=== mem_arbiter ===
Figure 1. Clock routing (mem_arbiter).
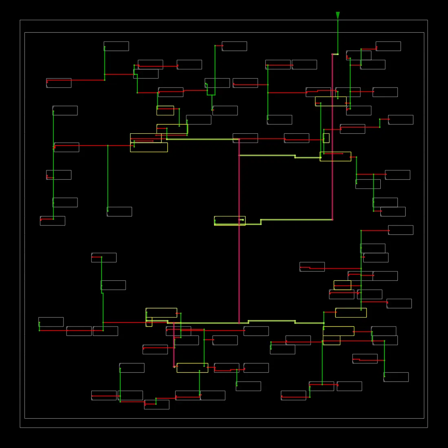

`src/rtl/mem_arbiter.sv`:
```
// Shared RAM port arbiter for instruction fetch and data LW/SW, with data priority and a fetch starvation guard.
// Optional hit counters (icount/dcount) are enabled by defining MEM_ARBITER_STATS_EN.
module mem_arbiter #(
  parameter int STARVE_LIMIT = 4
) (
  input  logic        CLK,
  input  logic        RST,
  input  logic        iREN,
  input  logic [31:0] iaddr,
  output logic [31:0] iload,
  output logic        ihit,
  input  logic        dREN,
  input  logic        dWEN,
  input  logic [31:0] daddr,
  input  logic [31:0] dstore,
  output logic [31:0] dload,
  output logic        dhit,
  input  logic        halt_in,
  output logic        halted,
  output logic        bus_error,
  output logic        ramREN,
  output logic        ramWEN,
  output logic [31:0] ramaddr,
  output logic [31:0] ramstore,
  input  logic [31:0] ramload,
  input  logic [1:0]  ramstate
`ifdef MEM_ARBITER_STATS_EN
  ,
  output logic [31:0] icount,
  output logic [31:0] dcount
`endif
);

  typedef enum logic [1:0] {IDLE, IREQ, DREQ, HALTED} state_e;

  localparam logic [1:0] RAM_ACCESS = 2'b10;
  localparam logic [1:0] RAM_ERROR  = 2'b11;
  localparam logic [3:0] LIMIT      = 4'(STARVE_LIMIT);

  state_e      state_q, state_d;
  logic [31:0] addr_q, addr_d;
  logic [31:0] store_q, store_d;
  logic        wr_q, wr_d;
  logic [3:0]  starve_q, starve_d;
  logic        bus_error_q, bus_error_d;
  logic        access, error, data_req;

  assign access   = (ramstate == RAM_ACCESS);
  assign error    = (ramstate == RAM_ERROR);
  assign data_req = dREN | dWEN;

  always_comb begin
    state_d     = state_q;
    addr_d      = addr_q;
    store_d     = store_q;
    wr_d        = wr_q;
    starve_d    = starve_q;
    bus_error_d = bus_error_q;
    case (state_q)
      IDLE: begin
        if (halt_in) begin
          state_d = HALTED;
        end else if (data_req && !(iREN && starve_q == LIMIT)) begin
          state_d = DREQ;
          addr_d  = daddr;
          store_d = dstore;
          wr_d    = dWEN;
        end else if (iREN) begin
          state_d = IREQ;
          addr_d  = iaddr;
          wr_d    = 1'b0;
        end
      end
      DREQ: begin
        if (access) begin
          state_d  = IDLE;
          // Count only data grants that actually made a waiting fetch wait longer.
          starve_d = !iREN ? '0 : (starve_q == LIMIT) ? starve_q : starve_q + 4'd1;
        end else if (error) begin
          state_d     = IDLE;
          bus_error_d = 1'b1;
        end
      end
      IREQ: begin
        if (access) begin
          state_d  = IDLE;
          starve_d = '0;
        end else if (error) begin
          state_d     = IDLE;
          bus_error_d = 1'b1;
        end
      end
      HALTED: state_d = HALTED;
    endcase
  end

  always_ff @(posedge CLK) begin
    if (RST) begin
      state_q     <= IDLE;
      addr_q      <= '0;
      store_q     <= '0;
      wr_q        <= 1'b0;
      starve_q    <= '0;
      bus_error_q <= 1'b0;
    end else begin
      state_q     <= state_d;
      addr_q      <= addr_d;
      store_q     <= store_d;
      wr_q        <= wr_d;
      starve_q    <= starve_d;
      bus_error_q <= bus_error_d;
    end
  end

  // A requester that dropped its request mid-access still lets RAM finish, but gets no hit.
  assign ihit      = (state_q == IREQ) && access && iREN;
  assign dhit      = (state_q == DREQ) && access && data_req;
  assign iload     = ramload;
  assign dload     = ramload;
  assign ramREN    = (state_q == IREQ) || ((state_q == DREQ) && !wr_q);
  assign ramWEN    = (state_q == DREQ) && wr_q;
  assign ramaddr   = addr_q;
  assign ramstore  = store_q;
  assign halted    = (state_q == HALTED);
  assign bus_error = bus_error_q;

`ifdef MEM_ARBITER_STATS_EN
  logic [31:0] icount_q, icount_d;
  logic [31:0] dcount_q, dcount_d;

  always_comb begin
    icount_d = icount_q + {31'b0, ihit};
    dcount_d = dcount_q + {31'b0, dhit};
  end

  always_ff @(posedge CLK) begin
    if (RST) begin
      icount_q <= '0;
      dcount_q <= '0;
    end else begin
      icount_q <= icount_d;
      dcount_q <= dcount_d;
    end
  end

  assign icount = icount_q;
  assign dcount = dcount_q;
`endif

endmodule

```
`config.mk`:
```
export PLATFORM = sky130hd
export DESIGN_NAME = mem_arbiter
export DESIGN_NICKNAME = d
export VERILOG_FILES = /design/src/rtl/mem_arbiter.sv
export SDC_FILE = /design/constraint.sdc
export NUM_CORES = 1
export LEC_CHECK = 0
export CAP_MARGIN = 20
export CORE_UTILIZATION = 25
export CTS_CLUSTER_SIZE = 28
export DETAILED_ROUTE_END_ITERATION = 6
export PLACE_DENSITY = 0.75
export SLEW_MARGIN = 40
export SYNTH_ARGS = -nofsm -noshare
export SYNTH_HDL_FRONTEND = slang
export SYNTH_SLANG_ARGS = --single-unit
```
`constraint.sdc`:
```
create_clock -name CLK -period 3.7 [get_ports CLK]
set_input_delay 0.74 -clock CLK [delete_from_list [all_inputs] [get_ports CLK]]
set_output_delay 0.74 -clock CLK [all_outputs]
set_load 0.02 [all_outputs]
```
=== cpu_run_ctrl ===
==> src/rtl/run_ctrl_pkg.sv <==
// Shared types and reset values for the CPU run/step/halt sequencer.
// The optional breakpoint stop is compiled in with RUN_CTRL_BREAKPOINT_EN.
package run_ctrl_pkg;

  typedef enum logic [1:0] {
    PAUSE = 2'd0,
    RUN   = 2'd1,
    STEP  = 2'd2,
    HALT  = 2'd3
  } run_state_t;

  localparam run_state_t  STATE_RST     = PAUSE;
  localparam logic        CPU_CE_RST    = 1'b0;
  localparam logic [31:0] CYCLE_CNT_RST = 32'h0000_0000;
  localparam logic [31:0] CYCLE_CNT_MAX = 32'hFFFF_FFFF;
  localparam logic        BP_HIT_RST    = 1'b0;
  localparam logic        DEB_LEVEL_RST = 1'b0;

endpackage

==> src/rtl/btn_debounce.sv <==
// Push-button conditioner: two-flop synchronizer, stable-level debouncer and
// a one-cycle pulse on each accepted 0->1 change of the stable level.
module btn_debounce
  import run_ctrl_pkg::*;
#(
  parameter int DEB_CYCLES = 1_000_000
) (
  input  logic clk,
  input  logic rst_n,
  input  logic raw,
  output logic press
);

  localparam int            CW       = (DEB_CYCLES > 1) ? $clog2(DEB_CYCLES) : 1;
  localparam logic [CW-1:0] CNT_LAST = CW'(DEB_CYCLES - 1);

  logic          sync1_reg;
  logic          sync2_reg;
  logic          stable_reg;
  logic          stable_d_reg;
  logic          press_reg;
  logic [CW-1:0] cnt_reg;

  // Bring the asynchronous button level into the clk domain.
  always_ff @(posedge clk) begin
    if (!rst_n) begin
      sync1_reg <= 1'b0;
      sync2_reg <= 1'b0;
    end else begin
      sync1_reg <= raw;
      sync2_reg <= sync1_reg;
    end
  end

  // Accept a new level only after it has differed for DEB_CYCLES cycles in a row.
  always_ff @(posedge clk) begin
    if (!rst_n) begin
      stable_reg <= DEB_LEVEL_RST;
      cnt_reg    <= '0;
    end else if (sync2_reg == stable_reg) begin
      cnt_reg <= '0;
    end else if (cnt_reg == CNT_LAST) begin
      stable_reg <= sync2_reg;
      cnt_reg    <= '0;
    end else begin
      cnt_reg <= cnt_reg + CW'(1);
    end
  end

  // Rising edge of the stable level becomes a single-cycle press pulse.
  always_ff @(posedge clk) begin
    if (!rst_n) begin
      stable_d_reg <= DEB_LEVEL_RST;
      press_reg    <= 1'b0;
    end else begin
      stable_d_reg <= stable_reg;
      press_reg    <= stable_reg & ~stable_d_reg;
    end
  end

  assign press = press_reg;

endmodule

==> src/rtl/cpu_run_ctrl.sv <==
// Run/step/halt sequencer producing a one-cycle CPU clock enable.
// Optional breakpoint stop in RUN is built when RUN_CTRL_BREAKPOINT_EN is defined.
module cpu_run_ctrl
  import run_ctrl_pkg::*;
#(
  parameter int TICK_DIV   = 3_125_000,
  parameter int DEB_CYCLES = 1_000_000,
  parameter int WIDTH      = 32
) (
  input  logic             clk,
  input  logic             rst_n,
  input  logic             run_en,
  input  logic             step_btn,
  input  logic             halt,
  input  logic [WIDTH-1:0] pc,
  input  logic [WIDTH-1:0] bp_addr,
  input  logic             bp_en,
  output logic             cpu_ce,
  output logic [1:0]       state,
  output logic [31:0]      cycle_cnt,
  output logic             bp_hit
);

  localparam int            TW        = $clog2(TICK_DIV);
  localparam logic [TW-1:0] TICK_LAST = TW'(TICK_DIV - 1);

  run_state_t    state_reg;
  logic          cpu_ce_reg;
  logic [TW-1:0] tick_reg;
  logic [31:0]   cycle_cnt_reg;
  logic          step_press;
  logic          bp_stop;
  logic          bp_match;

  btn_debounce #(
    .DEB_CYCLES (DEB_CYCLES)
  ) u_step_deb (
    .clk   (clk),
    .rst_n (rst_n),
    .raw   (step_btn),
    .press (step_press)
  );

`ifdef RUN_CTRL_BREAKPOINT_EN
  logic bp_hit_reg;
  logic first_pulse_reg;

  // The first pulse after entering RUN skips the compare so a resume steps past the breakpoint.
  assign bp_match = bp_en && (pc == bp_addr) && !first_pulse_reg;
  assign bp_stop  = bp_hit_reg;
`else
  logic unused_bp;

  assign unused_bp = ^{pc, bp_addr, bp_en};
  assign bp_match  = 1'b0;
  assign bp_stop   = 1'b0;
`endif

  // Sequencer: state and cpu_ce are registered together so a pulse only appears in RUN or STEP.
  always_ff @(posedge clk) begin
    if (!rst_n) begin
      state_reg  <= STATE_RST;
      cpu_ce_reg <= CPU_CE_RST;
      tick_reg   <= '0;
`ifdef RUN_CTRL_BREAKPOINT_EN
      bp_hit_reg      <= BP_HIT_RST;
      first_pulse_reg <= 1'b1;
`endif
    end else begin
      cpu_ce_reg <= 1'b0;
      if (halt) begin
        state_reg <= HALT;
      end else begin
        unique case (state_reg)
          PAUSE: begin
            if (run_en && !bp_stop) begin
              state_reg <= RUN;
              tick_reg  <= '0;
`ifdef RUN_CTRL_BREAKPOINT_EN
              first_pulse_reg <= 1'b1;
`endif
            end else if (step_press) begin
              state_reg  <= STEP;
              cpu_ce_reg <= 1'b1;
`ifdef RUN_CTRL_BREAKPOINT_EN
              bp_hit_reg <= 1'b0;
`endif
            end
          end
          RUN: begin
            if (!run_en) begin
              state_reg <= PAUSE;
            end else if (tick_reg == TICK_LAST) begin
              tick_reg <= '0;
              if (bp_match) begin
                state_reg <= PAUSE;
`ifdef RUN_CTRL_BREAKPOINT_EN
                bp_hit_reg <= 1'b1;
`endif
              end else begin
                cpu_ce_reg <= 1'b1;
`ifdef RUN_CTRL_BREAKPOINT_EN
                first_pulse_reg <= 1'b0;
`endif
              end
            end else begin
              tick_reg <= tick_reg + TW'(1);
            end
          end
          STEP: state_reg <= PAUSE;
          HALT: state_reg <= HALT;
        endcase
      end
`ifdef RUN_CTRL_BREAKPOINT_EN
      // Dropping the run switch always acknowledges a breakpoint stop.
      if (!run_en) begin
        bp_hit_reg <= 1'b0;
      end
`endif
    end
  end

  // Count issued enables, saturating at the top of the range.
  always_ff @(posedge clk) begin
    if (!rst_n) begin
      cycle_cnt_reg <= CYCLE_CNT_RST;
    end else if (cpu_ce_reg && (cycle_cnt_reg != CYCLE_CNT_MAX)) begin
      cycle_cnt_reg <= cycle_cnt_reg + 32'd1;
    end
  end

  assign cpu_ce    = cpu_ce_reg;
  assign state     = state_reg;
  assign cycle_cnt = cycle_cnt_reg;
  assign bp_hit    = bp_stop;

endmodule

==> config.mk <==
export PLATFORM = sky130hd
export DESIGN_NAME = cpu_run_ctrl
export DESIGN_NICKNAME = d
export VERILOG_FILES = /design/src/rtl/run_ctrl_pkg.sv /design/src/rtl/btn_debounce.sv /design/src/rtl/cpu_run_ctrl.sv
export SDC_FILE = /design/constraint.sdc
export NUM_CORES = 1
export LEC_CHECK = 0
export CELL_PAD_IN_SITES_DETAIL_PLACEMENT = 1
export CELL_PAD_IN_SITES_GLOBAL_PLACEMENT = 1
export CORE_MARGIN = 5
export CORE_UTILIZATION = 36
export CTS_CLUSTER_SIZE = 12
export DETAILED_ROUTE_END_ITERATION = 10
export PLACE_DENSITY = 0.81
export SYNTH_ARGS = -nofsm -noshare
export SYNTH_HDL_FRONTEND = slang
export SYNTH_HIERARCHICAL = 1
export SYNTH_SLANG_ARGS = --single-unit
==> constraint.sdc <==
create_clock -name clk -period 2.65 [get_ports clk]
set_input_delay 0.53 -clock clk [delete_from_list [all_inputs] [get_ports clk]]
set_output_delay 0.53 -clock clk [all_outputs]
set_load 0.01 [all_outputs]
=== ex_mem_flag_stage ===
File: config.mk
export PLATFORM = sky130hd
export DESIGN_NAME = ex_mem_flag_stage
export DESIGN_NICKNAME = d
export VERILOG_FILES = /design/src/rtl/cpu_pkg.sv /design/src/rtl/flag_unit.sv /design/src/rtl/ex_mem_flag_stage.sv
export SDC_FILE = /design/constraint.sdc
export NUM_CORES = 1
export LEC_CHECK = 0
export ABC_CLOCK_PERIOD_IN_PS = 1350
export CORE_MARGIN = 4
export CORE_UTILIZATION = 41
export DETAILED_ROUTE_END_ITERATION = 16
export GPL_ROUTABILITY_DRIVEN = 0
export PLACE_DENSITY = 0.92
export REMOVE_ABC_BUFFERS = 1
export SLEW_MARGIN = 20
export SYNTH_ARGS = -nofsm -noshare
export SYNTH_HDL_FRONTEND = slang
export SYNTH_SLANG_ARGS = --single-unit
File: constraint.sdc
create_clock -name clk -period 1.35 [get_ports clk]
set_input_delay 0.2025 -clock clk [delete_from_list [all_inputs] [get_ports clk]]
set_output_delay 0.2025 -clock clk [all_outputs]
set_load 0.01 [all_outputs]
File: src/rtl/cpu_pkg.sv
// Shared CPU definitions: opcode encodings, flag bit positions and the
// opcode-to-flag-class helper used by the EX/MEM flag logic.
package cpu_pkg;

    typedef enum logic [3:0] {
        OP_ADD    = 4'b0000,
        OP_SUB    = 4'b0001,
        OP_XOR    = 4'b0010,
        OP_RED    = 4'b0011,
        OP_SLL    = 4'b0100,
        OP_SRA    = 4'b0101,
        OP_ROR    = 4'b0110,
        OP_PADDSB = 4'b0111
    } opcode_e;

    // Bit positions inside the 3-bit {Z,V,N} flag vector
    localparam int unsigned FLAG_Z = 2;
    localparam int unsigned FLAG_V = 1;
    localparam int unsigned FLAG_N = 0;

    // Which flags an opcode is allowed to write
    typedef enum logic [1:0] {
        FCLS_ZVN  = 2'd0,   // arithmetic: Z, V and N
        FCLS_Z    = 2'd1,   // logic/shift: Z only
        FCLS_NONE = 2'd2    // everything else leaves flags alone
    } flag_class_e;

    function automatic flag_class_e flag_class(input logic [3:0] op);
        flag_class_e cls;
        case (op)
            OP_ADD, OP_SUB:                 cls = FCLS_ZVN;
            OP_XOR, OP_SLL, OP_SRA, OP_ROR: cls = FCLS_Z;
            default:                        cls = FCLS_NONE;
        endcase
        return cls;
    endfunction

endpackage

File: src/rtl/flag_unit.sv
// Flag unit: holds the architectural {Z,V,N} flags and computes the value
// they take on the next edge. With FLAG_BYPASS_EN defined, that next value
// is also exported as flags_next for same-cycle branch resolution.
module flag_unit
    import cpu_pkg::*;
#(
    parameter int DATA_W = 16
) (
    input  logic              clk,
    input  logic              rst_n,
    input  logic [3:0]        opcode,
    input  logic [DATA_W-1:0] result,
    input  logic              ovfl,
    input  logic              update_en,
    output logic [2:0]        flags
`ifdef FLAG_BYPASS_EN
    ,
    output logic [2:0]        flags_next
`endif
);

    logic [2:0] flags_d;

    // Next-flag selection by opcode class; unselected bits hold
    always_comb begin
        flags_d = flags;
        if (update_en) begin
            case (flag_class(opcode))
                FCLS_ZVN: begin
                    flags_d[FLAG_Z] = (result == '0);
                    flags_d[FLAG_V] = ovfl;
                    flags_d[FLAG_N] = result[DATA_W-1];
                end
                FCLS_Z: begin
                    flags_d[FLAG_Z] = (result == '0);
                end
                default: begin
                    flags_d = flags;
                end
            endcase
        end
    end

    // Flag register
    always_ff @(posedge clk or negedge rst_n) begin
        if (!rst_n) begin
            flags <= '0;
        end else begin
            flags <= flags_d;
        end
    end

`ifdef FLAG_BYPASS_EN
    assign flags_next = flags_d;
`endif

endmodule

File: src/rtl/ex_mem_flag_stage.sv
// EX/MEM pipeline register with condition-flag generation.
// Optional feature macro: FLAG_BYPASS_EN (adds the flags_next output).
module ex_mem_flag_stage
    import cpu_pkg::*;
#(
    parameter int DATA_W = 16,
    parameter int REG_AW = 4
) (
    input  logic              clk,
    input  logic              rst_n,
    input  logic              ex_valid,
    input  logic [3:0]        ex_opcode,
    input  logic [DATA_W-1:0] ex_result,
    input  logic              ex_ovfl,
    input  logic [REG_AW-1:0] ex_rd,
    input  logic              ex_wr_en,
    input  logic [DATA_W-1:0] ex_store_data,
    input  logic              stall,
    input  logic              flush,
    output logic              mem_valid,
    output logic [3:0]        mem_opcode,
    output logic [DATA_W-1:0] mem_result,
    output logic [REG_AW-1:0] mem_rd,
    output logic              mem_wr_en,
    output logic [DATA_W-1:0] mem_store_data,
    output logic [2:0]        flags
`ifdef FLAG_BYPASS_EN
    ,
    output logic [2:0]        flags_next
`endif
);

    logic capture;
    logic flag_update;

    // Flush wins over stall; flags move only on a capture of a real instruction
    always_comb begin
        capture     = !stall && !flush;
        flag_update = capture && ex_valid;
    end

    // Pipeline register: flush clears only the control bits, stall holds all
    always_ff @(posedge clk or negedge rst_n) begin
        if (!rst_n) begin
            mem_valid      <= 1'b0;
            mem_opcode     <= '0;
            mem_result     <= '0;
            mem_rd         <= '0;
            mem_wr_en      <= 1'b0;
            mem_store_data <= '0;
        end else if (flush) begin
            mem_valid <= 1'b0;
            mem_wr_en <= 1'b0;
        end else if (capture) begin
            mem_valid      <= ex_valid;
            mem_opcode     <= ex_opcode;
            mem_result     <= ex_result;
            mem_rd         <= ex_rd;
            mem_wr_en      <= ex_wr_en && ex_valid;
            mem_store_data <= ex_store_data;
        end
    end

    flag_unit #(
        .DATA_W (DATA_W)
    ) u_flag_unit (
        .clk        (clk),
        .rst_n      (rst_n),
        .opcode     (ex_opcode),
        .result     (ex_result),
        .ovfl       (ex_ovfl),
        .update_en  (flag_update),
        .flags      (flags)
`ifdef FLAG_BYPASS_EN
        ,
        .flags_next (flags_next)
`endif
    );

endmodule

=== demux1_16_wb ===
===== config.mk =====
export PLATFORM = sky130hd
export DESIGN_NAME = demux1_16_wb
export DESIGN_NICKNAME = d
export VERILOG_FILES = /design/src/rtl/demux1_16_wb.sv
export SDC_FILE = /design/constraint.sdc
export NUM_CORES = 1
export LEC_CHECK = 0
export CAP_MARGIN = 10
export CORE_MARGIN = 2
export CORE_UTILIZATION = 44
export CTS_CLUSTER_SIZE = 25
export DETAILED_ROUTE_END_ITERATION = 16
export PLACE_DENSITY = 0.74
export RECOVER_POWER = 25
export SLEW_MARGIN = 20
export SYNTH_ARGS = -nofsm -noshare
export SYNTH_HDL_FRONTEND = slang
export SYNTH_SLANG_ARGS = --single-unit

===== constraint.sdc =====
create_clock -name clk -period 4.01 [get_ports clk]
set_input_delay 0.802 -clock clk [delete_from_list [all_inputs] [get_ports clk]]
set_output_delay 0.802 -clock clk [all_outputs]
set_load 0.005 [all_outputs]

===== src/rtl/demux1_16_wb.sv =====
// Write-back demultiplexer: routes one producer word into NCH one-entry
// channel buffers (unicast or broadcast) with per-channel consumer acks.

module demux1_16_wb_ch #(
   parameter int DW = 16
) (
   input  logic          clk,
   input  logic          rst,
   input  logic          wr_i,
   input  logic          ack_i,
   input  logic [DW-1:0] data_i,
   output logic [DW-1:0] data_o,
   output logic          valid_o,
   output logic          free_o
);

   logic [DW-1:0] data_q;
   logic          vld_q;

   // A write wins over an ack in the same cycle so the channel streams without a bubble.
   always_ff @(posedge clk) begin
      if (rst) begin
         data_q <= '0;
         vld_q  <= 1'b0;
      end else if (wr_i) begin
         data_q <= data_i;
         vld_q  <= 1'b1;
      end else if (ack_i) begin
         vld_q  <= 1'b0;
      end
   end

   assign data_o  = data_q;
   assign valid_o = vld_q;
   assign free_o  = ~vld_q | ack_i;

endmodule

module demux1_16_wb #(
   parameter int DW  = 16,
   parameter int NCH = 16
) (
   input  logic                  clk,
   input  logic                  rst,
   input  logic [DW-1:0]         in_data,
   input  logic [3:0]            in_sel,
   input  logic                  in_bcast,
   input  logic                  in_valid,
   output logic                  in_ready,
   output logic [NCH*DW-1:0]     out_data,
   output logic [NCH-1:0]        out_valid,
   input  logic [NCH-1:0]        out_ack,
   output logic [7:0]            stall_cnt
);

   logic [NCH-1:0] free;
   logic [NCH-1:0] wr;
   logic           sel_free;
   logic           accept;
   logic           stall;
   logic [7:0]     stall_cnt_q, stall_cnt_d;

   // Out-of-range selects (only possible when NCH < 16) are never ready.
   always_comb begin
      sel_free = 1'b0;
      for (int i = 0; i < NCH; i++)
         if (in_sel == 4'(i)) sel_free = free[i];
   end

   assign in_ready = in_bcast ? &free : sel_free;
   assign accept   = in_valid & in_ready;
   assign stall    = in_valid & ~in_ready;

   genvar g;
   generate
      for (g = 0; g < NCH; g++) begin : g_ch
         assign wr[g] = accept & (in_bcast | (in_sel == 4'(g)));
         demux1_16_wb_ch #(.DW(DW)) u_ch (
            .clk     (clk),
            .rst     (rst),
            .wr_i    (wr[g]),
            .ack_i   (out_ack[g]),
            .data_i  (in_data),
            .data_o  (out_data[g*DW +: DW]),
            .valid_o (out_valid[g]),
            .free_o  (free[g])
         );
      end
   endgenerate

   always_comb begin
      stall_cnt_d = stall_cnt_q;
      if (stall && stall_cnt_q != 8'hFF) stall_cnt_d = stall_cnt_q + 8'd1;
   end

   always_ff @(posedge clk) begin
      if (rst) stall_cnt_q <= '0;
      else     stall_cnt_q <= stall_cnt_d;
   end

   assign stall_cnt = stall_cnt_q;

endmodule


=== pend_enc32 ===
==> src/rtl/pend_enc_pkg.sv <==
// Shared types for the pending-mask encoder: mask/index widths and FSM states.
package pend_enc_pkg;

  localparam int WIDTH = 32;
  localparam int IDX_W = $clog2(WIDTH);

  typedef logic [WIDTH-1:0] mask_t;
  typedef logic [IDX_W-1:0] idx_t;

  typedef enum logic {
    IDLE  = 1'b0,
    DRAIN = 1'b1
  } state_t;

endpackage

==> src/rtl/prio_enc32.sv <==
// Combinational 32-to-5 priority encoder with "any" and "exactly one" flags.
// PENC_MSB_FIRST_EN: when defined, the highest set bit wins instead of the lowest.
module prio_enc32
  import pend_enc_pkg::*;
(
  input  mask_t i_mask,
  output idx_t  o_idx,
  output logic  o_any,
  output logic  o_single
);

  // Winning index; the last assignment in loop order has priority.
  always_comb begin
    o_idx = '0;
`ifdef PENC_MSB_FIRST_EN
    for (int i = 0; i < WIDTH; i++) begin
      if (i_mask[i]) o_idx = idx_t'(i);
    end
`else
    for (int i = WIDTH - 1; i >= 0; i--) begin
      if (i_mask[i]) o_idx = idx_t'(i);
    end
`endif
  end

  // Clearing the lowest set bit leaves zero only for a one-hot mask.
  assign o_any    = |i_mask;
  assign o_single = o_any && ((i_mask & (i_mask - mask_t'(1))) == '0);

endmodule

==> src/rtl/pend_enc32.sv <==
// Sequential 32-to-5 encoder: walks a multi-hot pending mask and emits one
// set-bit index per valid/ready handshake.
// PENC_MSB_FIRST_EN (via prio_enc32): emit indices highest first.
//
// state | meaning
// IDLE  | load_ready=1, waiting for a mask; a zero mask only pulses done
// DRAIN | out_valid=1, presenting the priority bit of r_mask until it is empty
module pend_enc32
  import pend_enc_pkg::*;
(
  input  logic  clk,
  input  logic  reset,
  input  logic  load_valid,
  output logic  load_ready,
  input  mask_t load_mask,
  output logic  out_valid,
  input  logic  out_ready,
  output idx_t  out_idx,
  output logic  out_last,
  input  logic  abort,
  output logic  done
);

  state_t r_state, w_next_state;
  mask_t  r_mask,  w_next_mask;
  logic   r_done,  w_next_done;
  logic   w_any, w_single;

  prio_enc32 u_prio (
    .i_mask   (r_mask),
    .o_idx    (out_idx),
    .o_any    (w_any),
    .o_single (w_single)
  );

  // Outputs depend on the registered state and mask only, never on out_ready.
  assign load_ready = (r_state == IDLE);
  assign out_valid  = (r_state == DRAIN) && w_any;
  assign out_last   = (r_state == DRAIN) && w_single;
  assign done       = r_done;

  // State, pending mask and the registered done pulse.
  always_ff @(posedge clk or posedge reset) begin
    if (reset) begin
      r_state <= IDLE;
      r_mask  <= '0;
      r_done  <= 1'b0;
    end else begin
      r_state <= w_next_state;
      r_mask  <= w_next_mask;
      r_done  <= w_next_done;
    end
  end

  // Next state: abort dominates any load or handshake in the same cycle.
  always_comb begin
    w_next_state = r_state;
    w_next_mask  = r_mask;
    w_next_done  = 1'b0;
    if (abort) begin
      w_next_state = IDLE;
      w_next_mask  = '0;
    end else begin
      case (r_state)
        IDLE: begin
          if (load_valid) begin
            if (|load_mask) begin
              w_next_mask  = load_mask;
              w_next_state = DRAIN;
            end else begin
              w_next_done = 1'b1;
            end
          end
        end
        DRAIN: begin
          if (out_ready) begin
            w_next_mask[out_idx] = 1'b0;
            if (w_single) begin
              w_next_state = IDLE;
              w_next_done  = 1'b1;
            end
          end
        end
        default: begin
          w_next_state = IDLE;
          w_next_mask  = '0;
        end
      endcase
    end
  end

endmodule

==> config.mk <==
export PLATFORM = sky130hd
export DESIGN_NAME = pend_enc32
export DESIGN_NICKNAME = d
export VERILOG_FILES = /design/src/rtl/pend_enc_pkg.sv /design/src/rtl/prio_enc32.sv /design/src/rtl/pend_enc32.sv
export SDC_FILE = /design/constraint.sdc
export NUM_CORES = 1
export LEC_CHECK = 0
export CAP_MARGIN = 15
export CORE_MARGIN = 5
export CORE_UTILIZATION = 50
export DETAILED_ROUTE_END_ITERATION = 6
export GPL_ROUTABILITY_DRIVEN = 0
export GPL_TIMING_DRIVEN = 0
export PLACE_DENSITY = 0.81
export REMOVE_ABC_BUFFERS = 1
export SLEW_MARGIN = 20
export SYNTH_ARGS = -nofsm -noshare
export SYNTH_HDL_FRONTEND = slang
export SYNTH_HIERARCHICAL = 1
export SYNTH_SLANG_ARGS = --single-unit
==> constraint.sdc <==
create_clock -name clk -period 2.7 [get_ports clk]
set_input_delay 0.81 -clock clk [delete_from_list [all_inputs] [get_ports clk]]
set_output_delay 0.81 -clock clk [all_outputs]
set_load 0.02 [all_outputs]

## Gallery

Wires at chosen ports, followed through buffers.
(a)
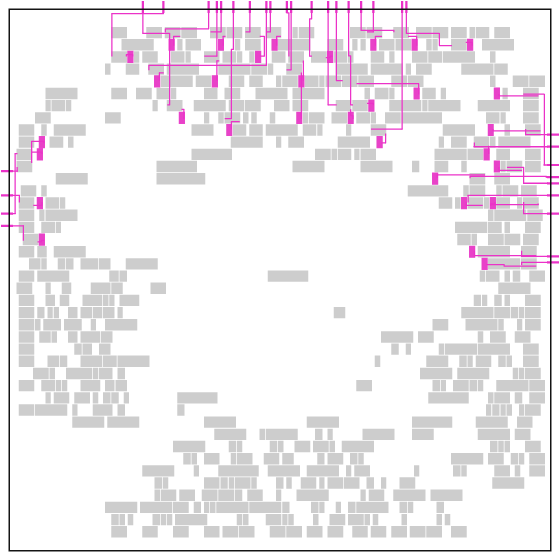
(b)
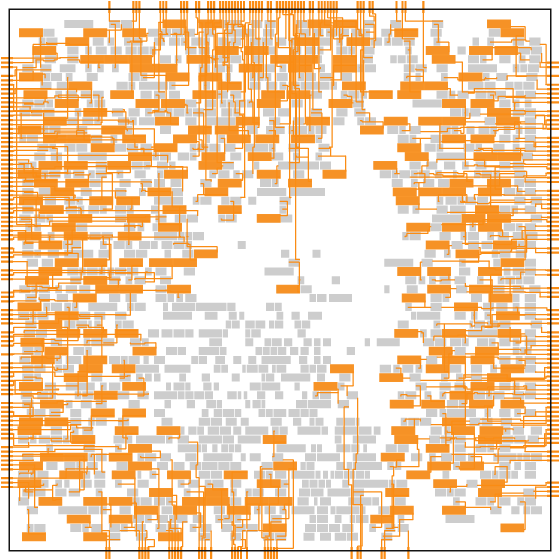
(c)
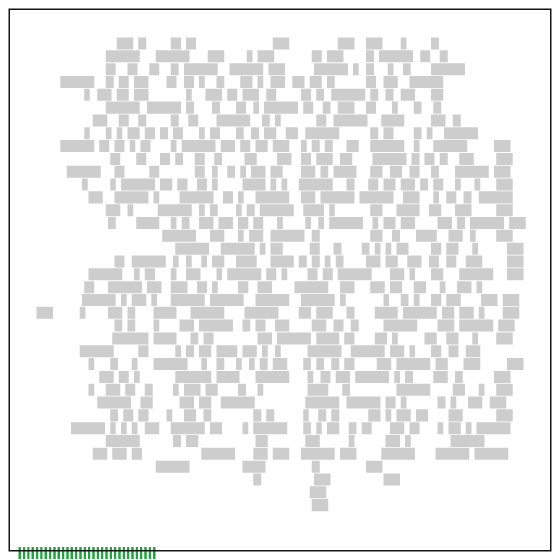
(d)
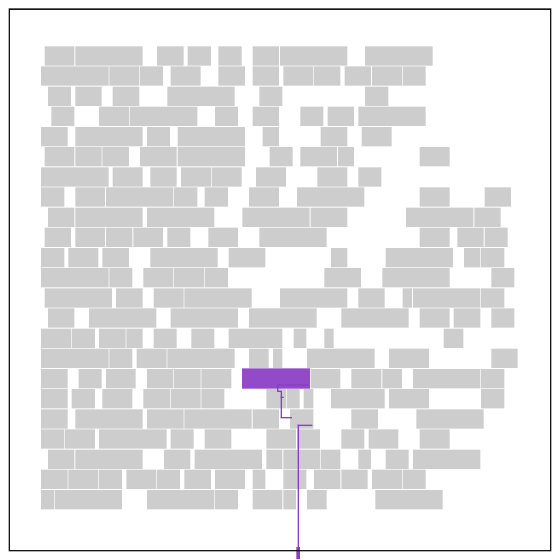
(e)
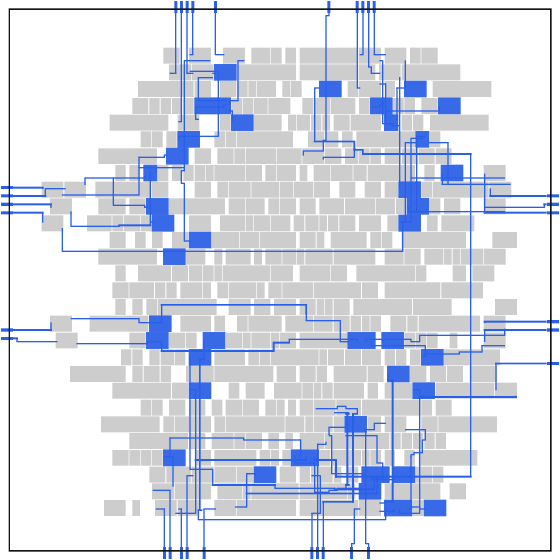
(c): cpu_run_ctrl
(a): mem_arbiter
(e): pend_enc32
(d): ex_mem_flag_stage
(b): demux1_16_wb
- fewest cells: (d)
- most cells: (b)

Key to (c):
`bp_addr`: marked green, direction input, end cells 0, buffers 0.

Figure 2. Logic cells by family (mem_arbiter).
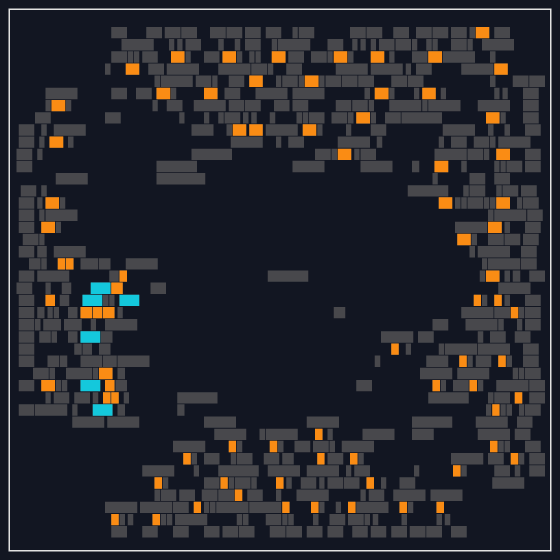
inverting AOI/OAI gates: marked orange, cells 77, most used a21oi_1, where spread over the die. adder and majority cells: marked cyan, cells 6, most used ha_1, where middle left.
Commonest Layout Cell: clkdlybuf4s50_1
Layout Cells excl Fill: 727
fraction of area in multi-input gates: 27.6%

About Figure 1:
Clock Sinks: 72
skew final: 0.00507 ns
CTS buffer count: 9

==> out/qor.yml, mem_arbiter <==
run_status:
  status: "completed"
drt:
  highest_layer: "met4"
  wl_per_cell_um: 13.3
  ant_nets: 0
  drtIter0Drc: 166
layout:
  nNonClkBuffers: 179
  utilization_pct: 38.5
  seq_share_pct: 27.7
  bufAreaShareNonClock_pct: 34.1
die:
  fp_util_pct: 26.1
cts:
  cts_resized: 0
  cts_hold_buf: 0
power_and_ir_drop:
  p_clk_uw: 892
  p_comb_mw: 1.19
  p_switching_mw: 1.04
  power-top-group: "combinational logic"
critical_path:
  crit_path_end_kind: "output pin"
  crit_type: "in -> out"
  rr_endpoint: "ramaddr[0]"
run:
  cap_violations: 0
sta:
  slew_headroom_pct: 47.6
  finalHoldViolations: 0
  fin_tns_setup_ns: 0
  hold_ws_ns: 0.451
  fmax_ghz: 0.331
yosys:
  yosysSeqAreaShare_pct: 41.0
  yosys.area.top_type_share_pct: 41.0
  top_logic_kind: "simple AND/OR/NAND/NOR gates"
  area_leaders: "dfxtp_1 41%, buf_4 14%, nand2_1 14%"
  syn-instance-count: 448
  xor_share_pct: 0
placement:
  globalplace.congestion: 0.743
global_routing:
  grtUsageTotal_pct: 13.6
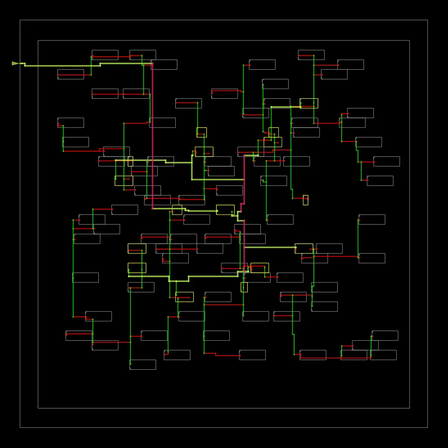
Figure 3: cpu_run_ctrl, clock routing.
clk pwr: 829 uW
skew final: 0.0132 ns
flop count: 82
clkbuf count: 12
CTS buffer count: 9

==> out/qor.yml, cpu_run_ctrl <==
layout:
  largest_class: "combinational gates"
  n_antenna_cell: 0
  mostFrequentLayoutCell: "dfxtp_1"
  inv_count: 13
  postLayoutCellArea_mm2: 0.00475
  clock_area_share_pct: 3.63
critical_path:
  crit_arrival_ns: 2.65
  rr_endpoint: "cycle_cnt[30]"
  crit_path_end_kind: "flop"
  crit_type: "reg -> reg"
placement:
  placedInstanceArea_mm2: 0.00458
cts:
  cts_sinks: 82
yosys:
  synth_area_mm2: 0.00394
  area_leaders: "dfxtp_1 42%, xnor2_1 6.7%, nor2_1 5.1%"
run_status:
  status: "completed"
power_and_ir_drop:
  p_switching_uw: 515
  p_seq_mw: 1.24
  p_leak_nw: 1.47
drt:
  ant_nets: 0
  drtPass1Iterations: 4
min_path:
  min_path_cells: 1
run:
  warnings: 91
Figure 4. Logic cells by family (demux1_16_wb).
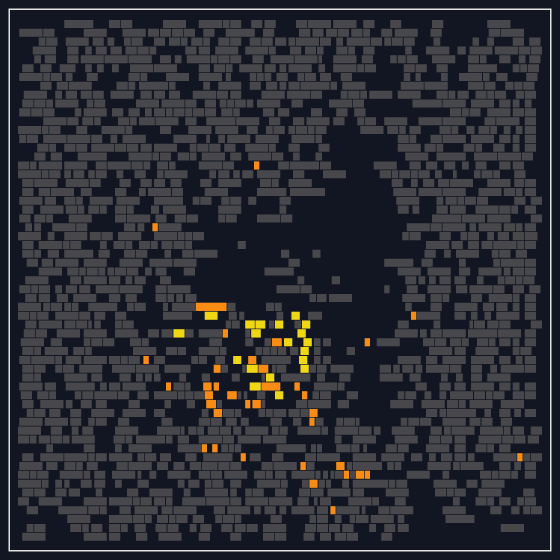
inverting AOI/OAI gates: marked orange, cells 36, most used a21oi_1. AND-OR and OR-AND gates: marked yellow, cells 19, most used a21o_1, where center.
Commonest Layout Cell: nand2b_1
fraction of area in multi-input gates: 33.6%
Layout Cells excl Fill: 1700

Figure 5. Clock routing (demux1_16_wb).
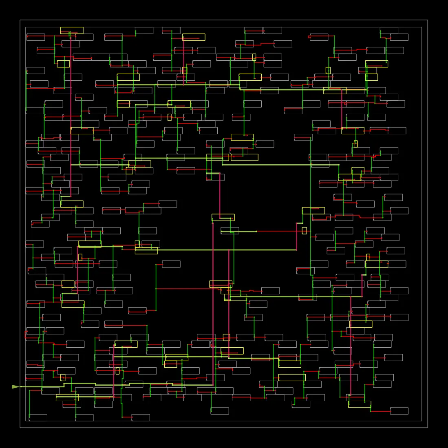
skew final: 0.0136 ns
flop count: 280
CTS buffer count: 29

==> out/qor.yml, demux1_16_wb <==
run_status:
  status: "completed"
critical_path:
  r2r_cells: 7
  cp-start-kind: "primary input"
  crit_path_end: "in_ready"
yosys:
  synth_area_mm2: 0.0116
  yosys.area_share.aoi_pct: 3.54
  yosys.area_share.simple_pct: 19.3
cts:
  cts_tree: "built"
  postCtsSetupRepairBufs: 0
  cts_hold_buf: 0
sta:
  rsz0062_at_grt: "false"
  fin_tns_setup_ns: 0
  setup_viol: 0
power_and_ir_drop:
  clockPowerShare_pct: 41.1
layout:
  bufAreaShareNonClock_pct: 22.2
  seq_share_pct: 35.5
global_routing:
  grtUsageTotal_pct: 24.8
drt:
  dr_wl_met3_mm: 3.59
die:
  fp_util_pct: 44.6
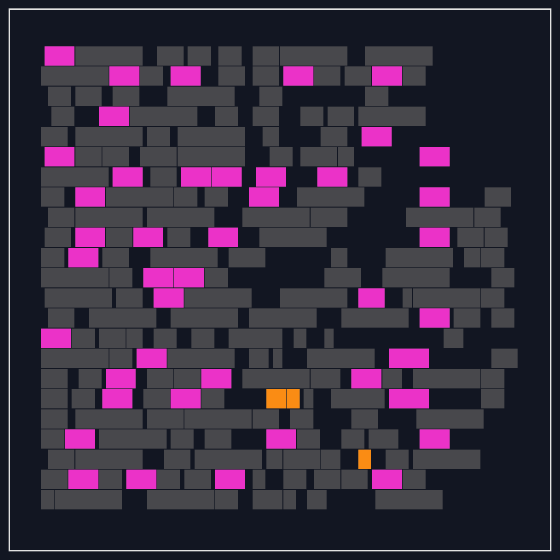
Figure 6: ex_mem_flag_stage, logic cells by family.
inverting AOI/OAI gates: marked orange, cells 3, most used a21oi_1. multiplexers: marked magenta, cells 43, most used mux2_2, where spread over the die.

Figure 7. Clock routing (ex_mem_flag_stage).
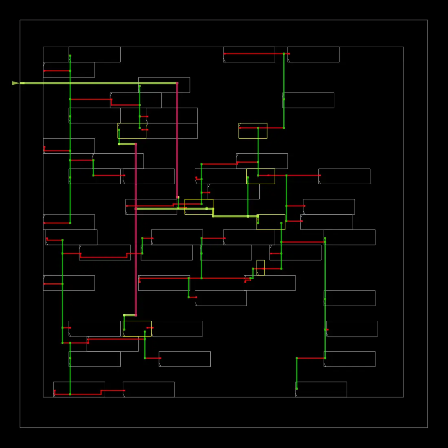
CTS buffer count: 5
skew final: 0 ns

==> out/qor.yml, ex_mem_flag_stage <==
placement:
  hpwl_mm: 3.36
cts:
  root_buffer: "clkbuf_8"
  cts_max_path_buffers: 2
  cts_sinks: 45
  htree_levels: 2
layout:
  largest_class: "sequential cells"
  utilization_pct: 69.3
  num-nets-final: 256
  final-comb-area_um2: 589
  inv_count: 1
global_routing:
  antenna_found_initial: 0
  overflow: 0
  grt_util_met1_pct: 20.5
  grtUsageTotal_pct: 17.1
  use_met3_pct: 7.58
power_and_ir_drop:
  p_seq_share_pct: 50.2
  internal-power_mw: 2.43
sta:
  maxSlewViolCount: 0
  fin_tns_setup_ns: 0
  worst_slack_ns: 0.0486
  hold_ws_ns: 0.178
  finalCriticalPeriod_ns: 1.30
critical_path:
  crit_start: "flush"
  cp.depth: 4
  critPathRequiredTime_ns: 1.53
  crit_path_top_delay_cell: "or4b_4"
  crit_type: "in -> reg"
  rr_endpoint: "mem_store_data[6]"
yosys:
  synth_area_mm2: 0.00172
  top_logic_kind: "multiplexers"
  ys_sh_mux_pct: 28.5
min_path:
  hold-path-endpoint: "mem_opcode[3]"
drt:
  routed_via_density: 4.86
  wl_per_cell_um: 16.3
  drtPass1Iterations: 2
die:
  dieWidth_um: 72.8
run_status:
  status: "completed"
run:
  cap_violations: 0
Figure 8. Metal layers overlaid (pend_enc32).
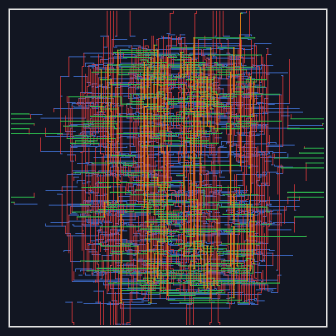
met4: marked orange, wire length 1170 um. met1: marked blue, wire length 4190 um. met2: marked red, wire length 5510 um. met3: marked green, wire length 1850 um.
Routed wire per std cell: 24.9 um
DR vias: 3909
gr usage total: 28.4%
total routed wirelength: 12.7 mm

==> out/qor.yml, pend_enc32 <==
yosys:
  ys_types: 53
  edf_count: 0
  ys_sh_mux_pct: 10.6
  most_common_cell: "a21oi_1"
  ys_ff: 34
  synth_area_mm2: 0.00301
  xor_share_pct: 0
cts:
  clk_pin_slew_ns: 0.07
  htree_levels: 2
  cts_sinks: 34
  cts_tree: "built"
  numCtsBuffers: 5
power_and_ir_drop:
  p_seq_share_pct: 27.4
  p_leak_nw: 1.57
  power.density_mw_per_mm2: 584
  power_mw: 2.45
  p_comb_mw: 1.31
  p_comb_share_pct: 53.5
  p_switching_mw: 1.04
critical_path:
  r2r_cells: 10
  path_buffers: 1
  rr_endpoint: "done"
  critical_path_peak_fanout: 6
  critical_path.top_delay_family: "simple AND/OR/NAND/NOR gates"
  crit_arrival_ns: 2.83
sta:
  maxSlewViolCount: 0
  hold_ws_ns: 0.630
  finalClockPeriodUsage_pct: 135
  worst_slack_ns: -0.939
  finalCriticalPeriod_ns: 3.64
  setup_viol: 13
run:
  warnings: 27
global_routing:
  grt.busiest_layer: "met2"
  use_met3_pct: 6.02
  grt_pass1_wl_mm: 17.0
  use_met2_pct: 45.0
run_status:
  violations: "design-rule violations, negative setup slack"
  status: "complete, but fails checks"
layout:
  largest_reg_flops: 32
  n_antenna_cell: 0
  area_growth_pct: 39.4
  comb_area_share_pct: 54.1
drt:
  wl_met1_mm: 4.19
  highest_layer: "met4"
  wl_met2_mm: 5.51
  routed_via_density: 7.65
  route.detailed.drc: 3
die:
  dieArea_mm2: 0.00768
  n_tap_cell: 75

=== mips_multicycle_ctrl ===
Figure 9. Metal layers overlaid (mips_multicycle_ctrl).
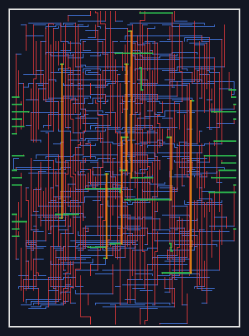

## src/rtl/mips_ctrl_pkg.sv

```systemverilog
// rtl/mips_ctrl_pkg.sv - state codes, opcode/funct constants and control encodings for mips_multicycle_ctrl
package mips_ctrl_pkg;

    typedef enum logic [3:0] {
        S_FETCH     = 4'd0,
        S_DECODE    = 4'd1,
        S_MEM_ADDR  = 4'd2,
        S_MEM_READ  = 4'd3,
        S_MEM_WB    = 4'd4,
        S_MEM_WRITE = 4'd5,
        S_R_EXEC    = 4'd6,
        S_R_WB      = 4'd7,
        S_BRANCH    = 4'd8,
        S_JUMP      = 4'd9,
        S_I_EXEC    = 4'd10,
        S_I_WB      = 4'd11,
        S_JAL       = 4'd12,
        S_JR        = 4'd13
    } state_t;

    localparam logic [5:0] OP_RTYPE = 6'h00;
    localparam logic [5:0] OP_J     = 6'h02;
    localparam logic [5:0] OP_JAL   = 6'h03;
    localparam logic [5:0] OP_BEQ   = 6'h04;
    localparam logic [5:0] OP_BNE   = 6'h05;
    localparam logic [5:0] OP_ADDI  = 6'h08;
    localparam logic [5:0] OP_SLTI  = 6'h0A;
    localparam logic [5:0] OP_ANDI  = 6'h0C;
    localparam logic [5:0] OP_ORI   = 6'h0D;
    localparam logic [5:0] OP_LW    = 6'h23;
    localparam logic [5:0] OP_SW    = 6'h2B;

    localparam logic [5:0] FN_JR  = 6'h08;
    localparam logic [5:0] FN_ADD = 6'h20;
    localparam logic [5:0] FN_SUB = 6'h22;
    localparam logic [5:0] FN_AND = 6'h24;
    localparam logic [5:0] FN_OR  = 6'h25;
    localparam logic [5:0] FN_SLT = 6'h2A;

    localparam logic [2:0] ALU_ADD   = 3'b000;
    localparam logic [2:0] ALU_SUB   = 3'b001;
    localparam logic [2:0] ALU_FUNCT = 3'b010;
    localparam logic [2:0] ALU_AND   = 3'b011;
    localparam logic [2:0] ALU_OR    = 3'b100;
    localparam logic [2:0] ALU_SLT   = 3'b101;

    localparam logic [2:0] SRCB_B       = 3'b000;
    localparam logic [2:0] SRCB_FOUR    = 3'b001;
    localparam logic [2:0] SRCB_SEXT    = 3'b010;
    localparam logic [2:0] SRCB_SEXT_SH = 3'b011;
    localparam logic [2:0] SRCB_ZEXT    = 3'b100;

    localparam logic [1:0] PCSRC_ALU    = 2'b00;
    localparam logic [1:0] PCSRC_ALUOUT = 2'b01;
    localparam logic [1:0] PCSRC_JUMP   = 2'b10;
    localparam logic [1:0] PCSRC_REG    = 2'b11;

    localparam logic [1:0] REGDST_RT = 2'b00;
    localparam logic [1:0] REGDST_RD = 2'b01;
    localparam logic [1:0] REGDST_RA = 2'b10;

    localparam logic [1:0] M2R_ALUOUT = 2'b00;
    localparam logic [1:0] M2R_MDR    = 2'b01;
    localparam logic [1:0] M2R_PC     = 2'b10;

    typedef struct packed {
        logic       pc_write;
        logic       pc_write_cond;
        logic       branch_ne;
        logic       i_or_d;
        logic       mem_read;
        logic       mem_write;
        logic       ir_write;
        logic       reg_write;
        logic [1:0] reg_dst;
        logic [1:0] mem_to_reg;
        logic       alu_src_a;
        logic [2:0] alu_src_b;
        logic [2:0] alu_op;
        logic [1:0] pc_source;
        logic       illegal_op;
    } ctrl_t;

    // Execution state chosen out of DECODE; S_FETCH doubles as the "unsupported" result.
    function automatic logic [3:0] dispatch(input logic [5:0] opcode, input logic [5:0] funct);
        logic [3:0] nxt;
        nxt = S_FETCH;
        case (opcode)
            OP_LW, OP_SW:                     nxt = S_MEM_ADDR;
            OP_RTYPE: begin
                case (funct)
                    FN_JR:                                  nxt = S_JR;
                    FN_ADD, FN_SUB, FN_AND, FN_OR, FN_SLT:  nxt = S_R_EXEC;
                    default:                                nxt = S_FETCH;
                endcase
            end
            OP_BEQ, OP_BNE:                   nxt = S_BRANCH;
            OP_ADDI, OP_SLTI, OP_ANDI, OP_ORI: nxt = S_I_EXEC;
            OP_J:                             nxt = S_JUMP;
            OP_JAL:                           nxt = S_JAL;
            default:                          nxt = S_FETCH;
        endcase
        return nxt;
    endfunction

endpackage

```

## src/rtl/mips_ctrl_decode.sv

```systemverilog
// rtl/mips_ctrl_decode.sv - combinational state/opcode to control-vector mapping
module mips_ctrl_decode
    import mips_ctrl_pkg::*;
(
    input  logic [3:0] state,
    input  logic [5:0] opcode,
    input  logic [5:0] funct,
    output ctrl_t      ctrl
);

    always_comb begin
        ctrl = '0;
        case (state)
            S_FETCH: begin
                ctrl.mem_read  = 1'b1;
                ctrl.ir_write  = 1'b1;
                ctrl.pc_write  = 1'b1;
                ctrl.alu_src_b = SRCB_FOUR;
                ctrl.alu_op    = ALU_ADD;
                ctrl.pc_source = PCSRC_ALU;
            end
            S_DECODE: begin
                ctrl.alu_src_b  = SRCB_SEXT_SH;
                ctrl.alu_op     = ALU_ADD;
                ctrl.illegal_op = (dispatch(opcode, funct) == S_FETCH);
            end
            S_MEM_ADDR: begin
                ctrl.alu_src_a = 1'b1;
                ctrl.alu_src_b = SRCB_SEXT;
            end
            S_MEM_READ: begin
                ctrl.mem_read = 1'b1;
                ctrl.i_or_d   = 1'b1;
            end
            S_MEM_WB: begin
                ctrl.reg_write  = 1'b1;
                ctrl.reg_dst    = REGDST_RT;
                ctrl.mem_to_reg = M2R_MDR;
            end
            S_MEM_WRITE: begin
                ctrl.mem_write = 1'b1;
                ctrl.i_or_d    = 1'b1;
            end
            S_R_EXEC: begin
                ctrl.alu_src_a = 1'b1;
                ctrl.alu_src_b = SRCB_B;
                ctrl.alu_op    = ALU_FUNCT;
            end
            S_R_WB: begin
                ctrl.reg_write  = 1'b1;
                ctrl.reg_dst    = REGDST_RD;
                ctrl.mem_to_reg = M2R_ALUOUT;
            end
            S_BRANCH: begin
                ctrl.alu_src_a     = 1'b1;
                ctrl.alu_src_b     = SRCB_B;
                ctrl.alu_op        = ALU_SUB;
                ctrl.pc_write_cond = 1'b1;
                ctrl.pc_source     = PCSRC_ALUOUT;
                ctrl.branch_ne     = (opcode == OP_BNE);
            end
            S_JUMP: begin
                ctrl.pc_write  = 1'b1;
                ctrl.pc_source = PCSRC_JUMP;
            end
            S_I_EXEC: begin
                ctrl.alu_src_a = 1'b1;
                case (opcode)
                    OP_ANDI: begin ctrl.alu_src_b = SRCB_ZEXT; ctrl.alu_op = ALU_AND; end
                    OP_ORI:  begin ctrl.alu_src_b = SRCB_ZEXT; ctrl.alu_op = ALU_OR;  end
                    OP_SLTI: begin ctrl.alu_src_b = SRCB_SEXT; ctrl.alu_op = ALU_SLT; end
                    default: begin ctrl.alu_src_b = SRCB_SEXT; ctrl.alu_op = ALU_ADD; end
                endcase
            end
            S_I_WB: begin
                ctrl.reg_write  = 1'b1;
                ctrl.reg_dst    = REGDST_RT;
                ctrl.mem_to_reg = M2R_ALUOUT;
            end
            // PC already holds PC+4 here, so linking and jumping share one edge.
            S_JAL: begin
                ctrl.reg_write  = 1'b1;
                ctrl.reg_dst    = REGDST_RA;
                ctrl.mem_to_reg = M2R_PC;
                ctrl.pc_write   = 1'b1;
                ctrl.pc_source  = PCSRC_JUMP;
            end
            S_JR: begin
                ctrl.pc_write  = 1'b1;
                ctrl.pc_source = PCSRC_REG;
            end
            default: ctrl = '0;
        endcase
    end

endmodule

```

## src/rtl/mips_multicycle_ctrl.sv

```systemverilog
// rtl/mips_multicycle_ctrl.sv - multicycle MIPS control FSM; MIPS_CTRL_PERF_EN adds cycle/retire counters
module mips_multicycle_ctrl
    import mips_ctrl_pkg::*;
#(
    parameter logic [3:0] RESET_STATE = 4'd0
) (
    input  logic       clk,
    input  logic       rstb,
    input  logic [5:0] opcode,
    input  logic [5:0] funct,
    input  logic       alu_zero,
    input  logic       mem_ready,
    output logic       pc_write,
    output logic       pc_write_cond,
    output logic       branch_ne,
    output logic       i_or_d,
    output logic       mem_read,
    output logic       mem_write,
    output logic       ir_write,
    output logic       reg_write,
    output logic [1:0] reg_dst,
    output logic [1:0] mem_to_reg,
    output logic       alu_src_a,
    output logic [2:0] alu_src_b,
    output logic [2:0] alu_op,
    output logic [1:0] pc_source,
    output logic       illegal_op,
    output logic [3:0] state
`ifdef MIPS_CTRL_PERF_EN
    ,
    output logic [31:0] cycle_count,
    output logic [31:0] instr_retired
`endif
);

    logic [3:0] state_q;
    logic [3:0] state_d;
    ctrl_t      ctrl_dec;
    ctrl_t      ctrl_o;

    // The branch decision itself is resolved in the datapath via pc_write_cond/branch_ne.
    logic unused_alu_zero;
    assign unused_alu_zero = alu_zero;

    always_ff @(posedge clk or negedge rstb) begin
        if (!rstb) state_q <= RESET_STATE;
        else       state_q <= state_d;
    end

    always_comb begin
        state_d = S_FETCH;
        case (state_q)
            S_FETCH:     state_d = mem_ready ? S_DECODE : S_FETCH;
            S_DECODE:    state_d = dispatch(opcode, funct);
            S_MEM_ADDR:  state_d = (opcode == OP_SW) ? S_MEM_WRITE : S_MEM_READ;
            S_MEM_READ:  state_d = mem_ready ? S_MEM_WB : S_MEM_READ;
            S_MEM_WRITE: state_d = mem_ready ? S_FETCH : S_MEM_WRITE;
            S_R_EXEC:    state_d = S_R_WB;
            S_I_EXEC:    state_d = S_I_WB;
            default:     state_d = S_FETCH;
        endcase
    end

    mips_ctrl_decode u_decode (
        .state  (state_q),
        .opcode (opcode),
        .funct  (funct),
        .ctrl   (ctrl_dec)
    );

    // Only the FETCH-stage loads wait on memory; reset silences every control line at once.
    always_comb begin
        ctrl_o = ctrl_dec;
        if (state_q == S_FETCH && !mem_ready) begin
            ctrl_o.pc_write = 1'b0;
            ctrl_o.ir_write = 1'b0;
        end
        if (!rstb) ctrl_o = '0;
    end

    assign pc_write      = ctrl_o.pc_write;
    assign pc_write_cond = ctrl_o.pc_write_cond;
    assign branch_ne     = ctrl_o.branch_ne;
    assign i_or_d        = ctrl_o.i_or_d;
    assign mem_read      = ctrl_o.mem_read;
    assign mem_write     = ctrl_o.mem_write;
    assign ir_write      = ctrl_o.ir_write;
    assign reg_write     = ctrl_o.reg_write;
    assign reg_dst       = ctrl_o.reg_dst;
    assign mem_to_reg    = ctrl_o.mem_to_reg;
    assign alu_src_a     = ctrl_o.alu_src_a;
    assign alu_src_b     = ctrl_o.alu_src_b;
    assign alu_op        = ctrl_o.alu_op;
    assign pc_source     = ctrl_o.pc_source;
    assign illegal_op    = ctrl_o.illegal_op;
    assign state         = state_q;

`ifdef MIPS_CTRL_PERF_EN
    always_ff @(posedge clk or negedge rstb) begin
        if (!rstb) begin
            cycle_count   <= 32'd0;
            instr_retired <= 32'd0;
        end else begin
            cycle_count <= cycle_count + 32'd1;
            if (state_d == S_FETCH && state_q != S_FETCH)
                instr_retired <= instr_retired + 32'd1;
        end
    end
`endif

endmodule

```

## config.mk

```make
export PLATFORM = sky130hd
export DESIGN_NAME = mips_multicycle_ctrl
export DESIGN_NICKNAME = d
export VERILOG_FILES = /design/src/rtl/mips_ctrl_pkg.sv /design/src/rtl/mips_ctrl_decode.sv /design/src/rtl/mips_multicycle_ctrl.sv
export SDC_FILE = /design/constraint.sdc
export NUM_CORES = 1
export LEC_CHECK = 0
export CORE_ASPECT_RATIO = 1.4
export CORE_UTILIZATION = 35
export DETAILED_ROUTE_END_ITERATION = 16
export HOLD_SLACK_MARGIN = 0.05
export PLACE_DENSITY = 0.75
export SETUP_SLACK_MARGIN = 0.1
export SLEW_MARGIN = 20
export SYNTH_ARGS = -nofsm -noshare
export SYNTH_HDL_FRONTEND = slang
export SYNTH_SLANG_ARGS = --single-unit
```

## constraint.sdc

```tcl
create_clock -name clk -period 1.62 [get_ports clk]
set_clock_uncertainty 0.15 [all_clocks]
set_input_delay 0.243 -clock clk [delete_from_list [all_inputs] [get_ports clk]]
set_output_delay 0.243 -clock clk [all_outputs]
set_load 0.01 [all_outputs]
```

=== wb_rr_arbiter ===
**config.mk**
```make
export PLATFORM = sky130hd
export DESIGN_NAME = wb_rr_arbiter
export DESIGN_NICKNAME = d
export VERILOG_FILES = /design/src/rtl/wb_arb_pkg.sv /design/src/rtl/wb_rr_pick.sv /design/src/rtl/wb_rr_arbiter.sv
export SDC_FILE = /design/constraint.sdc
export NUM_CORES = 1
export LEC_CHECK = 0
export CAP_MARGIN = 10
export CORE_AREA = 8 8 118 120
export CTS_BUF_LIST = sky130_fd_sc_hd__clkbuf_8
export CTS_CLUSTER_DIAMETER = 120
export CTS_CLUSTER_SIZE = 16
export DETAILED_ROUTE_END_ITERATION = 7
export DIE_AREA = 0 0 126 128
export PLACE_DENSITY = 0.69
export SKIP_LAST_GASP = 1
export SLEW_MARGIN = 40
export SYNTH_ARGS = -nofsm -noshare
export SYNTH_HDL_FRONTEND = slang
export SYNTH_SLANG_ARGS = --single-unit
```
**constraint.sdc**
```tcl
create_clock -name clk -period 3.43 [get_ports clk]
set_input_delay 0.5145 -clock clk [delete_from_list [all_inputs] [get_ports clk]]
set_output_delay 0.5145 -clock clk [all_outputs]
set_load 0.01 [all_outputs]
```
**src/rtl/wb_arb_pkg.sv**
```systemverilog
// Shared types and constants for the Wishbone classic-cycle arbiter.
package wb_arb_pkg;

    typedef enum logic [1:0] {
        IDLE  = 2'd0,
        BUSY  = 2'd1,
        ABORT = 2'd2
    } arbState_t;

    localparam int MODE_RR    = 0;
    localparam int MODE_FIXED = 1;

endpackage

```
**src/rtl/wb_rr_pick.sv**
```systemverilog
// Combinational winner selection: round-robin starting after 'last', or lowest-index fixed priority.
module wb_rr_pick
    import wb_arb_pkg::*;
#(
    parameter int MASTERS = 2,
    parameter int MODE    = MODE_RR,
    localparam int GW     = $clog2(MASTERS)
)(
    input  logic [MASTERS-1:0] req,
    input  logic [GW-1:0]      last,
    output logic [GW-1:0]      winner,
    output logic               any
);

    logic [GW-1:0] rrWinner;
    logic [GW-1:0] fixWinner;
    int            idx;

    always_comb begin
        rrWinner  = '0;
        fixWinner = '0;
        idx       = 0;
        // Both walks run backwards so the last hit written is the closest one.
        for (int k = MASTERS; k >= 1; k--) begin
            idx = int'(last) + k;
            if (idx >= MASTERS) idx = idx - MASTERS;
            if (req[idx]) rrWinner = GW'(idx);
        end
        for (int i = MASTERS - 1; i >= 0; i--) begin
            if (req[i]) fixWinner = GW'(i);
        end
    end

    assign winner = (MODE == MODE_FIXED) ? fixWinner : rrWinner;
    assign any    = |req;

endmodule

```
**src/rtl/wb_rr_arbiter.sv**
```systemverilog
// Wishbone classic-cycle arbiter: MASTERS masters share one slave port, with
// round-robin or fixed priority, pass-through bus errors and a stall watchdog.
module wb_rr_arbiter
    import wb_arb_pkg::*;
#(
    parameter int MASTERS       = 2,
    parameter int ADDRESS_WIDTH = 32,
    parameter int DATA_WIDTH    = 32,
    parameter int SEL_WIDTH     = DATA_WIDTH / 8,
    parameter int MODE          = MODE_RR,
    parameter int TIMEOUT       = 256,
    localparam int GW           = $clog2(MASTERS)
)(
    input  logic                              clk,
    input  logic                              rst,
    input  logic [MASTERS-1:0]                mCycI,
    input  logic [MASTERS-1:0]                mStbI,
    input  logic [MASTERS-1:0]                mWeI,
    input  logic [ADDRESS_WIDTH*MASTERS-1:0]  mAdrIPacked,
    input  logic [DATA_WIDTH*MASTERS-1:0]     mDatIPacked,
    input  logic [SEL_WIDTH*MASTERS-1:0]      mSelIPacked,
    output logic [MASTERS-1:0]                mAckO,
    output logic [MASTERS-1:0]                mErrO,
    output logic [DATA_WIDTH*MASTERS-1:0]     mDatOPacked,
    output logic                              sCycO,
    output logic                              sStbO,
    output logic                              sWeO,
    output logic [ADDRESS_WIDTH-1:0]          sAdrO,
    output logic [DATA_WIDTH-1:0]             sDatO,
    output logic [SEL_WIDTH-1:0]              sSelO,
    input  logic                              sAckI,
    input  logic                              sErrI,
    input  logic [DATA_WIDTH-1:0]             sDatI,
    output logic [GW-1:0]                     grant,
    output logic                              grantValid,
    output logic                              timeoutO
);

    arbState_t     state;
    arbState_t     stateNext;
    logic [GW-1:0] last;
    logic [GW-1:0] lastNext;
    logic [GW-1:0] grantNext;
    logic [GW-1:0] winner;
    logic          anyReq;
    logic          stalled;
    logic          expire;

    wb_rr_pick #(
        .MASTERS (MASTERS),
        .MODE    (MODE)
    ) uPick (
        .req    (mCycI),
        .last   (last),
        .winner (winner),
        .any    (anyReq)
    );

    assign grantValid  = (state == BUSY);
    assign stalled     = grantValid && mCycI[grant] && mStbI[grant] && !sAckI && !sErrI;
    assign mDatOPacked = {MASTERS{sDatI}};
    assign sAdrO       = mAdrIPacked[grant*ADDRESS_WIDTH +: ADDRESS_WIDTH];
    assign sDatO       = mDatIPacked[grant*DATA_WIDTH +: DATA_WIDTH];
    assign sSelO       = mSelIPacked[grant*SEL_WIDTH +: SEL_WIDTH];
    assign timeoutO    = expire;

    // Counts consecutive strobed cycles with no slave response; an ack in the
    // expiry cycle makes 'stalled' low, so the ack wins over the abort.
    generate
        if (TIMEOUT > 0) begin : gWatchdog
            localparam int            CW    = $clog2(TIMEOUT + 1);
            localparam logic [CW-1:0] LIMIT = CW'(TIMEOUT - 1);
            localparam logic [CW-1:0] TOP   = CW'(TIMEOUT);
            logic [CW-1:0] count;

            always_ff @(posedge clk) begin
                if (rst || !stalled) begin
                    count <= '0;
                end else if (count != TOP) begin
                    count <= count + CW'(1);
                end
            end

            assign expire = stalled && (count == LIMIT);
        end else begin : gNoWatchdog
            assign expire = 1'b0;
        end
    endgenerate

    always_comb begin
        stateNext = state;
        grantNext = grant;
        lastNext  = last;
        sCycO     = 1'b0;
        sStbO     = 1'b0;
        sWeO      = 1'b0;
        mAckO     = '0;
        mErrO     = '0;
        unique case (state)
            IDLE: begin
                if (anyReq) begin
                    grantNext = winner;
                    stateNext = BUSY;
                end
            end
            BUSY: begin
                sCycO        = mCycI[grant];
                sStbO        = mStbI[grant];
                sWeO         = mWeI[grant];
                mAckO[grant] = sAckI;
                mErrO[grant] = sErrI;
                if (!mCycI[grant]) begin
                    lastNext  = grant;
                    stateNext = IDLE;
                end else if (expire) begin
                    stateNext = ABORT;
                end
            end
            ABORT: begin
                // The slave is already disconnected; keep erroring until the owner gives up.
                mErrO[grant] = mCycI[grant];
                if (!mCycI[grant]) begin
                    lastNext  = grant;
                    stateNext = IDLE;
                end
            end
            default: stateNext = IDLE;
        endcase
    end

    always_ff @(posedge clk) begin
        if (rst) begin
            state <= IDLE;
            grant <= '0;
            last  <= GW'(MASTERS - 1);
        end else begin
            state <= stateNext;
            grant <= grantNext;
            last  <= lastNext;
        end
    end

endmodule

```
Figure 10. Clock network drawn from the DEF (wb_rr_arbiter).
Bar = 50 um.
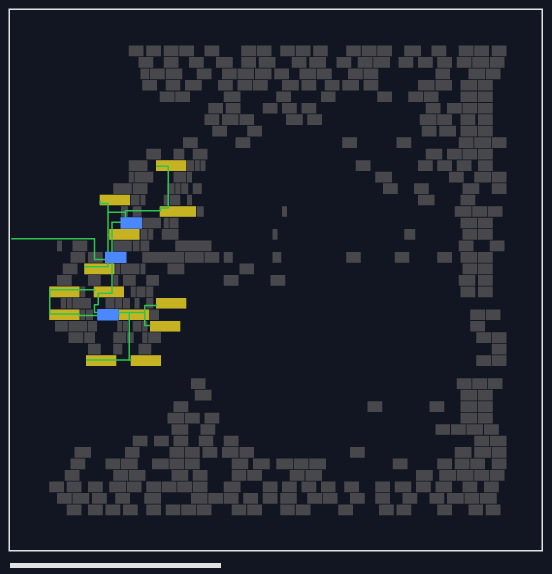
clock wires: marked green, length 186 um. flip-flops: marked yellow, count 13. cells driving clock nets: marked blue, count 3.
There are 4 routed clock nets. Position of the flops: middle left.
skew final: 0.00284 ns
clk pwr: 136 uW

==> out/qor.yml, wb_rr_arbiter <==
critical_path:
  cp-start-kind: "flop"
  crit_path_end_kind: "output pin"
  cp.depth: 3
  crit_arrival_ns: 2.39
  crit_path_top_delay_cell: "dfxtp_4"
  critical_path.top_delay_family: "buffers and inverters"
die:
  fp-row-count: 41
  n_tap_cell: 150
cts:
  cts_resized: 0
  numCtsBuffers: 3
  root_buffer: "clkbuf_8"
drt:
  vias: 2223
  highest_layer: "met3"
  dr_wl_met3_mm: 1.26
  ant_nets: 0
run_status:
  status: "completed"
global_routing:
  grt.busiest_layer: "met2"
  use_met3_pct: 5.37
  use_met2_pct: 22.3
layout:
  comb_area_share_pct: 32.1
  layout-drive-gt1-share_pct: 21.5
  inv_count: 8
  comb_cells: 141
  layout.cells.non_filler: 540
yosys:
  ys_types: 33
  ys_warn_count: 0
  top_logic_kind: "multiplexers"
  avgSynthCellArea_um2: 9.04
placement:
  placedInstanceArea_mm2: 0.00403
sta:
  finalHoldViolations: 0
Figure 11. Logic cells by family (mips_multicycle_ctrl).
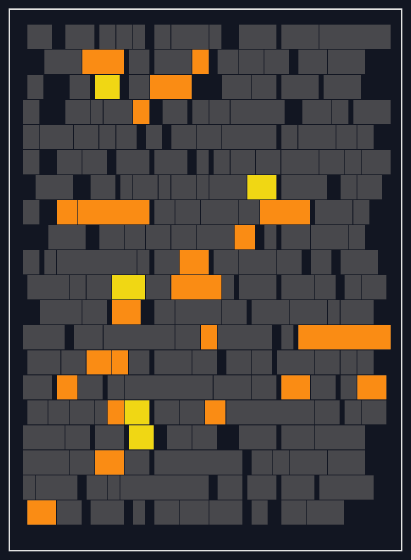
AND-OR and OR-AND gates: marked yellow, cells 5, most used a21o_1. inverting AOI/OAI gates: marked orange, cells 22.
Commonest Layout Cell: buf_4
Layout Cells excl Fill: 238
fraction of area in multi-input gates: 45.1%

Figure 12. Clock routing (mips_multicycle_ctrl).
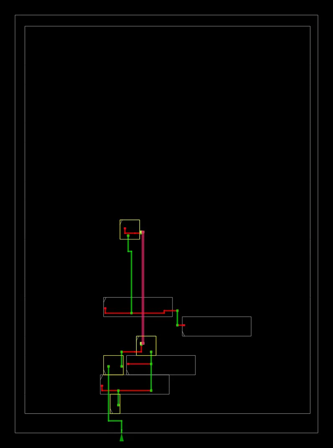
Clk Latency, worst-skew pair: 0.24 ns
Clock Sinks: 4
clk pwr: 144 uW
clkbuf count: 4

Notes on Figure 9 above:
met1: marked blue, wire length 1450 um. met4: marked orange, wire length 154 um. met2: marked red, wire length 2260 um. met3: marked green, wire length 111 um.

==> out/qor.yml, mips_multicycle_ctrl <==
layout:
  clock_area_share_pct: 1.38
  ff_latch_area_um2: 105
  seq_share_pct: 5.53
  nNonClkBuffers: 107
  area_growth_pct: 136
  ff_count: 4
  nFillCells: 110
  bufAreaShareNonClock_pct: 45.4
global_routing:
  antenna_found_initial: 0
  grt_pass1_vias: 1343
  grt_max_degree: 14
  overflow: 0
  grt_util_met1_pct: 29.2
  grtUsageTotal_pct: 30.9
  grt_pass1_wl_mm: 5.87
drt:
  route.detailed.drc: 0
  drtPass1Iterations: 6
  ant_nets: 0
  vias: 1378
  routed_wl_mm: 3.98
  dr_wl_met3_um: 111
  routed_via_density: 5.79
  drtIter0Drc: 39
yosys:
  area_leaders: "dfrtp_1 12%, nor2_1 5.6%, and3_1 4.7%"
  yosysSeqAreaShare_pct: 12.5
  ys_ff: 4
  yosys.area_share.simple_pct: 48.0
  yosys.area.top_type_share_pct: 12.5
  fa_ha_area_share_pct: 0
  ys_types: 44
  xor_share_pct: 4.36
  top_cells_by_count: "12 x nor2_1, 9 x nand2_1, 7 x nor3_1"
  synth_nets: 132
  ys_async_sr_fraction_pct: 100
  yosys-stat-cells: 116
critical_path:
  crit_path_end_kind: "output pin"
  critPathRequiredTime_ns: 1.23
  path_buffers: 3
  cp.depth: 6
  critical_path.top_delay_family: "flip-flops"
  rr_endpoint: "state[0]"
sta:
  hold_ws_ns: 0.368
  setup_viol: 26
  worst_slack_ns: -0.366
  maxSlewViolCount: 0
  worstMarginPinSlew_ns: 0.390
power_and_ir_drop:
  p_comb_mw: 1.70
  power-top-group: "combinational logic"
  clockPowerShare_pct: 7.0
  power.density_mw_per_mm2: 1080
  p_comb_share_pct: 83.3
  p_sw_share_pct: 44.5
run:
  cap_violations: 0
cts:
  cts_max_path_buffers: 2
  postCtsSetupRepairBufs: 20
  cts_hold_buf: 1
  clk_pin_slew_ns: 0.04
placement:
  post-place-ws_ns: -0.957
  port_buffers: 40
  globalplace.congestion: 0.881
  hpwl_mm: 2.45
run_status:
  violations: "negative setup slack"
  status: "complete, but fails checks"

=== baz_share_arbiter ===
==> src/rtl/baz_share_pkg.sv <==
// Shared types and the round-robin pick function for the Baz share arbiter.
package baz_share_pkg;

    localparam int unsigned NUM_REQ = 4;
    localparam int unsigned IDXW    = $clog2(NUM_REQ);

    typedef struct packed {
        logic            valid;
        logic [IDXW-1:0] idx;
    } tag_t;

    typedef struct packed {
        logic            any;
        logic [IDXW-1:0] idx;
    } pick_t;

    // First set request scanning from ptr upward, wrapping modulo NUM_REQ.
    function automatic pick_t rr_pick(input logic [NUM_REQ-1:0] req, input logic [IDXW-1:0] ptr);
        pick_t           p;
        int unsigned     i;
        logic [IDXW-1:0] ii;
        p.any = 1'b0;
        p.idx = '0;
        for (int unsigned k = 0; k < NUM_REQ; k++) begin
            i  = (32'(ptr) + k) % NUM_REQ;
            ii = IDXW'(i);
            if (!p.any && req[ii]) begin
                p.any = 1'b1;
                p.idx = ii;
            end
        end
        return p;
    endfunction

endpackage

==> src/rtl/baz_share_tag_pipe.sv <==
// Shift register of {valid, idx} tags tracking ownership of in-flight Baz operations.
module baz_share_tag_pipe #(
    parameter int unsigned DEPTH = 4,
    parameter int unsigned IDXW  = 2
) (
    input  logic            CLK,
    input  logic            RESET,
    input  logic [IDXW:0]   tag_in,
    output logic [IDXW:0]   tag_out
);

    logic [IDXW:0] stage_q [DEPTH];

    always_ff @(posedge CLK) begin
        if (RESET) begin
            for (int unsigned k = 0; k < DEPTH; k++) begin
                stage_q[k] <= '0;
            end
        end else begin
            stage_q[0] <= tag_in;
            for (int unsigned k = 1; k < DEPTH; k++) begin
                stage_q[k] <= stage_q[k-1];
            end
        end
    end

    assign tag_out = stage_q[DEPTH-1];

endmodule

==> src/rtl/baz_share_arbiter.sv <==
// Round-robin share of one fixed-latency Baz unit between N requesters,
// with a tag pipe steering each result back to its owner.
module baz_share_arbiter
    import baz_share_pkg::*;
#(
    parameter int unsigned N   = NUM_REQ,
    parameter int unsigned W   = 8,
    parameter int unsigned LAT = 3
) (
    input  logic                     CLK,
    input  logic                     RESET,
    input  logic [N-1:0]             req_valid,
    input  logic [N*W-1:0]           req_data,
    output logic [N-1:0]             req_ready,
    output logic [W-1:0]             res_I,
    output logic                     res_valid,
    input  logic [W-1:0]             res_O,
    output logic [N-1:0]             rsp_valid,
    output logic [W-1:0]             rsp_data,
    output logic [$clog2(LAT+2)-1:0] inflight
);

    localparam int unsigned CW = $clog2(LAT+2);

    logic [IDXW-1:0] rr_ptr_q, rr_ptr_d;
    logic [W-1:0]    res_data_q;
    logic            res_valid_q;
    logic [N-1:0]    rsp_valid_q;
    logic [W-1:0]    rsp_data_q;
    logic [CW-1:0]   inflight_q, inflight_d;

    pick_t           pick;
    logic            transfer;
    logic [W-1:0]    op_sel;
    logic [N-1:0]    rsp_oh;
    tag_t            issue_tag;
    tag_t            ret_tag;
    logic [IDXW:0]   ret_tag_bits;

    assign pick     = rr_pick(req_valid, rr_ptr_q);
    // Reset masks the grant so nothing is accepted while clearing.
    assign transfer = pick.any & ~RESET;

    always_comb begin
        req_ready = '0;
        op_sel    = '0;
        rr_ptr_d  = rr_ptr_q;
        for (int unsigned i = 0; i < N; i++) begin
            if (pick.idx == IDXW'(i)) begin
                op_sel = req_data[i*W +: W];
            end
        end
        if (transfer) begin
            req_ready[pick.idx] = 1'b1;
            rr_ptr_d = (pick.idx == IDXW'(N-1)) ? '0 : pick.idx + 1'b1;
        end
    end

    assign issue_tag.valid = transfer;
    assign issue_tag.idx   = pick.idx;

    // Stage LAT lines up with res_O, which arrives LAT cycles after res_valid.
    baz_share_tag_pipe #(
        .DEPTH (LAT + 1),
        .IDXW  (IDXW)
    ) u_tag_pipe (
        .CLK     (CLK),
        .RESET   (RESET),
        .tag_in  (issue_tag),
        .tag_out (ret_tag_bits)
    );

    assign ret_tag = tag_t'(ret_tag_bits);

    always_comb begin
        rsp_oh              = '0;
        rsp_oh[ret_tag.idx] = 1'b1;
        inflight_d          = inflight_q;
        if (transfer && !ret_tag.valid) begin
            inflight_d = inflight_q + 1'b1;
        end else if (!transfer && ret_tag.valid) begin
            inflight_d = inflight_q - 1'b1;
        end
    end

    always_ff @(posedge CLK) begin
        if (RESET) begin
            rr_ptr_q    <= '0;
            res_data_q  <= '0;
            res_valid_q <= 1'b0;
            rsp_valid_q <= '0;
            rsp_data_q  <= '0;
            inflight_q  <= '0;
        end else begin
            rr_ptr_q    <= rr_ptr_d;
            res_valid_q <= transfer;
            if (transfer) begin
                res_data_q <= op_sel;
            end
            if (ret_tag.valid) begin
                rsp_valid_q <= rsp_oh;
                rsp_data_q  <= res_O;
            end else begin
                rsp_valid_q <= '0;
            end
            inflight_q <= inflight_d;
        end
    end

    assign res_I     = res_data_q;
    assign res_valid = res_valid_q;
    assign rsp_valid = rsp_valid_q;
    assign rsp_data  = rsp_data_q;
    assign inflight  = inflight_q;

endmodule

==> config.mk <==
export PLATFORM = sky130hd
export DESIGN_NAME = baz_share_arbiter
export DESIGN_NICKNAME = d
export VERILOG_FILES = /design/src/rtl/baz_share_pkg.sv /design/src/rtl/baz_share_tag_pipe.sv /design/src/rtl/baz_share_arbiter.sv
export SDC_FILE = /design/constraint.sdc
export NUM_CORES = 1
export LEC_CHECK = 0
export ABC_AREA = 1
export CORE_MARGIN = 8
export CORE_UTILIZATION = 43
export CTS_CLUSTER_DIAMETER = 150
export DETAILED_ROUTE_END_ITERATION = 12
export GPL_ROUTABILITY_DRIVEN = 0
export GPL_TIMING_DRIVEN = 0
export PLACE_DENSITY = 0.86
export SYNTH_ARGS = -nofsm -noshare
export SYNTH_HDL_FRONTEND = slang
export SYNTH_SLANG_ARGS = --single-unit
==> constraint.sdc <==
create_clock -name CLK -period 5.1 [get_ports CLK]
set_input_delay 1.53 -clock CLK [delete_from_list [all_inputs] [get_ports CLK]]
set_output_delay 1.53 -clock CLK [all_outputs]
set_load 0.01 [all_outputs]
=== vga_sync_decoder ===
$ cat src/rtl/vga_sync_decoder.sv
// Receive-side 640x480 timing monitor: rebuilds x/y/active from hsync/vsync
// edges, checks line and frame timing, and declares lock after clean frames.
module vga_sync_decoder #(
  parameter int unsigned H_SYNC      = 96,
  parameter int unsigned H_BP        = 48,
  parameter int unsigned H_ACTIVE    = 640,
  parameter int unsigned H_TOTAL     = 800,
  parameter int unsigned V_SYNC      = 2,
  parameter int unsigned V_BP        = 33,
  parameter int unsigned V_ACTIVE    = 480,
  parameter int unsigned V_TOTAL     = 525,
  parameter int unsigned LOCK_FRAMES = 2
) (
  input  logic       clk,
  input  logic       rst,
  input  logic       hs_in,
  input  logic       vs_in,
  output logic [9:0] x,
  output logic [9:0] y,
  output logic       active,
  output logic       locked,
  output logic       frame_start,
  output logic       sync_err
);

  localparam int unsigned CNT_W  = 10;
  localparam int unsigned SUM_W  = 11;
  localparam int unsigned GOOD_W = 3;
  localparam int unsigned GS_W   = 4;

  localparam logic [CNT_W-1:0] CNT_MAX   = '1;
  localparam logic [CNT_W-1:0] CNT_PRE   = CNT_MAX - CNT_W'(1);
  localparam logic [SUM_W-1:0] H_TOTAL_S = SUM_W'(H_TOTAL);
  localparam logic [SUM_W-1:0] H_SYNC_S  = SUM_W'(H_SYNC);
  localparam logic [SUM_W-1:0] V_TOTAL_S = SUM_W'(V_TOTAL);
  localparam logic [SUM_W-1:0] V_SYNC_S  = SUM_W'(V_SYNC);
  localparam logic [SUM_W-1:0] X_LO      = SUM_W'(H_SYNC + H_BP);
  localparam logic [SUM_W-1:0] X_HI      = SUM_W'(H_SYNC + H_BP + H_ACTIVE);
  localparam logic [SUM_W-1:0] Y_LO      = SUM_W'(V_SYNC + V_BP);
  localparam logic [SUM_W-1:0] Y_HI      = SUM_W'(V_SYNC + V_BP + V_ACTIVE);
  localparam logic [GS_W-1:0]  LOCK_S    = GS_W'(LOCK_FRAMES);

  typedef enum logic [1:0] {
    SEARCH  = 2'd0,
    MEASURE = 2'd1,
    LOCKED  = 2'd2
  } state_t;

  state_t              state;
  logic                hs_q;
  logic                vs_q;
  logic [CNT_W-1:0]    h_cnt;
  logic [CNT_W-1:0]    v_cnt;
  logic [CNT_W-1:0]    h_nxt;
  logic [CNT_W-1:0]    v_nxt;
  logic [GOOD_W-1:0]   good_cnt;
  logic                frame_ok;
  logic                hfall;
  logic                hrise;
  logic                vfall;
  logic                vrise;
  logic [SUM_W-1:0]    h_sum;
  logic [SUM_W-1:0]    v_sum;
  logic [GS_W-1:0]     good_sum;
  logic                timeout;
  logic                line_err;
  logic                frame_err;
  logic                any_err;
  logic                run_ok;
  logic                win_nxt;

  assign x = h_cnt;
  assign y = v_cnt;

  // Edge detection, counter next values and the timing checks for this sample.
  always_comb begin
    hfall    = ~hs_in & hs_q;
    hrise    = hs_in & ~hs_q;
    vfall    = ~vs_in & vs_q;
    vrise    = vs_in & ~vs_q;
    h_sum    = SUM_W'(h_cnt) + SUM_W'(1);
    v_sum    = SUM_W'(v_cnt) + SUM_W'(1);
    good_sum = GS_W'(good_cnt) + GS_W'(1);

    h_nxt = h_cnt;
    if (hfall) begin
      h_nxt = '0;
    end else if (h_cnt != CNT_MAX) begin
      h_nxt = h_cnt + CNT_W'(1);
    end

    v_nxt = v_cnt;
    if (vfall) begin
      v_nxt = '0;
    end else if (hfall && (v_cnt != CNT_MAX)) begin
      v_nxt = v_cnt + CNT_W'(1);
    end

    // Fires once, on the step into saturation.
    timeout   = ~hfall & (h_cnt == CNT_PRE);
    line_err  = (hfall & (h_sum != H_TOTAL_S)) |
                (hrise & (h_sum != H_SYNC_S)) |
                timeout;
    frame_err = (vfall & (v_sum != V_TOTAL_S)) |
                (vrise & (v_sum != V_SYNC_S)) |
                ((vfall | vrise) & ~hfall);
    any_err   = line_err | frame_err;
    run_ok    = frame_ok & ~any_err;

    win_nxt = (SUM_W'(h_nxt) >= X_LO) & (SUM_W'(h_nxt) < X_HI) &
              (SUM_W'(v_nxt) >= Y_LO) & (SUM_W'(v_nxt) < Y_HI);
  end

  // Counters, lock FSM and registered outputs.
  always_ff @(posedge clk or posedge rst) begin
    if (rst) begin
      state       <= SEARCH;
      hs_q        <= 1'b1;
      vs_q        <= 1'b1;
      h_cnt       <= '0;
      v_cnt       <= '0;
      good_cnt    <= '0;
      frame_ok    <= 1'b0;
      active      <= 1'b0;
      locked      <= 1'b0;
      frame_start <= 1'b0;
      sync_err    <= 1'b0;
    end else begin
      hs_q        <= hs_in;
      vs_q        <= vs_in;
      h_cnt       <= h_nxt;
      v_cnt       <= v_nxt;
      frame_start <= vfall;
      sync_err    <= 1'b0;
      active      <= 1'b0;

      case (state)
        SEARCH: begin
          if (vfall) begin
            state    <= MEASURE;
            good_cnt <= '0;
            frame_ok <= 1'b1;
          end
        end

        MEASURE: begin
          sync_err <= any_err;
          if (timeout) begin
            state <= SEARCH;
          end else if (vfall) begin
            if (run_ok && (good_sum == LOCK_S)) begin
              state  <= LOCKED;
              locked <= 1'b1;
              active <= win_nxt;
            end else begin
              good_cnt <= run_ok ? (good_cnt + GOOD_W'(1)) : '0;
              frame_ok <= 1'b1;
            end
          end else if (any_err) begin
            frame_ok <= 1'b0;
          end
        end

        LOCKED: begin
          if (any_err) begin
            sync_err <= 1'b1;
            state    <= SEARCH;
            locked   <= 1'b0;
          end else begin
            active <= win_nxt;
          end
        end

        default: begin
          state  <= SEARCH;
          locked <= 1'b0;
        end
      endcase
    end
  end

endmodule

$ cat config.mk
export PLATFORM = sky130hd
export DESIGN_NAME = vga_sync_decoder
export DESIGN_NICKNAME = d
export VERILOG_FILES = /design/src/rtl/vga_sync_decoder.sv
export SDC_FILE = /design/constraint.sdc
export NUM_CORES = 1
export LEC_CHECK = 0
export CORE_ASPECT_RATIO = 1.75
export CORE_MARGIN = 2
export CORE_UTILIZATION = 50
export CTS_CLUSTER_DIAMETER = 120
export CTS_CLUSTER_SIZE = 24
export DETAILED_ROUTE_END_ITERATION = 10
export PLACE_DENSITY = 0.79
export SYNTH_ARGS = -nofsm -noshare
export SYNTH_HDL_FRONTEND = slang
export SYNTH_SLANG_ARGS = --single-unit
$ cat constraint.sdc
create_clock -name clk -period 3.1 [get_ports clk]
set_input_delay 0.62 -clock clk [delete_from_list [all_inputs] [get_ports clk]]
set_output_delay 0.62 -clock clk [all_outputs]
set_load 0.01 [all_outputs]
=== if_prefetch ===
File: src/rtl/if_prefetch.sv
// Instruction-fetch unit: owns the fetch PC, issues credit-limited requests on a
// variable-latency bus, buffers returned words in a prefetch FIFO for decode.
module if_prefetch #(
    parameter int                ADDR_W     = 32,
    parameter int                INST_W     = 32,
    parameter logic [ADDR_W-1:0] RESET_PC   = '0,
    parameter int                FIFO_DEPTH = 4,
    parameter int                PC_STEP    = 4
) (
    input  logic              clk,
    input  logic              rst,
    input  logic              redirect_i,
    input  logic [ADDR_W-1:0] redirect_pc_i,
    output logic              bus_req_o,
    output logic [ADDR_W-1:0] bus_addr_o,
    input  logic              bus_gnt_i,
    input  logic              bus_rvalid_i,
    input  logic [INST_W-1:0] bus_rdata_i,
    output logic              inst_valid_o,
    input  logic              inst_ready_i,
    output logic [INST_W-1:0] inst_o,
    output logic [ADDR_W-1:0] inst_pc_o
);
    localparam int PW = $clog2(FIFO_DEPTH);
    localparam int CW = PW + 1;
    typedef logic [CW-1:0] cnt_t;
    localparam cnt_t        DEPTH_C = CW'(FIFO_DEPTH);
    localparam logic [CW:0] DEPTH_W = (CW + 1)'(FIFO_DEPTH);

    logic [ADDR_W-1:0] fetch_pc;
    cnt_t              outst;
    cnt_t              drop;
    cnt_t              count;
    logic [PW-1:0]     rd_ptr, wr_ptr;
    logic [PW-1:0]     tag_rd, tag_wr;
    logic [ADDR_W-1:0] pc_mem   [FIFO_DEPTH];
    logic [INST_W-1:0] inst_mem [FIFO_DEPTH];
    logic [ADDR_W-1:0] tag_mem  [FIFO_DEPTH];

    logic [CW:0] used;
    logic        issue;
    logic        rsp;
    logic        push;
    logic        pop;

    // Buffered plus in-flight never exceeds the FIFO, so responses need no backpressure.
    assign used      = {1'b0, count} + {1'b0, outst};
    assign bus_req_o = !rst && !redirect_i && (used < DEPTH_W)
                       && (drop == '0 || outst < DEPTH_C);
    assign bus_addr_o = fetch_pc;

    assign issue = bus_req_o && bus_gnt_i;
    assign rsp   = bus_rvalid_i && (outst != '0);
    assign push  = rsp && (drop == '0) && !redirect_i;
    assign pop   = inst_valid_o && inst_ready_i && !redirect_i;

    assign inst_valid_o = (count != '0);
    assign inst_o       = inst_valid_o ? inst_mem[rd_ptr] : '0;
    assign inst_pc_o    = inst_valid_o ? pc_mem[rd_ptr]   : '0;

    always_ff @(posedge clk or posedge rst) begin
        if (rst) begin
            fetch_pc <= RESET_PC;
            outst    <= '0;
            drop     <= '0;
            count    <= '0;
            rd_ptr   <= '0;
            wr_ptr   <= '0;
            tag_rd   <= '0;
            tag_wr   <= '0;
        end else begin
            // NOTE: non-blocking so every update below sees the pre-edge state.
            outst <= outst + cnt_t'(issue) - cnt_t'(rsp);
            if (redirect_i) begin
                // Every response still in flight after this edge is stale; drop is a subset of outst.
                drop     <= outst - cnt_t'(rsp);
                fetch_pc <= redirect_pc_i;
                count    <= '0;
                rd_ptr   <= '0;
                wr_ptr   <= '0;
                tag_rd   <= '0;
                tag_wr   <= '0;
            end else begin
                if (issue) begin
                    fetch_pc <= fetch_pc + ADDR_W'(PC_STEP);
                    tag_wr   <= tag_wr + 1'b1;
                end
                if (rsp && drop != '0) drop <= drop - 1'b1;
                if (push) begin
                    tag_rd <= tag_rd + 1'b1;
                    wr_ptr <= wr_ptr + 1'b1;
                end
                if (pop) rd_ptr <= rd_ptr + 1'b1;
                count <= count + cnt_t'(push) - cnt_t'(pop);
            end
        end
    end

    // NOTE: storage arrays are not reset; outputs are gated by count so stale words never escape.
    always_ff @(posedge clk) begin
        if (issue) tag_mem[tag_wr] <= fetch_pc;
        if (push) begin
            pc_mem[wr_ptr]   <= tag_mem[tag_rd];
            inst_mem[wr_ptr] <= bus_rdata_i;
        end
    end

    rvalid_without_outst: assert property (@(posedge clk) disable iff (rst)
        bus_rvalid_i |-> (outst != '0));

endmodule

File: config.mk
export PLATFORM = sky130hd
export DESIGN_NAME = if_prefetch
export DESIGN_NICKNAME = d
export VERILOG_FILES = /design/src/rtl/if_prefetch.sv
export SDC_FILE = /design/constraint.sdc
export NUM_CORES = 1
export LEC_CHECK = 0
export CORE_AREA = 2 2 212 214
export DETAILED_ROUTE_END_ITERATION = 12
export DIE_AREA = 0 0 214 216
export DONT_BUFFER_PORTS = 1
export GPL_TIMING_DRIVEN = 0
export PLACE_DENSITY_LB_ADDON = 0.25
export SYNTH_ARGS = -nofsm -noshare
export SYNTH_HDL_FRONTEND = slang
export SYNTH_SLANG_ARGS = --single-unit
File: constraint.sdc
create_clock -name clk -period 5.4 [get_ports clk]
set_input_delay 0.81 -clock clk [delete_from_list [all_inputs] [get_ports clk]]
set_output_delay 0.81 -clock clk [all_outputs]
set_load 0.05 [all_outputs]
=== morse_tx_scheduler ===
**src/rtl/morse_tx_scheduler.sv**
```systemverilog
// morse_tx_scheduler: queues letter codes and keys them out as Morse.
// clock/reset_n; letter/letter_valid/letter_ready push side;
// tick_in unit strobe; enable gates dequeue; flush aborts all;
// out key line; busy; fifo_count; err on invalid code.
// MORSE_INT_TICK_EN: use internal TICK_CYCLES divider, ignore tick_in.
module morse_tx_scheduler #(
  parameter int unsigned TICK_CYCLES = 25000000,
  parameter int unsigned FIFO_DEPTH  = 4
) (
  input  logic       clock,
  input  logic       reset_n,
  input  logic [4:0] letter,
  input  logic       letter_valid,
  output logic       letter_ready,
  input  logic       tick_in,
  input  logic       enable,
  input  logic       flush,
  output logic       out,
  output logic       busy,
  output logic [3:0] fifo_count,
  output logic       err
);

  localparam int AW = $clog2(FIFO_DEPTH);
  localparam logic [3:0] DEPTH = 4'(FIFO_DEPTH);

  typedef enum logic [1:0] {
    IDLE,
    LOAD,
    SEND,
    GAP
  } state_t;

  state_t state_q, state_d;

  logic [4:0]    mem [FIFO_DEPTH];
  logic [AW-1:0] wr_q, rd_q;
  logic [3:0]    cnt_q;
  logic [4:0]    code_q, code_d;
  logic [13:0]   pat_q, pat_d;
  logic [3:0]    len_q, len_d;
  logic [3:0]    idx_q, idx_d;
  logic [2:0]    gap_q, gap_d;
  logic          out_q, out_d;
  logic          rdy_q;
  logic          err_c;
  logic          tick;
  logic          push, pop;

`ifdef MORSE_INT_TICK_EN
  logic [31:0] div_q;
  logic        unused_tick;

  assign unused_tick = tick_in;
  assign tick = (div_q == 32'd0);

  always_ff @(posedge clock or negedge reset_n) begin
    if (!reset_n) begin
      div_q <= TICK_CYCLES - 1;
    end else if (tick) begin
      div_q <= TICK_CYCLES - 1;
    end else begin
      div_q <= div_q - 32'd1;
    end
  end
`else
  logic unused_cfg;

  assign unused_cfg = ^TICK_CYCLES;
  assign tick = tick_in;
`endif

  // 14-bit key pattern, MSB first: 1 = key down unit, 0 = key up unit
  function automatic logic [13:0] morse_pat(input logic [4:0] c);
    case (c)
      5'd0:    morse_pat = {5'b10111, 9'd0};
      5'd1:    morse_pat = {9'b111010101, 5'd0};
      5'd2:    morse_pat = {11'b11101011101, 3'd0};
      5'd3:    morse_pat = {7'b1110101, 7'd0};
      5'd4:    morse_pat = {1'b1, 13'd0};
      5'd5:    morse_pat = {9'b101011101, 5'd0};
      5'd6:    morse_pat = {9'b111011101, 5'd0};
      5'd7:    morse_pat = {7'b1010101, 7'd0};
      5'd8:    morse_pat = {3'b101, 11'd0};
      5'd9:    morse_pat = {13'b1011101110111, 1'b0};
      5'd10:   morse_pat = {9'b111010111, 5'd0};
      5'd11:   morse_pat = {9'b101110101, 5'd0};
      5'd12:   morse_pat = {7'b1110111, 7'd0};
      5'd13:   morse_pat = {5'b11101, 9'd0};
      5'd14:   morse_pat = {11'b11101110111, 3'd0};
      5'd15:   morse_pat = {11'b10111011101, 3'd0};
      5'd16:   morse_pat = {13'b1110111010111, 1'b0};
      5'd17:   morse_pat = {7'b1011101, 7'd0};
      5'd18:   morse_pat = {5'b10101, 9'd0};
      5'd19:   morse_pat = {3'b111, 11'd0};
      5'd20:   morse_pat = {7'b1010111, 7'd0};
      5'd21:   morse_pat = {9'b101010111, 5'd0};
      5'd22:   morse_pat = {9'b101110111, 5'd0};
      5'd23:   morse_pat = {11'b11101010111, 3'd0};
      5'd24:   morse_pat = {13'b1110101110111, 1'b0};
      5'd25:   morse_pat = {11'b11101110101, 3'd0};
      default: morse_pat = 14'd0;
    endcase
  endfunction

  // length up to and including the last key-down unit
  function automatic logic [3:0] len_of(input logic [13:0] p);
    len_of = 4'd0;
    for (int i = 13; i >= 0; i--) begin
      if (p[i]) len_of = 4'(14 - i);
    end
  endfunction

  assign letter_ready = rdy_q && (cnt_q < DEPTH) && !flush;
  assign push = letter_valid && letter_ready;
  assign pop  = (state_q == IDLE) && enable && (cnt_q != 4'd0) && !flush;

  always_ff @(posedge clock) begin
    if (push) mem[wr_q] <= letter;
  end

  always_ff @(posedge clock or negedge reset_n) begin
    if (!reset_n) begin
      wr_q  <= '0;
      rd_q  <= '0;
      cnt_q <= 4'd0;
    end else if (flush) begin
      wr_q  <= '0;
      rd_q  <= '0;
      cnt_q <= 4'd0;
    end else begin
      if (push) wr_q <= wr_q + 1'b1;
      if (pop)  rd_q <= rd_q + 1'b1;
      if (push && !pop) cnt_q <= cnt_q + 4'd1;
      if (pop && !push) cnt_q <= cnt_q - 4'd1;
    end
  end

  always_comb begin
    state_d = state_q;
    out_d   = out_q;
    code_d  = code_q;
    pat_d   = pat_q;
    len_d   = len_q;
    idx_d   = idx_q;
    gap_d   = gap_q;
    err_c   = 1'b0;
    unique case (state_q)
      IDLE: begin
        out_d = 1'b0;
        if (pop) begin
          code_d  = mem[rd_q];
          state_d = LOAD;
        end
      end
      LOAD: begin
        pat_d = morse_pat(code_q);
        len_d = len_of(pat_d);
        idx_d = 4'd0;
        unique case (1'b1)
          (code_q < 5'd26): state_d = SEND;
          (code_q == 5'd26): begin
            state_d = GAP;
            gap_d   = 3'd7;
          end
          default: begin
            state_d = IDLE;
            err_c   = 1'b1;
          end
        endcase
      end
      SEND: begin
        if (tick) begin
          if (idx_q < len_q) begin
            out_d = pat_q[13];
            pat_d = {pat_q[12:0], 1'b0};
            idx_d = idx_q + 4'd1;
          end else begin
            // this tick is already the first of the 3 gap units
            out_d   = 1'b0;
            state_d = GAP;
            gap_d   = 3'd2;
          end
        end
      end
      GAP: begin
        out_d = 1'b0;
        if (tick) begin
          gap_d = gap_q - 3'd1;
          if (gap_q == 3'd1) state_d = IDLE;
        end
      end
    endcase
  end

  always_ff @(posedge clock or negedge reset_n) begin
    if (!reset_n) begin
      state_q <= IDLE;
      out_q   <= 1'b0;
      code_q  <= 5'd0;
      pat_q   <= 14'd0;
      len_q   <= 4'd0;
      idx_q   <= 4'd0;
      gap_q   <= 3'd0;
      rdy_q   <= 1'b0;
    end else begin
      rdy_q  <= 1'b1;
      code_q <= code_d;
      pat_q  <= pat_d;
      len_q  <= len_d;
      idx_q  <= idx_d;
      gap_q  <= gap_d;
      if (flush) begin
        state_q <= IDLE;
        out_q   <= 1'b0;
      end else begin
        state_q <= state_d;
        out_q   <= out_d;
      end
    end
  end

  assign out        = out_q;
  assign err        = err_c;
  assign busy       = (state_q != IDLE) || (cnt_q != 4'd0);
  assign fifo_count = cnt_q;

endmodule

```
**config.mk**
```make
export PLATFORM = sky130hd
export DESIGN_NAME = morse_tx_scheduler
export DESIGN_NICKNAME = d
export VERILOG_FILES = /design/src/rtl/morse_tx_scheduler.sv
export SDC_FILE = /design/constraint.sdc
export NUM_CORES = 1
export LEC_CHECK = 0
export CORE_MARGIN = 5
export CORE_UTILIZATION = 65
export CTS_CLUSTER_DIAMETER = 120
export DETAILED_ROUTE_END_ITERATION = 16
export MAX_ROUTING_LAYER = met4
export PLACE_DENSITY_LB_ADDON = 0.15
export REMOVE_ABC_BUFFERS = 1
export SLEW_MARGIN = 5
export SYNTH_ARGS = -nofsm -noshare
export SYNTH_HDL_FRONTEND = slang
export SYNTH_SLANG_ARGS = --single-unit
```
**constraint.sdc**
```tcl
create_clock -name clock -period 4.4 [get_ports clock]
set_input_delay 0.44 -clock clock [delete_from_list [all_inputs] [get_ports clock]]
set_output_delay 0.44 -clock clock [all_outputs]
set_load 0.02 [all_outputs]
```
Figure 13. Logic cells by family (vga_sync_decoder).
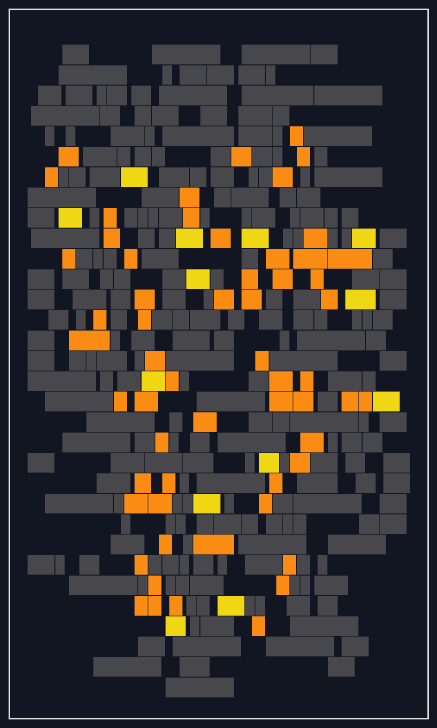
AND-OR and OR-AND gates: marked yellow, cells 13. inverting AOI/OAI gates: marked orange, cells 58, most used a21oi_1.
Commonest Layout Cell: dfrtp_1
fraction of area in multi-input gates: 49.0%
Layout Cells excl Fill: 350

==> out/qor.yml, vga_sync_decoder <==
yosys:
  top_area_cell: "dfrtp_1"
  top_logic_kind: "simple AND/OR/NAND/NOR gates"
  yosys-stat-cells: 262
  xor_share_pct: 3.38
  yosys.area_share.aoi_pct: 22.2
  synth_nets: 278
  synth_area_mm2: 0.00233
  area_leaders: "dfrtp_1 32%, ha_1 6.4%, nand2_1 3.7%"
sta:
  fin_worst_skew_ns: 0.00327
  fin_tns_setup_ns: 0
power_and_ir_drop:
  power.density_mw_per_mm2: 445
  p_comb_share_pct: 31.1
  clockPowerShare_pct: 26.7
  power_mw: 1.25
  p_switching_uw: 421
run_status:
  status: "completed"
layout:
  ff_count: 32
  inv_count: 18
  area_growth_pct: 20.3
  num-nets-final: 314
  seq_share_pct: 28.6
  postLayoutCellArea_mm2: 0.00281
global_routing:
  use_met3_pct: 3.15
  use_met2_pct: 42.2
placement:
  port_buffers: 27
die:
  n_tap_cell: 51
drt:
  vias: 2155
  ant_nets: 0
  wl_met2_mm: 3.09
  wl_per_cell_um: 16.3
critical_path:
  crit_chain: "nand4_4 > o31a_1 > o41ai_2 > o211ai_1 > or4_4 > or4_1 > mux2i_1"
  r2r_cells: 7
  critPathRequiredTime_ns: 3.31
  cp.depth: 7
  critical_path.top_delay_family: "simple AND/OR/NAND/NOR gates"
run:
  cap_violations: 0
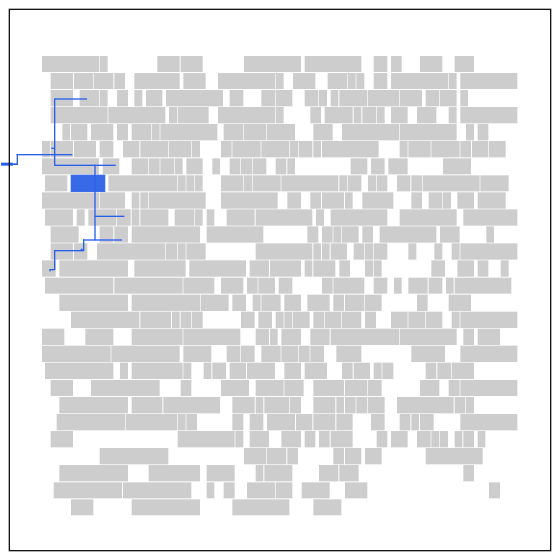
Figure 14: morse_tx_scheduler, wires at chosen ports, followed through buffers.
`letter_ready`: marked blue, direction output, end cells 1, buffers 1, wire 69.9 um.

Figure 15. Logic cells by family (morse_tx_scheduler).
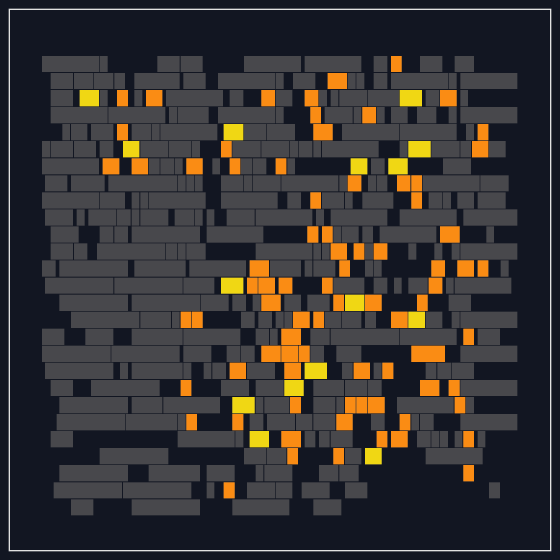
AND-OR and OR-AND gates: marked yellow, cells 15, most used a31o_2. inverting AOI/OAI gates: marked orange, cells 79, most used o21ai_0.

==> out/qor.yml, morse_tx_scheduler <==
power_and_ir_drop:
  internal-power_mw: 1.56
  power-top-group: "combinational logic"
  power.density_mw_per_mm2: 663
  p_clk_uw: 480
  p_seq_share_pct: 34.7
  p_seq_uw: 949
  p_sw_share_pct: 42.8
  p_comb_mw: 1.30
  ir_drop_uv: 400
  p_switching_mw: 1.17
yosys:
  ys_async_sr_fraction_pct: 67.2
  yosysSeqAreaShare_pct: 43.2
  top_logic_kind: "simple AND/OR/NAND/NOR gates"
  yosys.area_share.simple_pct: 17.0
  fa_ha_area_share_pct: 9.83
  synthFlopType: "dfrtp_1"
  ys_chip_area_mm2: 0.00377
  area_leaders: "dfrtp_1 27%, edfxtp_1 16%, ha_1 9.3%"
  yosys.area_share.aoi_pct: 16.7
  avgSynthCellArea_um2: 10.3
layout:
  nClkBuffers: 11
  comb_area_share_pct: 47.4
  ff_count: 61
  comb_cells: 264
  nNonClkBuffers: 20
  largest_class: "combinational gates"
  bufAreaShareNonClock_pct: 4.61
cts:
  cts_sinks: 61
  root_buffer: "clkbuf_8"
  cts_resized: 0
  clkLatencyLatePin_ns: 0.33
  cts_hold_buf: 0
critical_path:
  critical_path.top_delay_family: "flip-flops"
  rr_endpoint: "fifo_count[3]"
  crit_arrival_ns: 2.75
  crit_chain: "o211a_1 > a21boi_0 > and2_1 > clkdlybuf4s50_1"
  crit_path_top_delay_cell: "dfrtp_1"
  crit_path_end_kind: "output pin"
  crit_path_end: "err"
  path_buffers: 1
  crit_type: "reg -> out"
  cp-start-kind: "flop"
global_routing:
  overflow: 0
  grt_max_degree: 42
  antenna_found_initial: 0
sta:
  finalCriticalPeriod_ns: 3.19
  worst_slack_ns: 1.21
  maxSlewViolCount: 0
  fin_tns_setup_ns: 0
  finalHoldViolations: 0
  rsz0062_at_grt: "false"
  fin_worst_skew_ns: 0.00869
  setup_viol: 0
drt:
  wl_per_cell_um: 16.7
  dr_wl_met3_um: 333
  route.detailed.drc: 0
  ant_nets: 0
  wl_met1_mm: 3.36
placement:
  dp_cells: 438
  placedInstanceArea_mm2: 0.00394
  globalplace.congestion: 0.917
run:
  warnings: 42
run_status:
  status: "completed"
min_path:
  hold_path.class: "in -> async"
die:
  dieWidth_um: 86.1
  fp_util_pct: 67.6
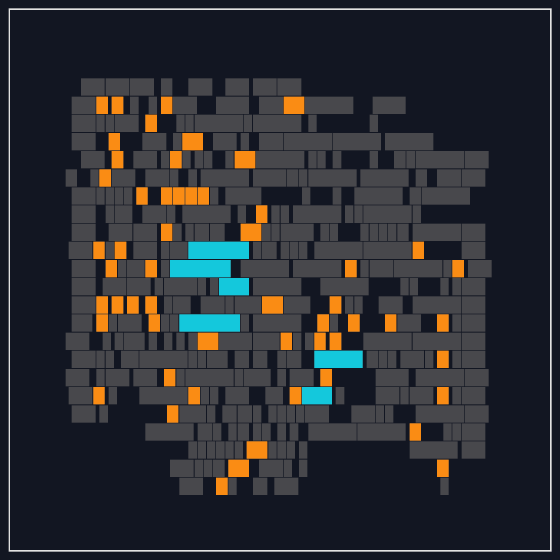
Figure 16: baz_share_arbiter, logic cells by family.
inverting AOI/OAI gates: marked orange, cells 55, most used o21ai_0. adder and majority cells: marked cyan, cells 6, most used ha_4, where center.
fraction of area in multi-input gates: 34.7%
Layout Cells excl Fill: 399

==> out/qor.yml, baz_share_arbiter <==
global_routing:
  grt_pass1_wl_mm: 8.38
  antenna_found_initial: 0
  overflow: 0
  grtUsageTotal_pct: 15.9
  grt_pass1_vias: 1964
  grt_util_met1_pct: 16.7
critical_path:
  cp.depth: 15
  path_buffers: 5
  critical_path_peak_fanout: 10
  r2r_setup_slack_ns: 2.00
  crit_path_end: "req_ready[3]"
  slowest_delay_ns: 0.44
  critical_path.top_delay_family: "simple AND/OR/NAND/NOR gates"
drt:
  route.detailed.drc: 0
  dr_wl_met3_um: 694
  wl_met1_mm: 2.04
  highest_layer: "met4"
min_path:
  hold_path.class: "reg -> reg"
cts:
  root_buffer: "clkbuf_8"
  clkLatencyLatePin_ns: 0.29
  cts_sinks: 37
  cts_max_path_buffers: 2
  htree_levels: 2
layout:
  largest_register: "u_tag_pipe.stage_q"
  largest_reg_flops: 12
  layout-drive-gt1-share_pct: 14.6
  clock_area_share_pct: 3.42
  comb_cells: 187
  nClkBuffers: 6
  seq_share_pct: 26.3
  ff_count: 37
sta:
  worst_slack_ns: 0.0923
  finalCriticalPeriod_ns: 5.01
  fin_tns_setup_ns: 0
  finalClockPeriodUsage_pct: 98.2
  fmax_ghz: 0.200
power_and_ir_drop:
  p_seq_uw: 369
  power-top-group: "combinational logic"
  p_sw_share_pct: 46.1
  internal-power_uw: 878
  p_switching_uw: 752
  power_mw: 1.63
run_status:
  status: "completed"
yosys:
  fa_ha_area_share_pct: 4.56
  ys_ff: 37
  avgSynthCellArea_um2: 6.81
  synth_area_mm2: 0.00181
  syn-instance-count: 266
  ys_async_sr_fraction_pct: 0
  ys_types: 22
  ys_sh_mux_pct: 0
  area_leaders: "dfxtp_1 41%, nand2_1 15%, o21ai_0 8.8%"
  edf_count: 0
  most_common_cell: "nand2_1"
die:
  fp_util_pct: 45.0
  fp-row-count: 23
Figure 17. Logic cells by family (if_prefetch).
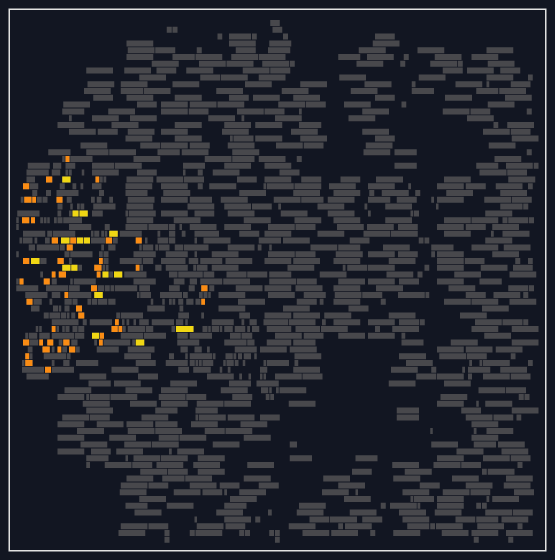
AND-OR and OR-AND gates: marked yellow, cells 16, most used a221o_1, where middle left. inverting AOI/OAI gates: marked orange, cells 47, most used o21ai_0, where middle left.

Figure 18. Clock routing (if_prefetch).
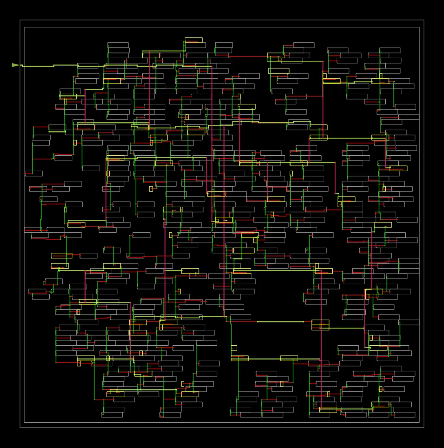
clk pwr: 3.03 mW
Clk Latency, worst-skew pair: 0.57 ns
skew final: 0.0149 ns

==> out/qor.yml, if_prefetch <==
power_and_ir_drop:
  power-top-group: "sequential cells"
  p_comb_share_pct: 21.5
  p_seq_mw: 4.09
  power_mw: 9.08
  p_switching_mw: 2.88
  p_comb_mw: 1.96
  clockPowerShare_pct: 33.4
run_status:
  status: "completed"
layout:
  nClkBuffers: 58
  final-comb-area_mm2: 0.00429
  reg_top3: "inst_mem: 128 flops, pc_mem: 128 flops, tag_mem: 128 flops"
  mostFrequentLayoutCell: "edfxtp_1"
  comb_cells: 394
  comb_area_share_pct: 21.7
  utilization_pct: 45.1
  area_growth_pct: 14.1
drt:
  routed_wl_mm: 38.1
  vias: 8384
  drtPass1Iterations: 5
  highest_layer: "met4"
  drtIter0Drc: 505
critical_path:
  rr_startpoint: "outst[2]"
  critPathRequiredTime_ns: 4.59
  crit_chain: "or3_1 > clkbuf_1 > clkbuf_1 > and2_1"
  rr_endpoint: "outst[2]"
  crit_path_end_kind: "output pin"
  cp.depth: 4
die:
  pin_count: 168
  dieArea_mm2: 0.0462
  die-height_um: 216
cts:
  clk_pin_slew_ns: 0.06
  htree_levels: 2
  cts_max_path_buffers: 3
  root_buffer: "clkbuf_16"
sta:
  hold_ws_ns: 0.127
  slew_headroom_pct: 37.2
  finalHoldViolations: 0
  fin_tns_setup_ns: 0
  finalClockPeriodUsage_pct: 71.3
yosys:
  synth_nets: 989
  yosysSeqAreaShare_pct: 73.6
  ys_warn_count: 0
  ys_types: 57
  edf_count: 384
  yosys-stat-cells: 898
  ys_chip_area_mm2: 0.0173
placement:
  port_buffers: 0
min_path:
  hold_path.class: "in -> async"


==> layout pictures side by side <==
Clock routing.
image #1
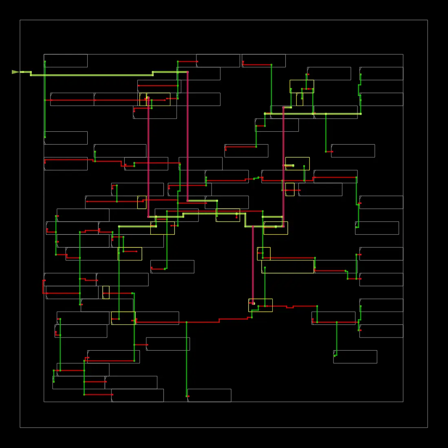
image #2
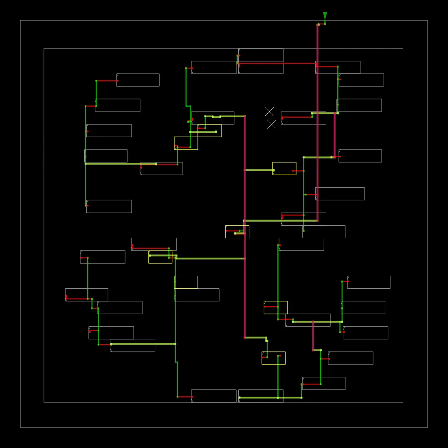
image #3
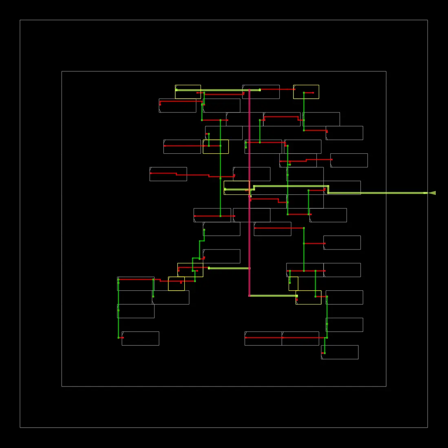
image #4
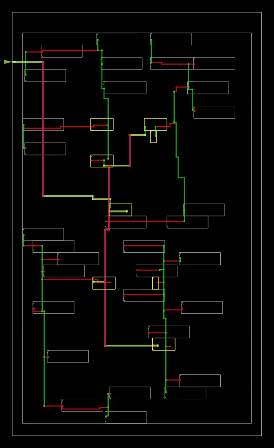
image #5
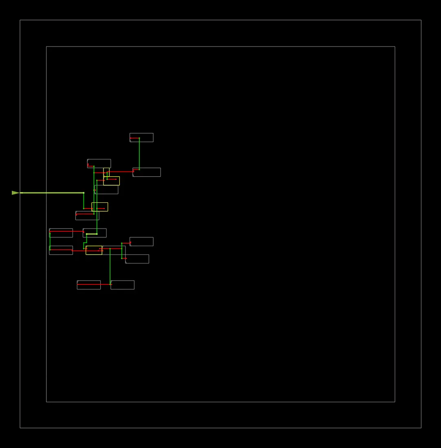
- fewest sequential cells: image #5
- fewest clock buffers: image #5
Image #2 comes from pend_enc32.
Image #4 comes from vga_sync_decoder.
Image #1 comes from morse_tx_scheduler.
Image #5 comes from wb_rr_arbiter.
Image #3 comes from baz_share_arbiter.


==> gallery <==
Logic cells by family.
picture 1
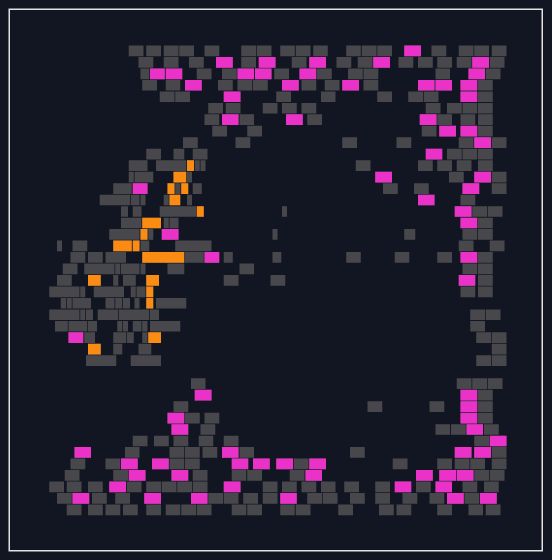
picture 2
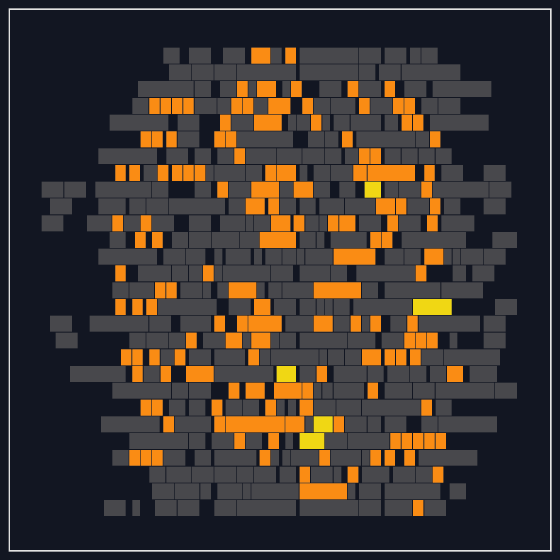
picture 3
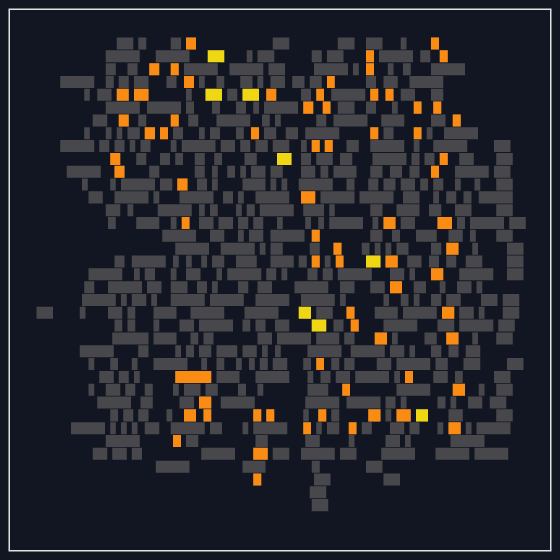
Of these, most cells: picture 3
picture 2: pend_enc32
picture 1: wb_rr_arbiter
picture 3: cpu_run_ctrl

Power figures rest on the tool's default switching activity, not on a simulated workload.
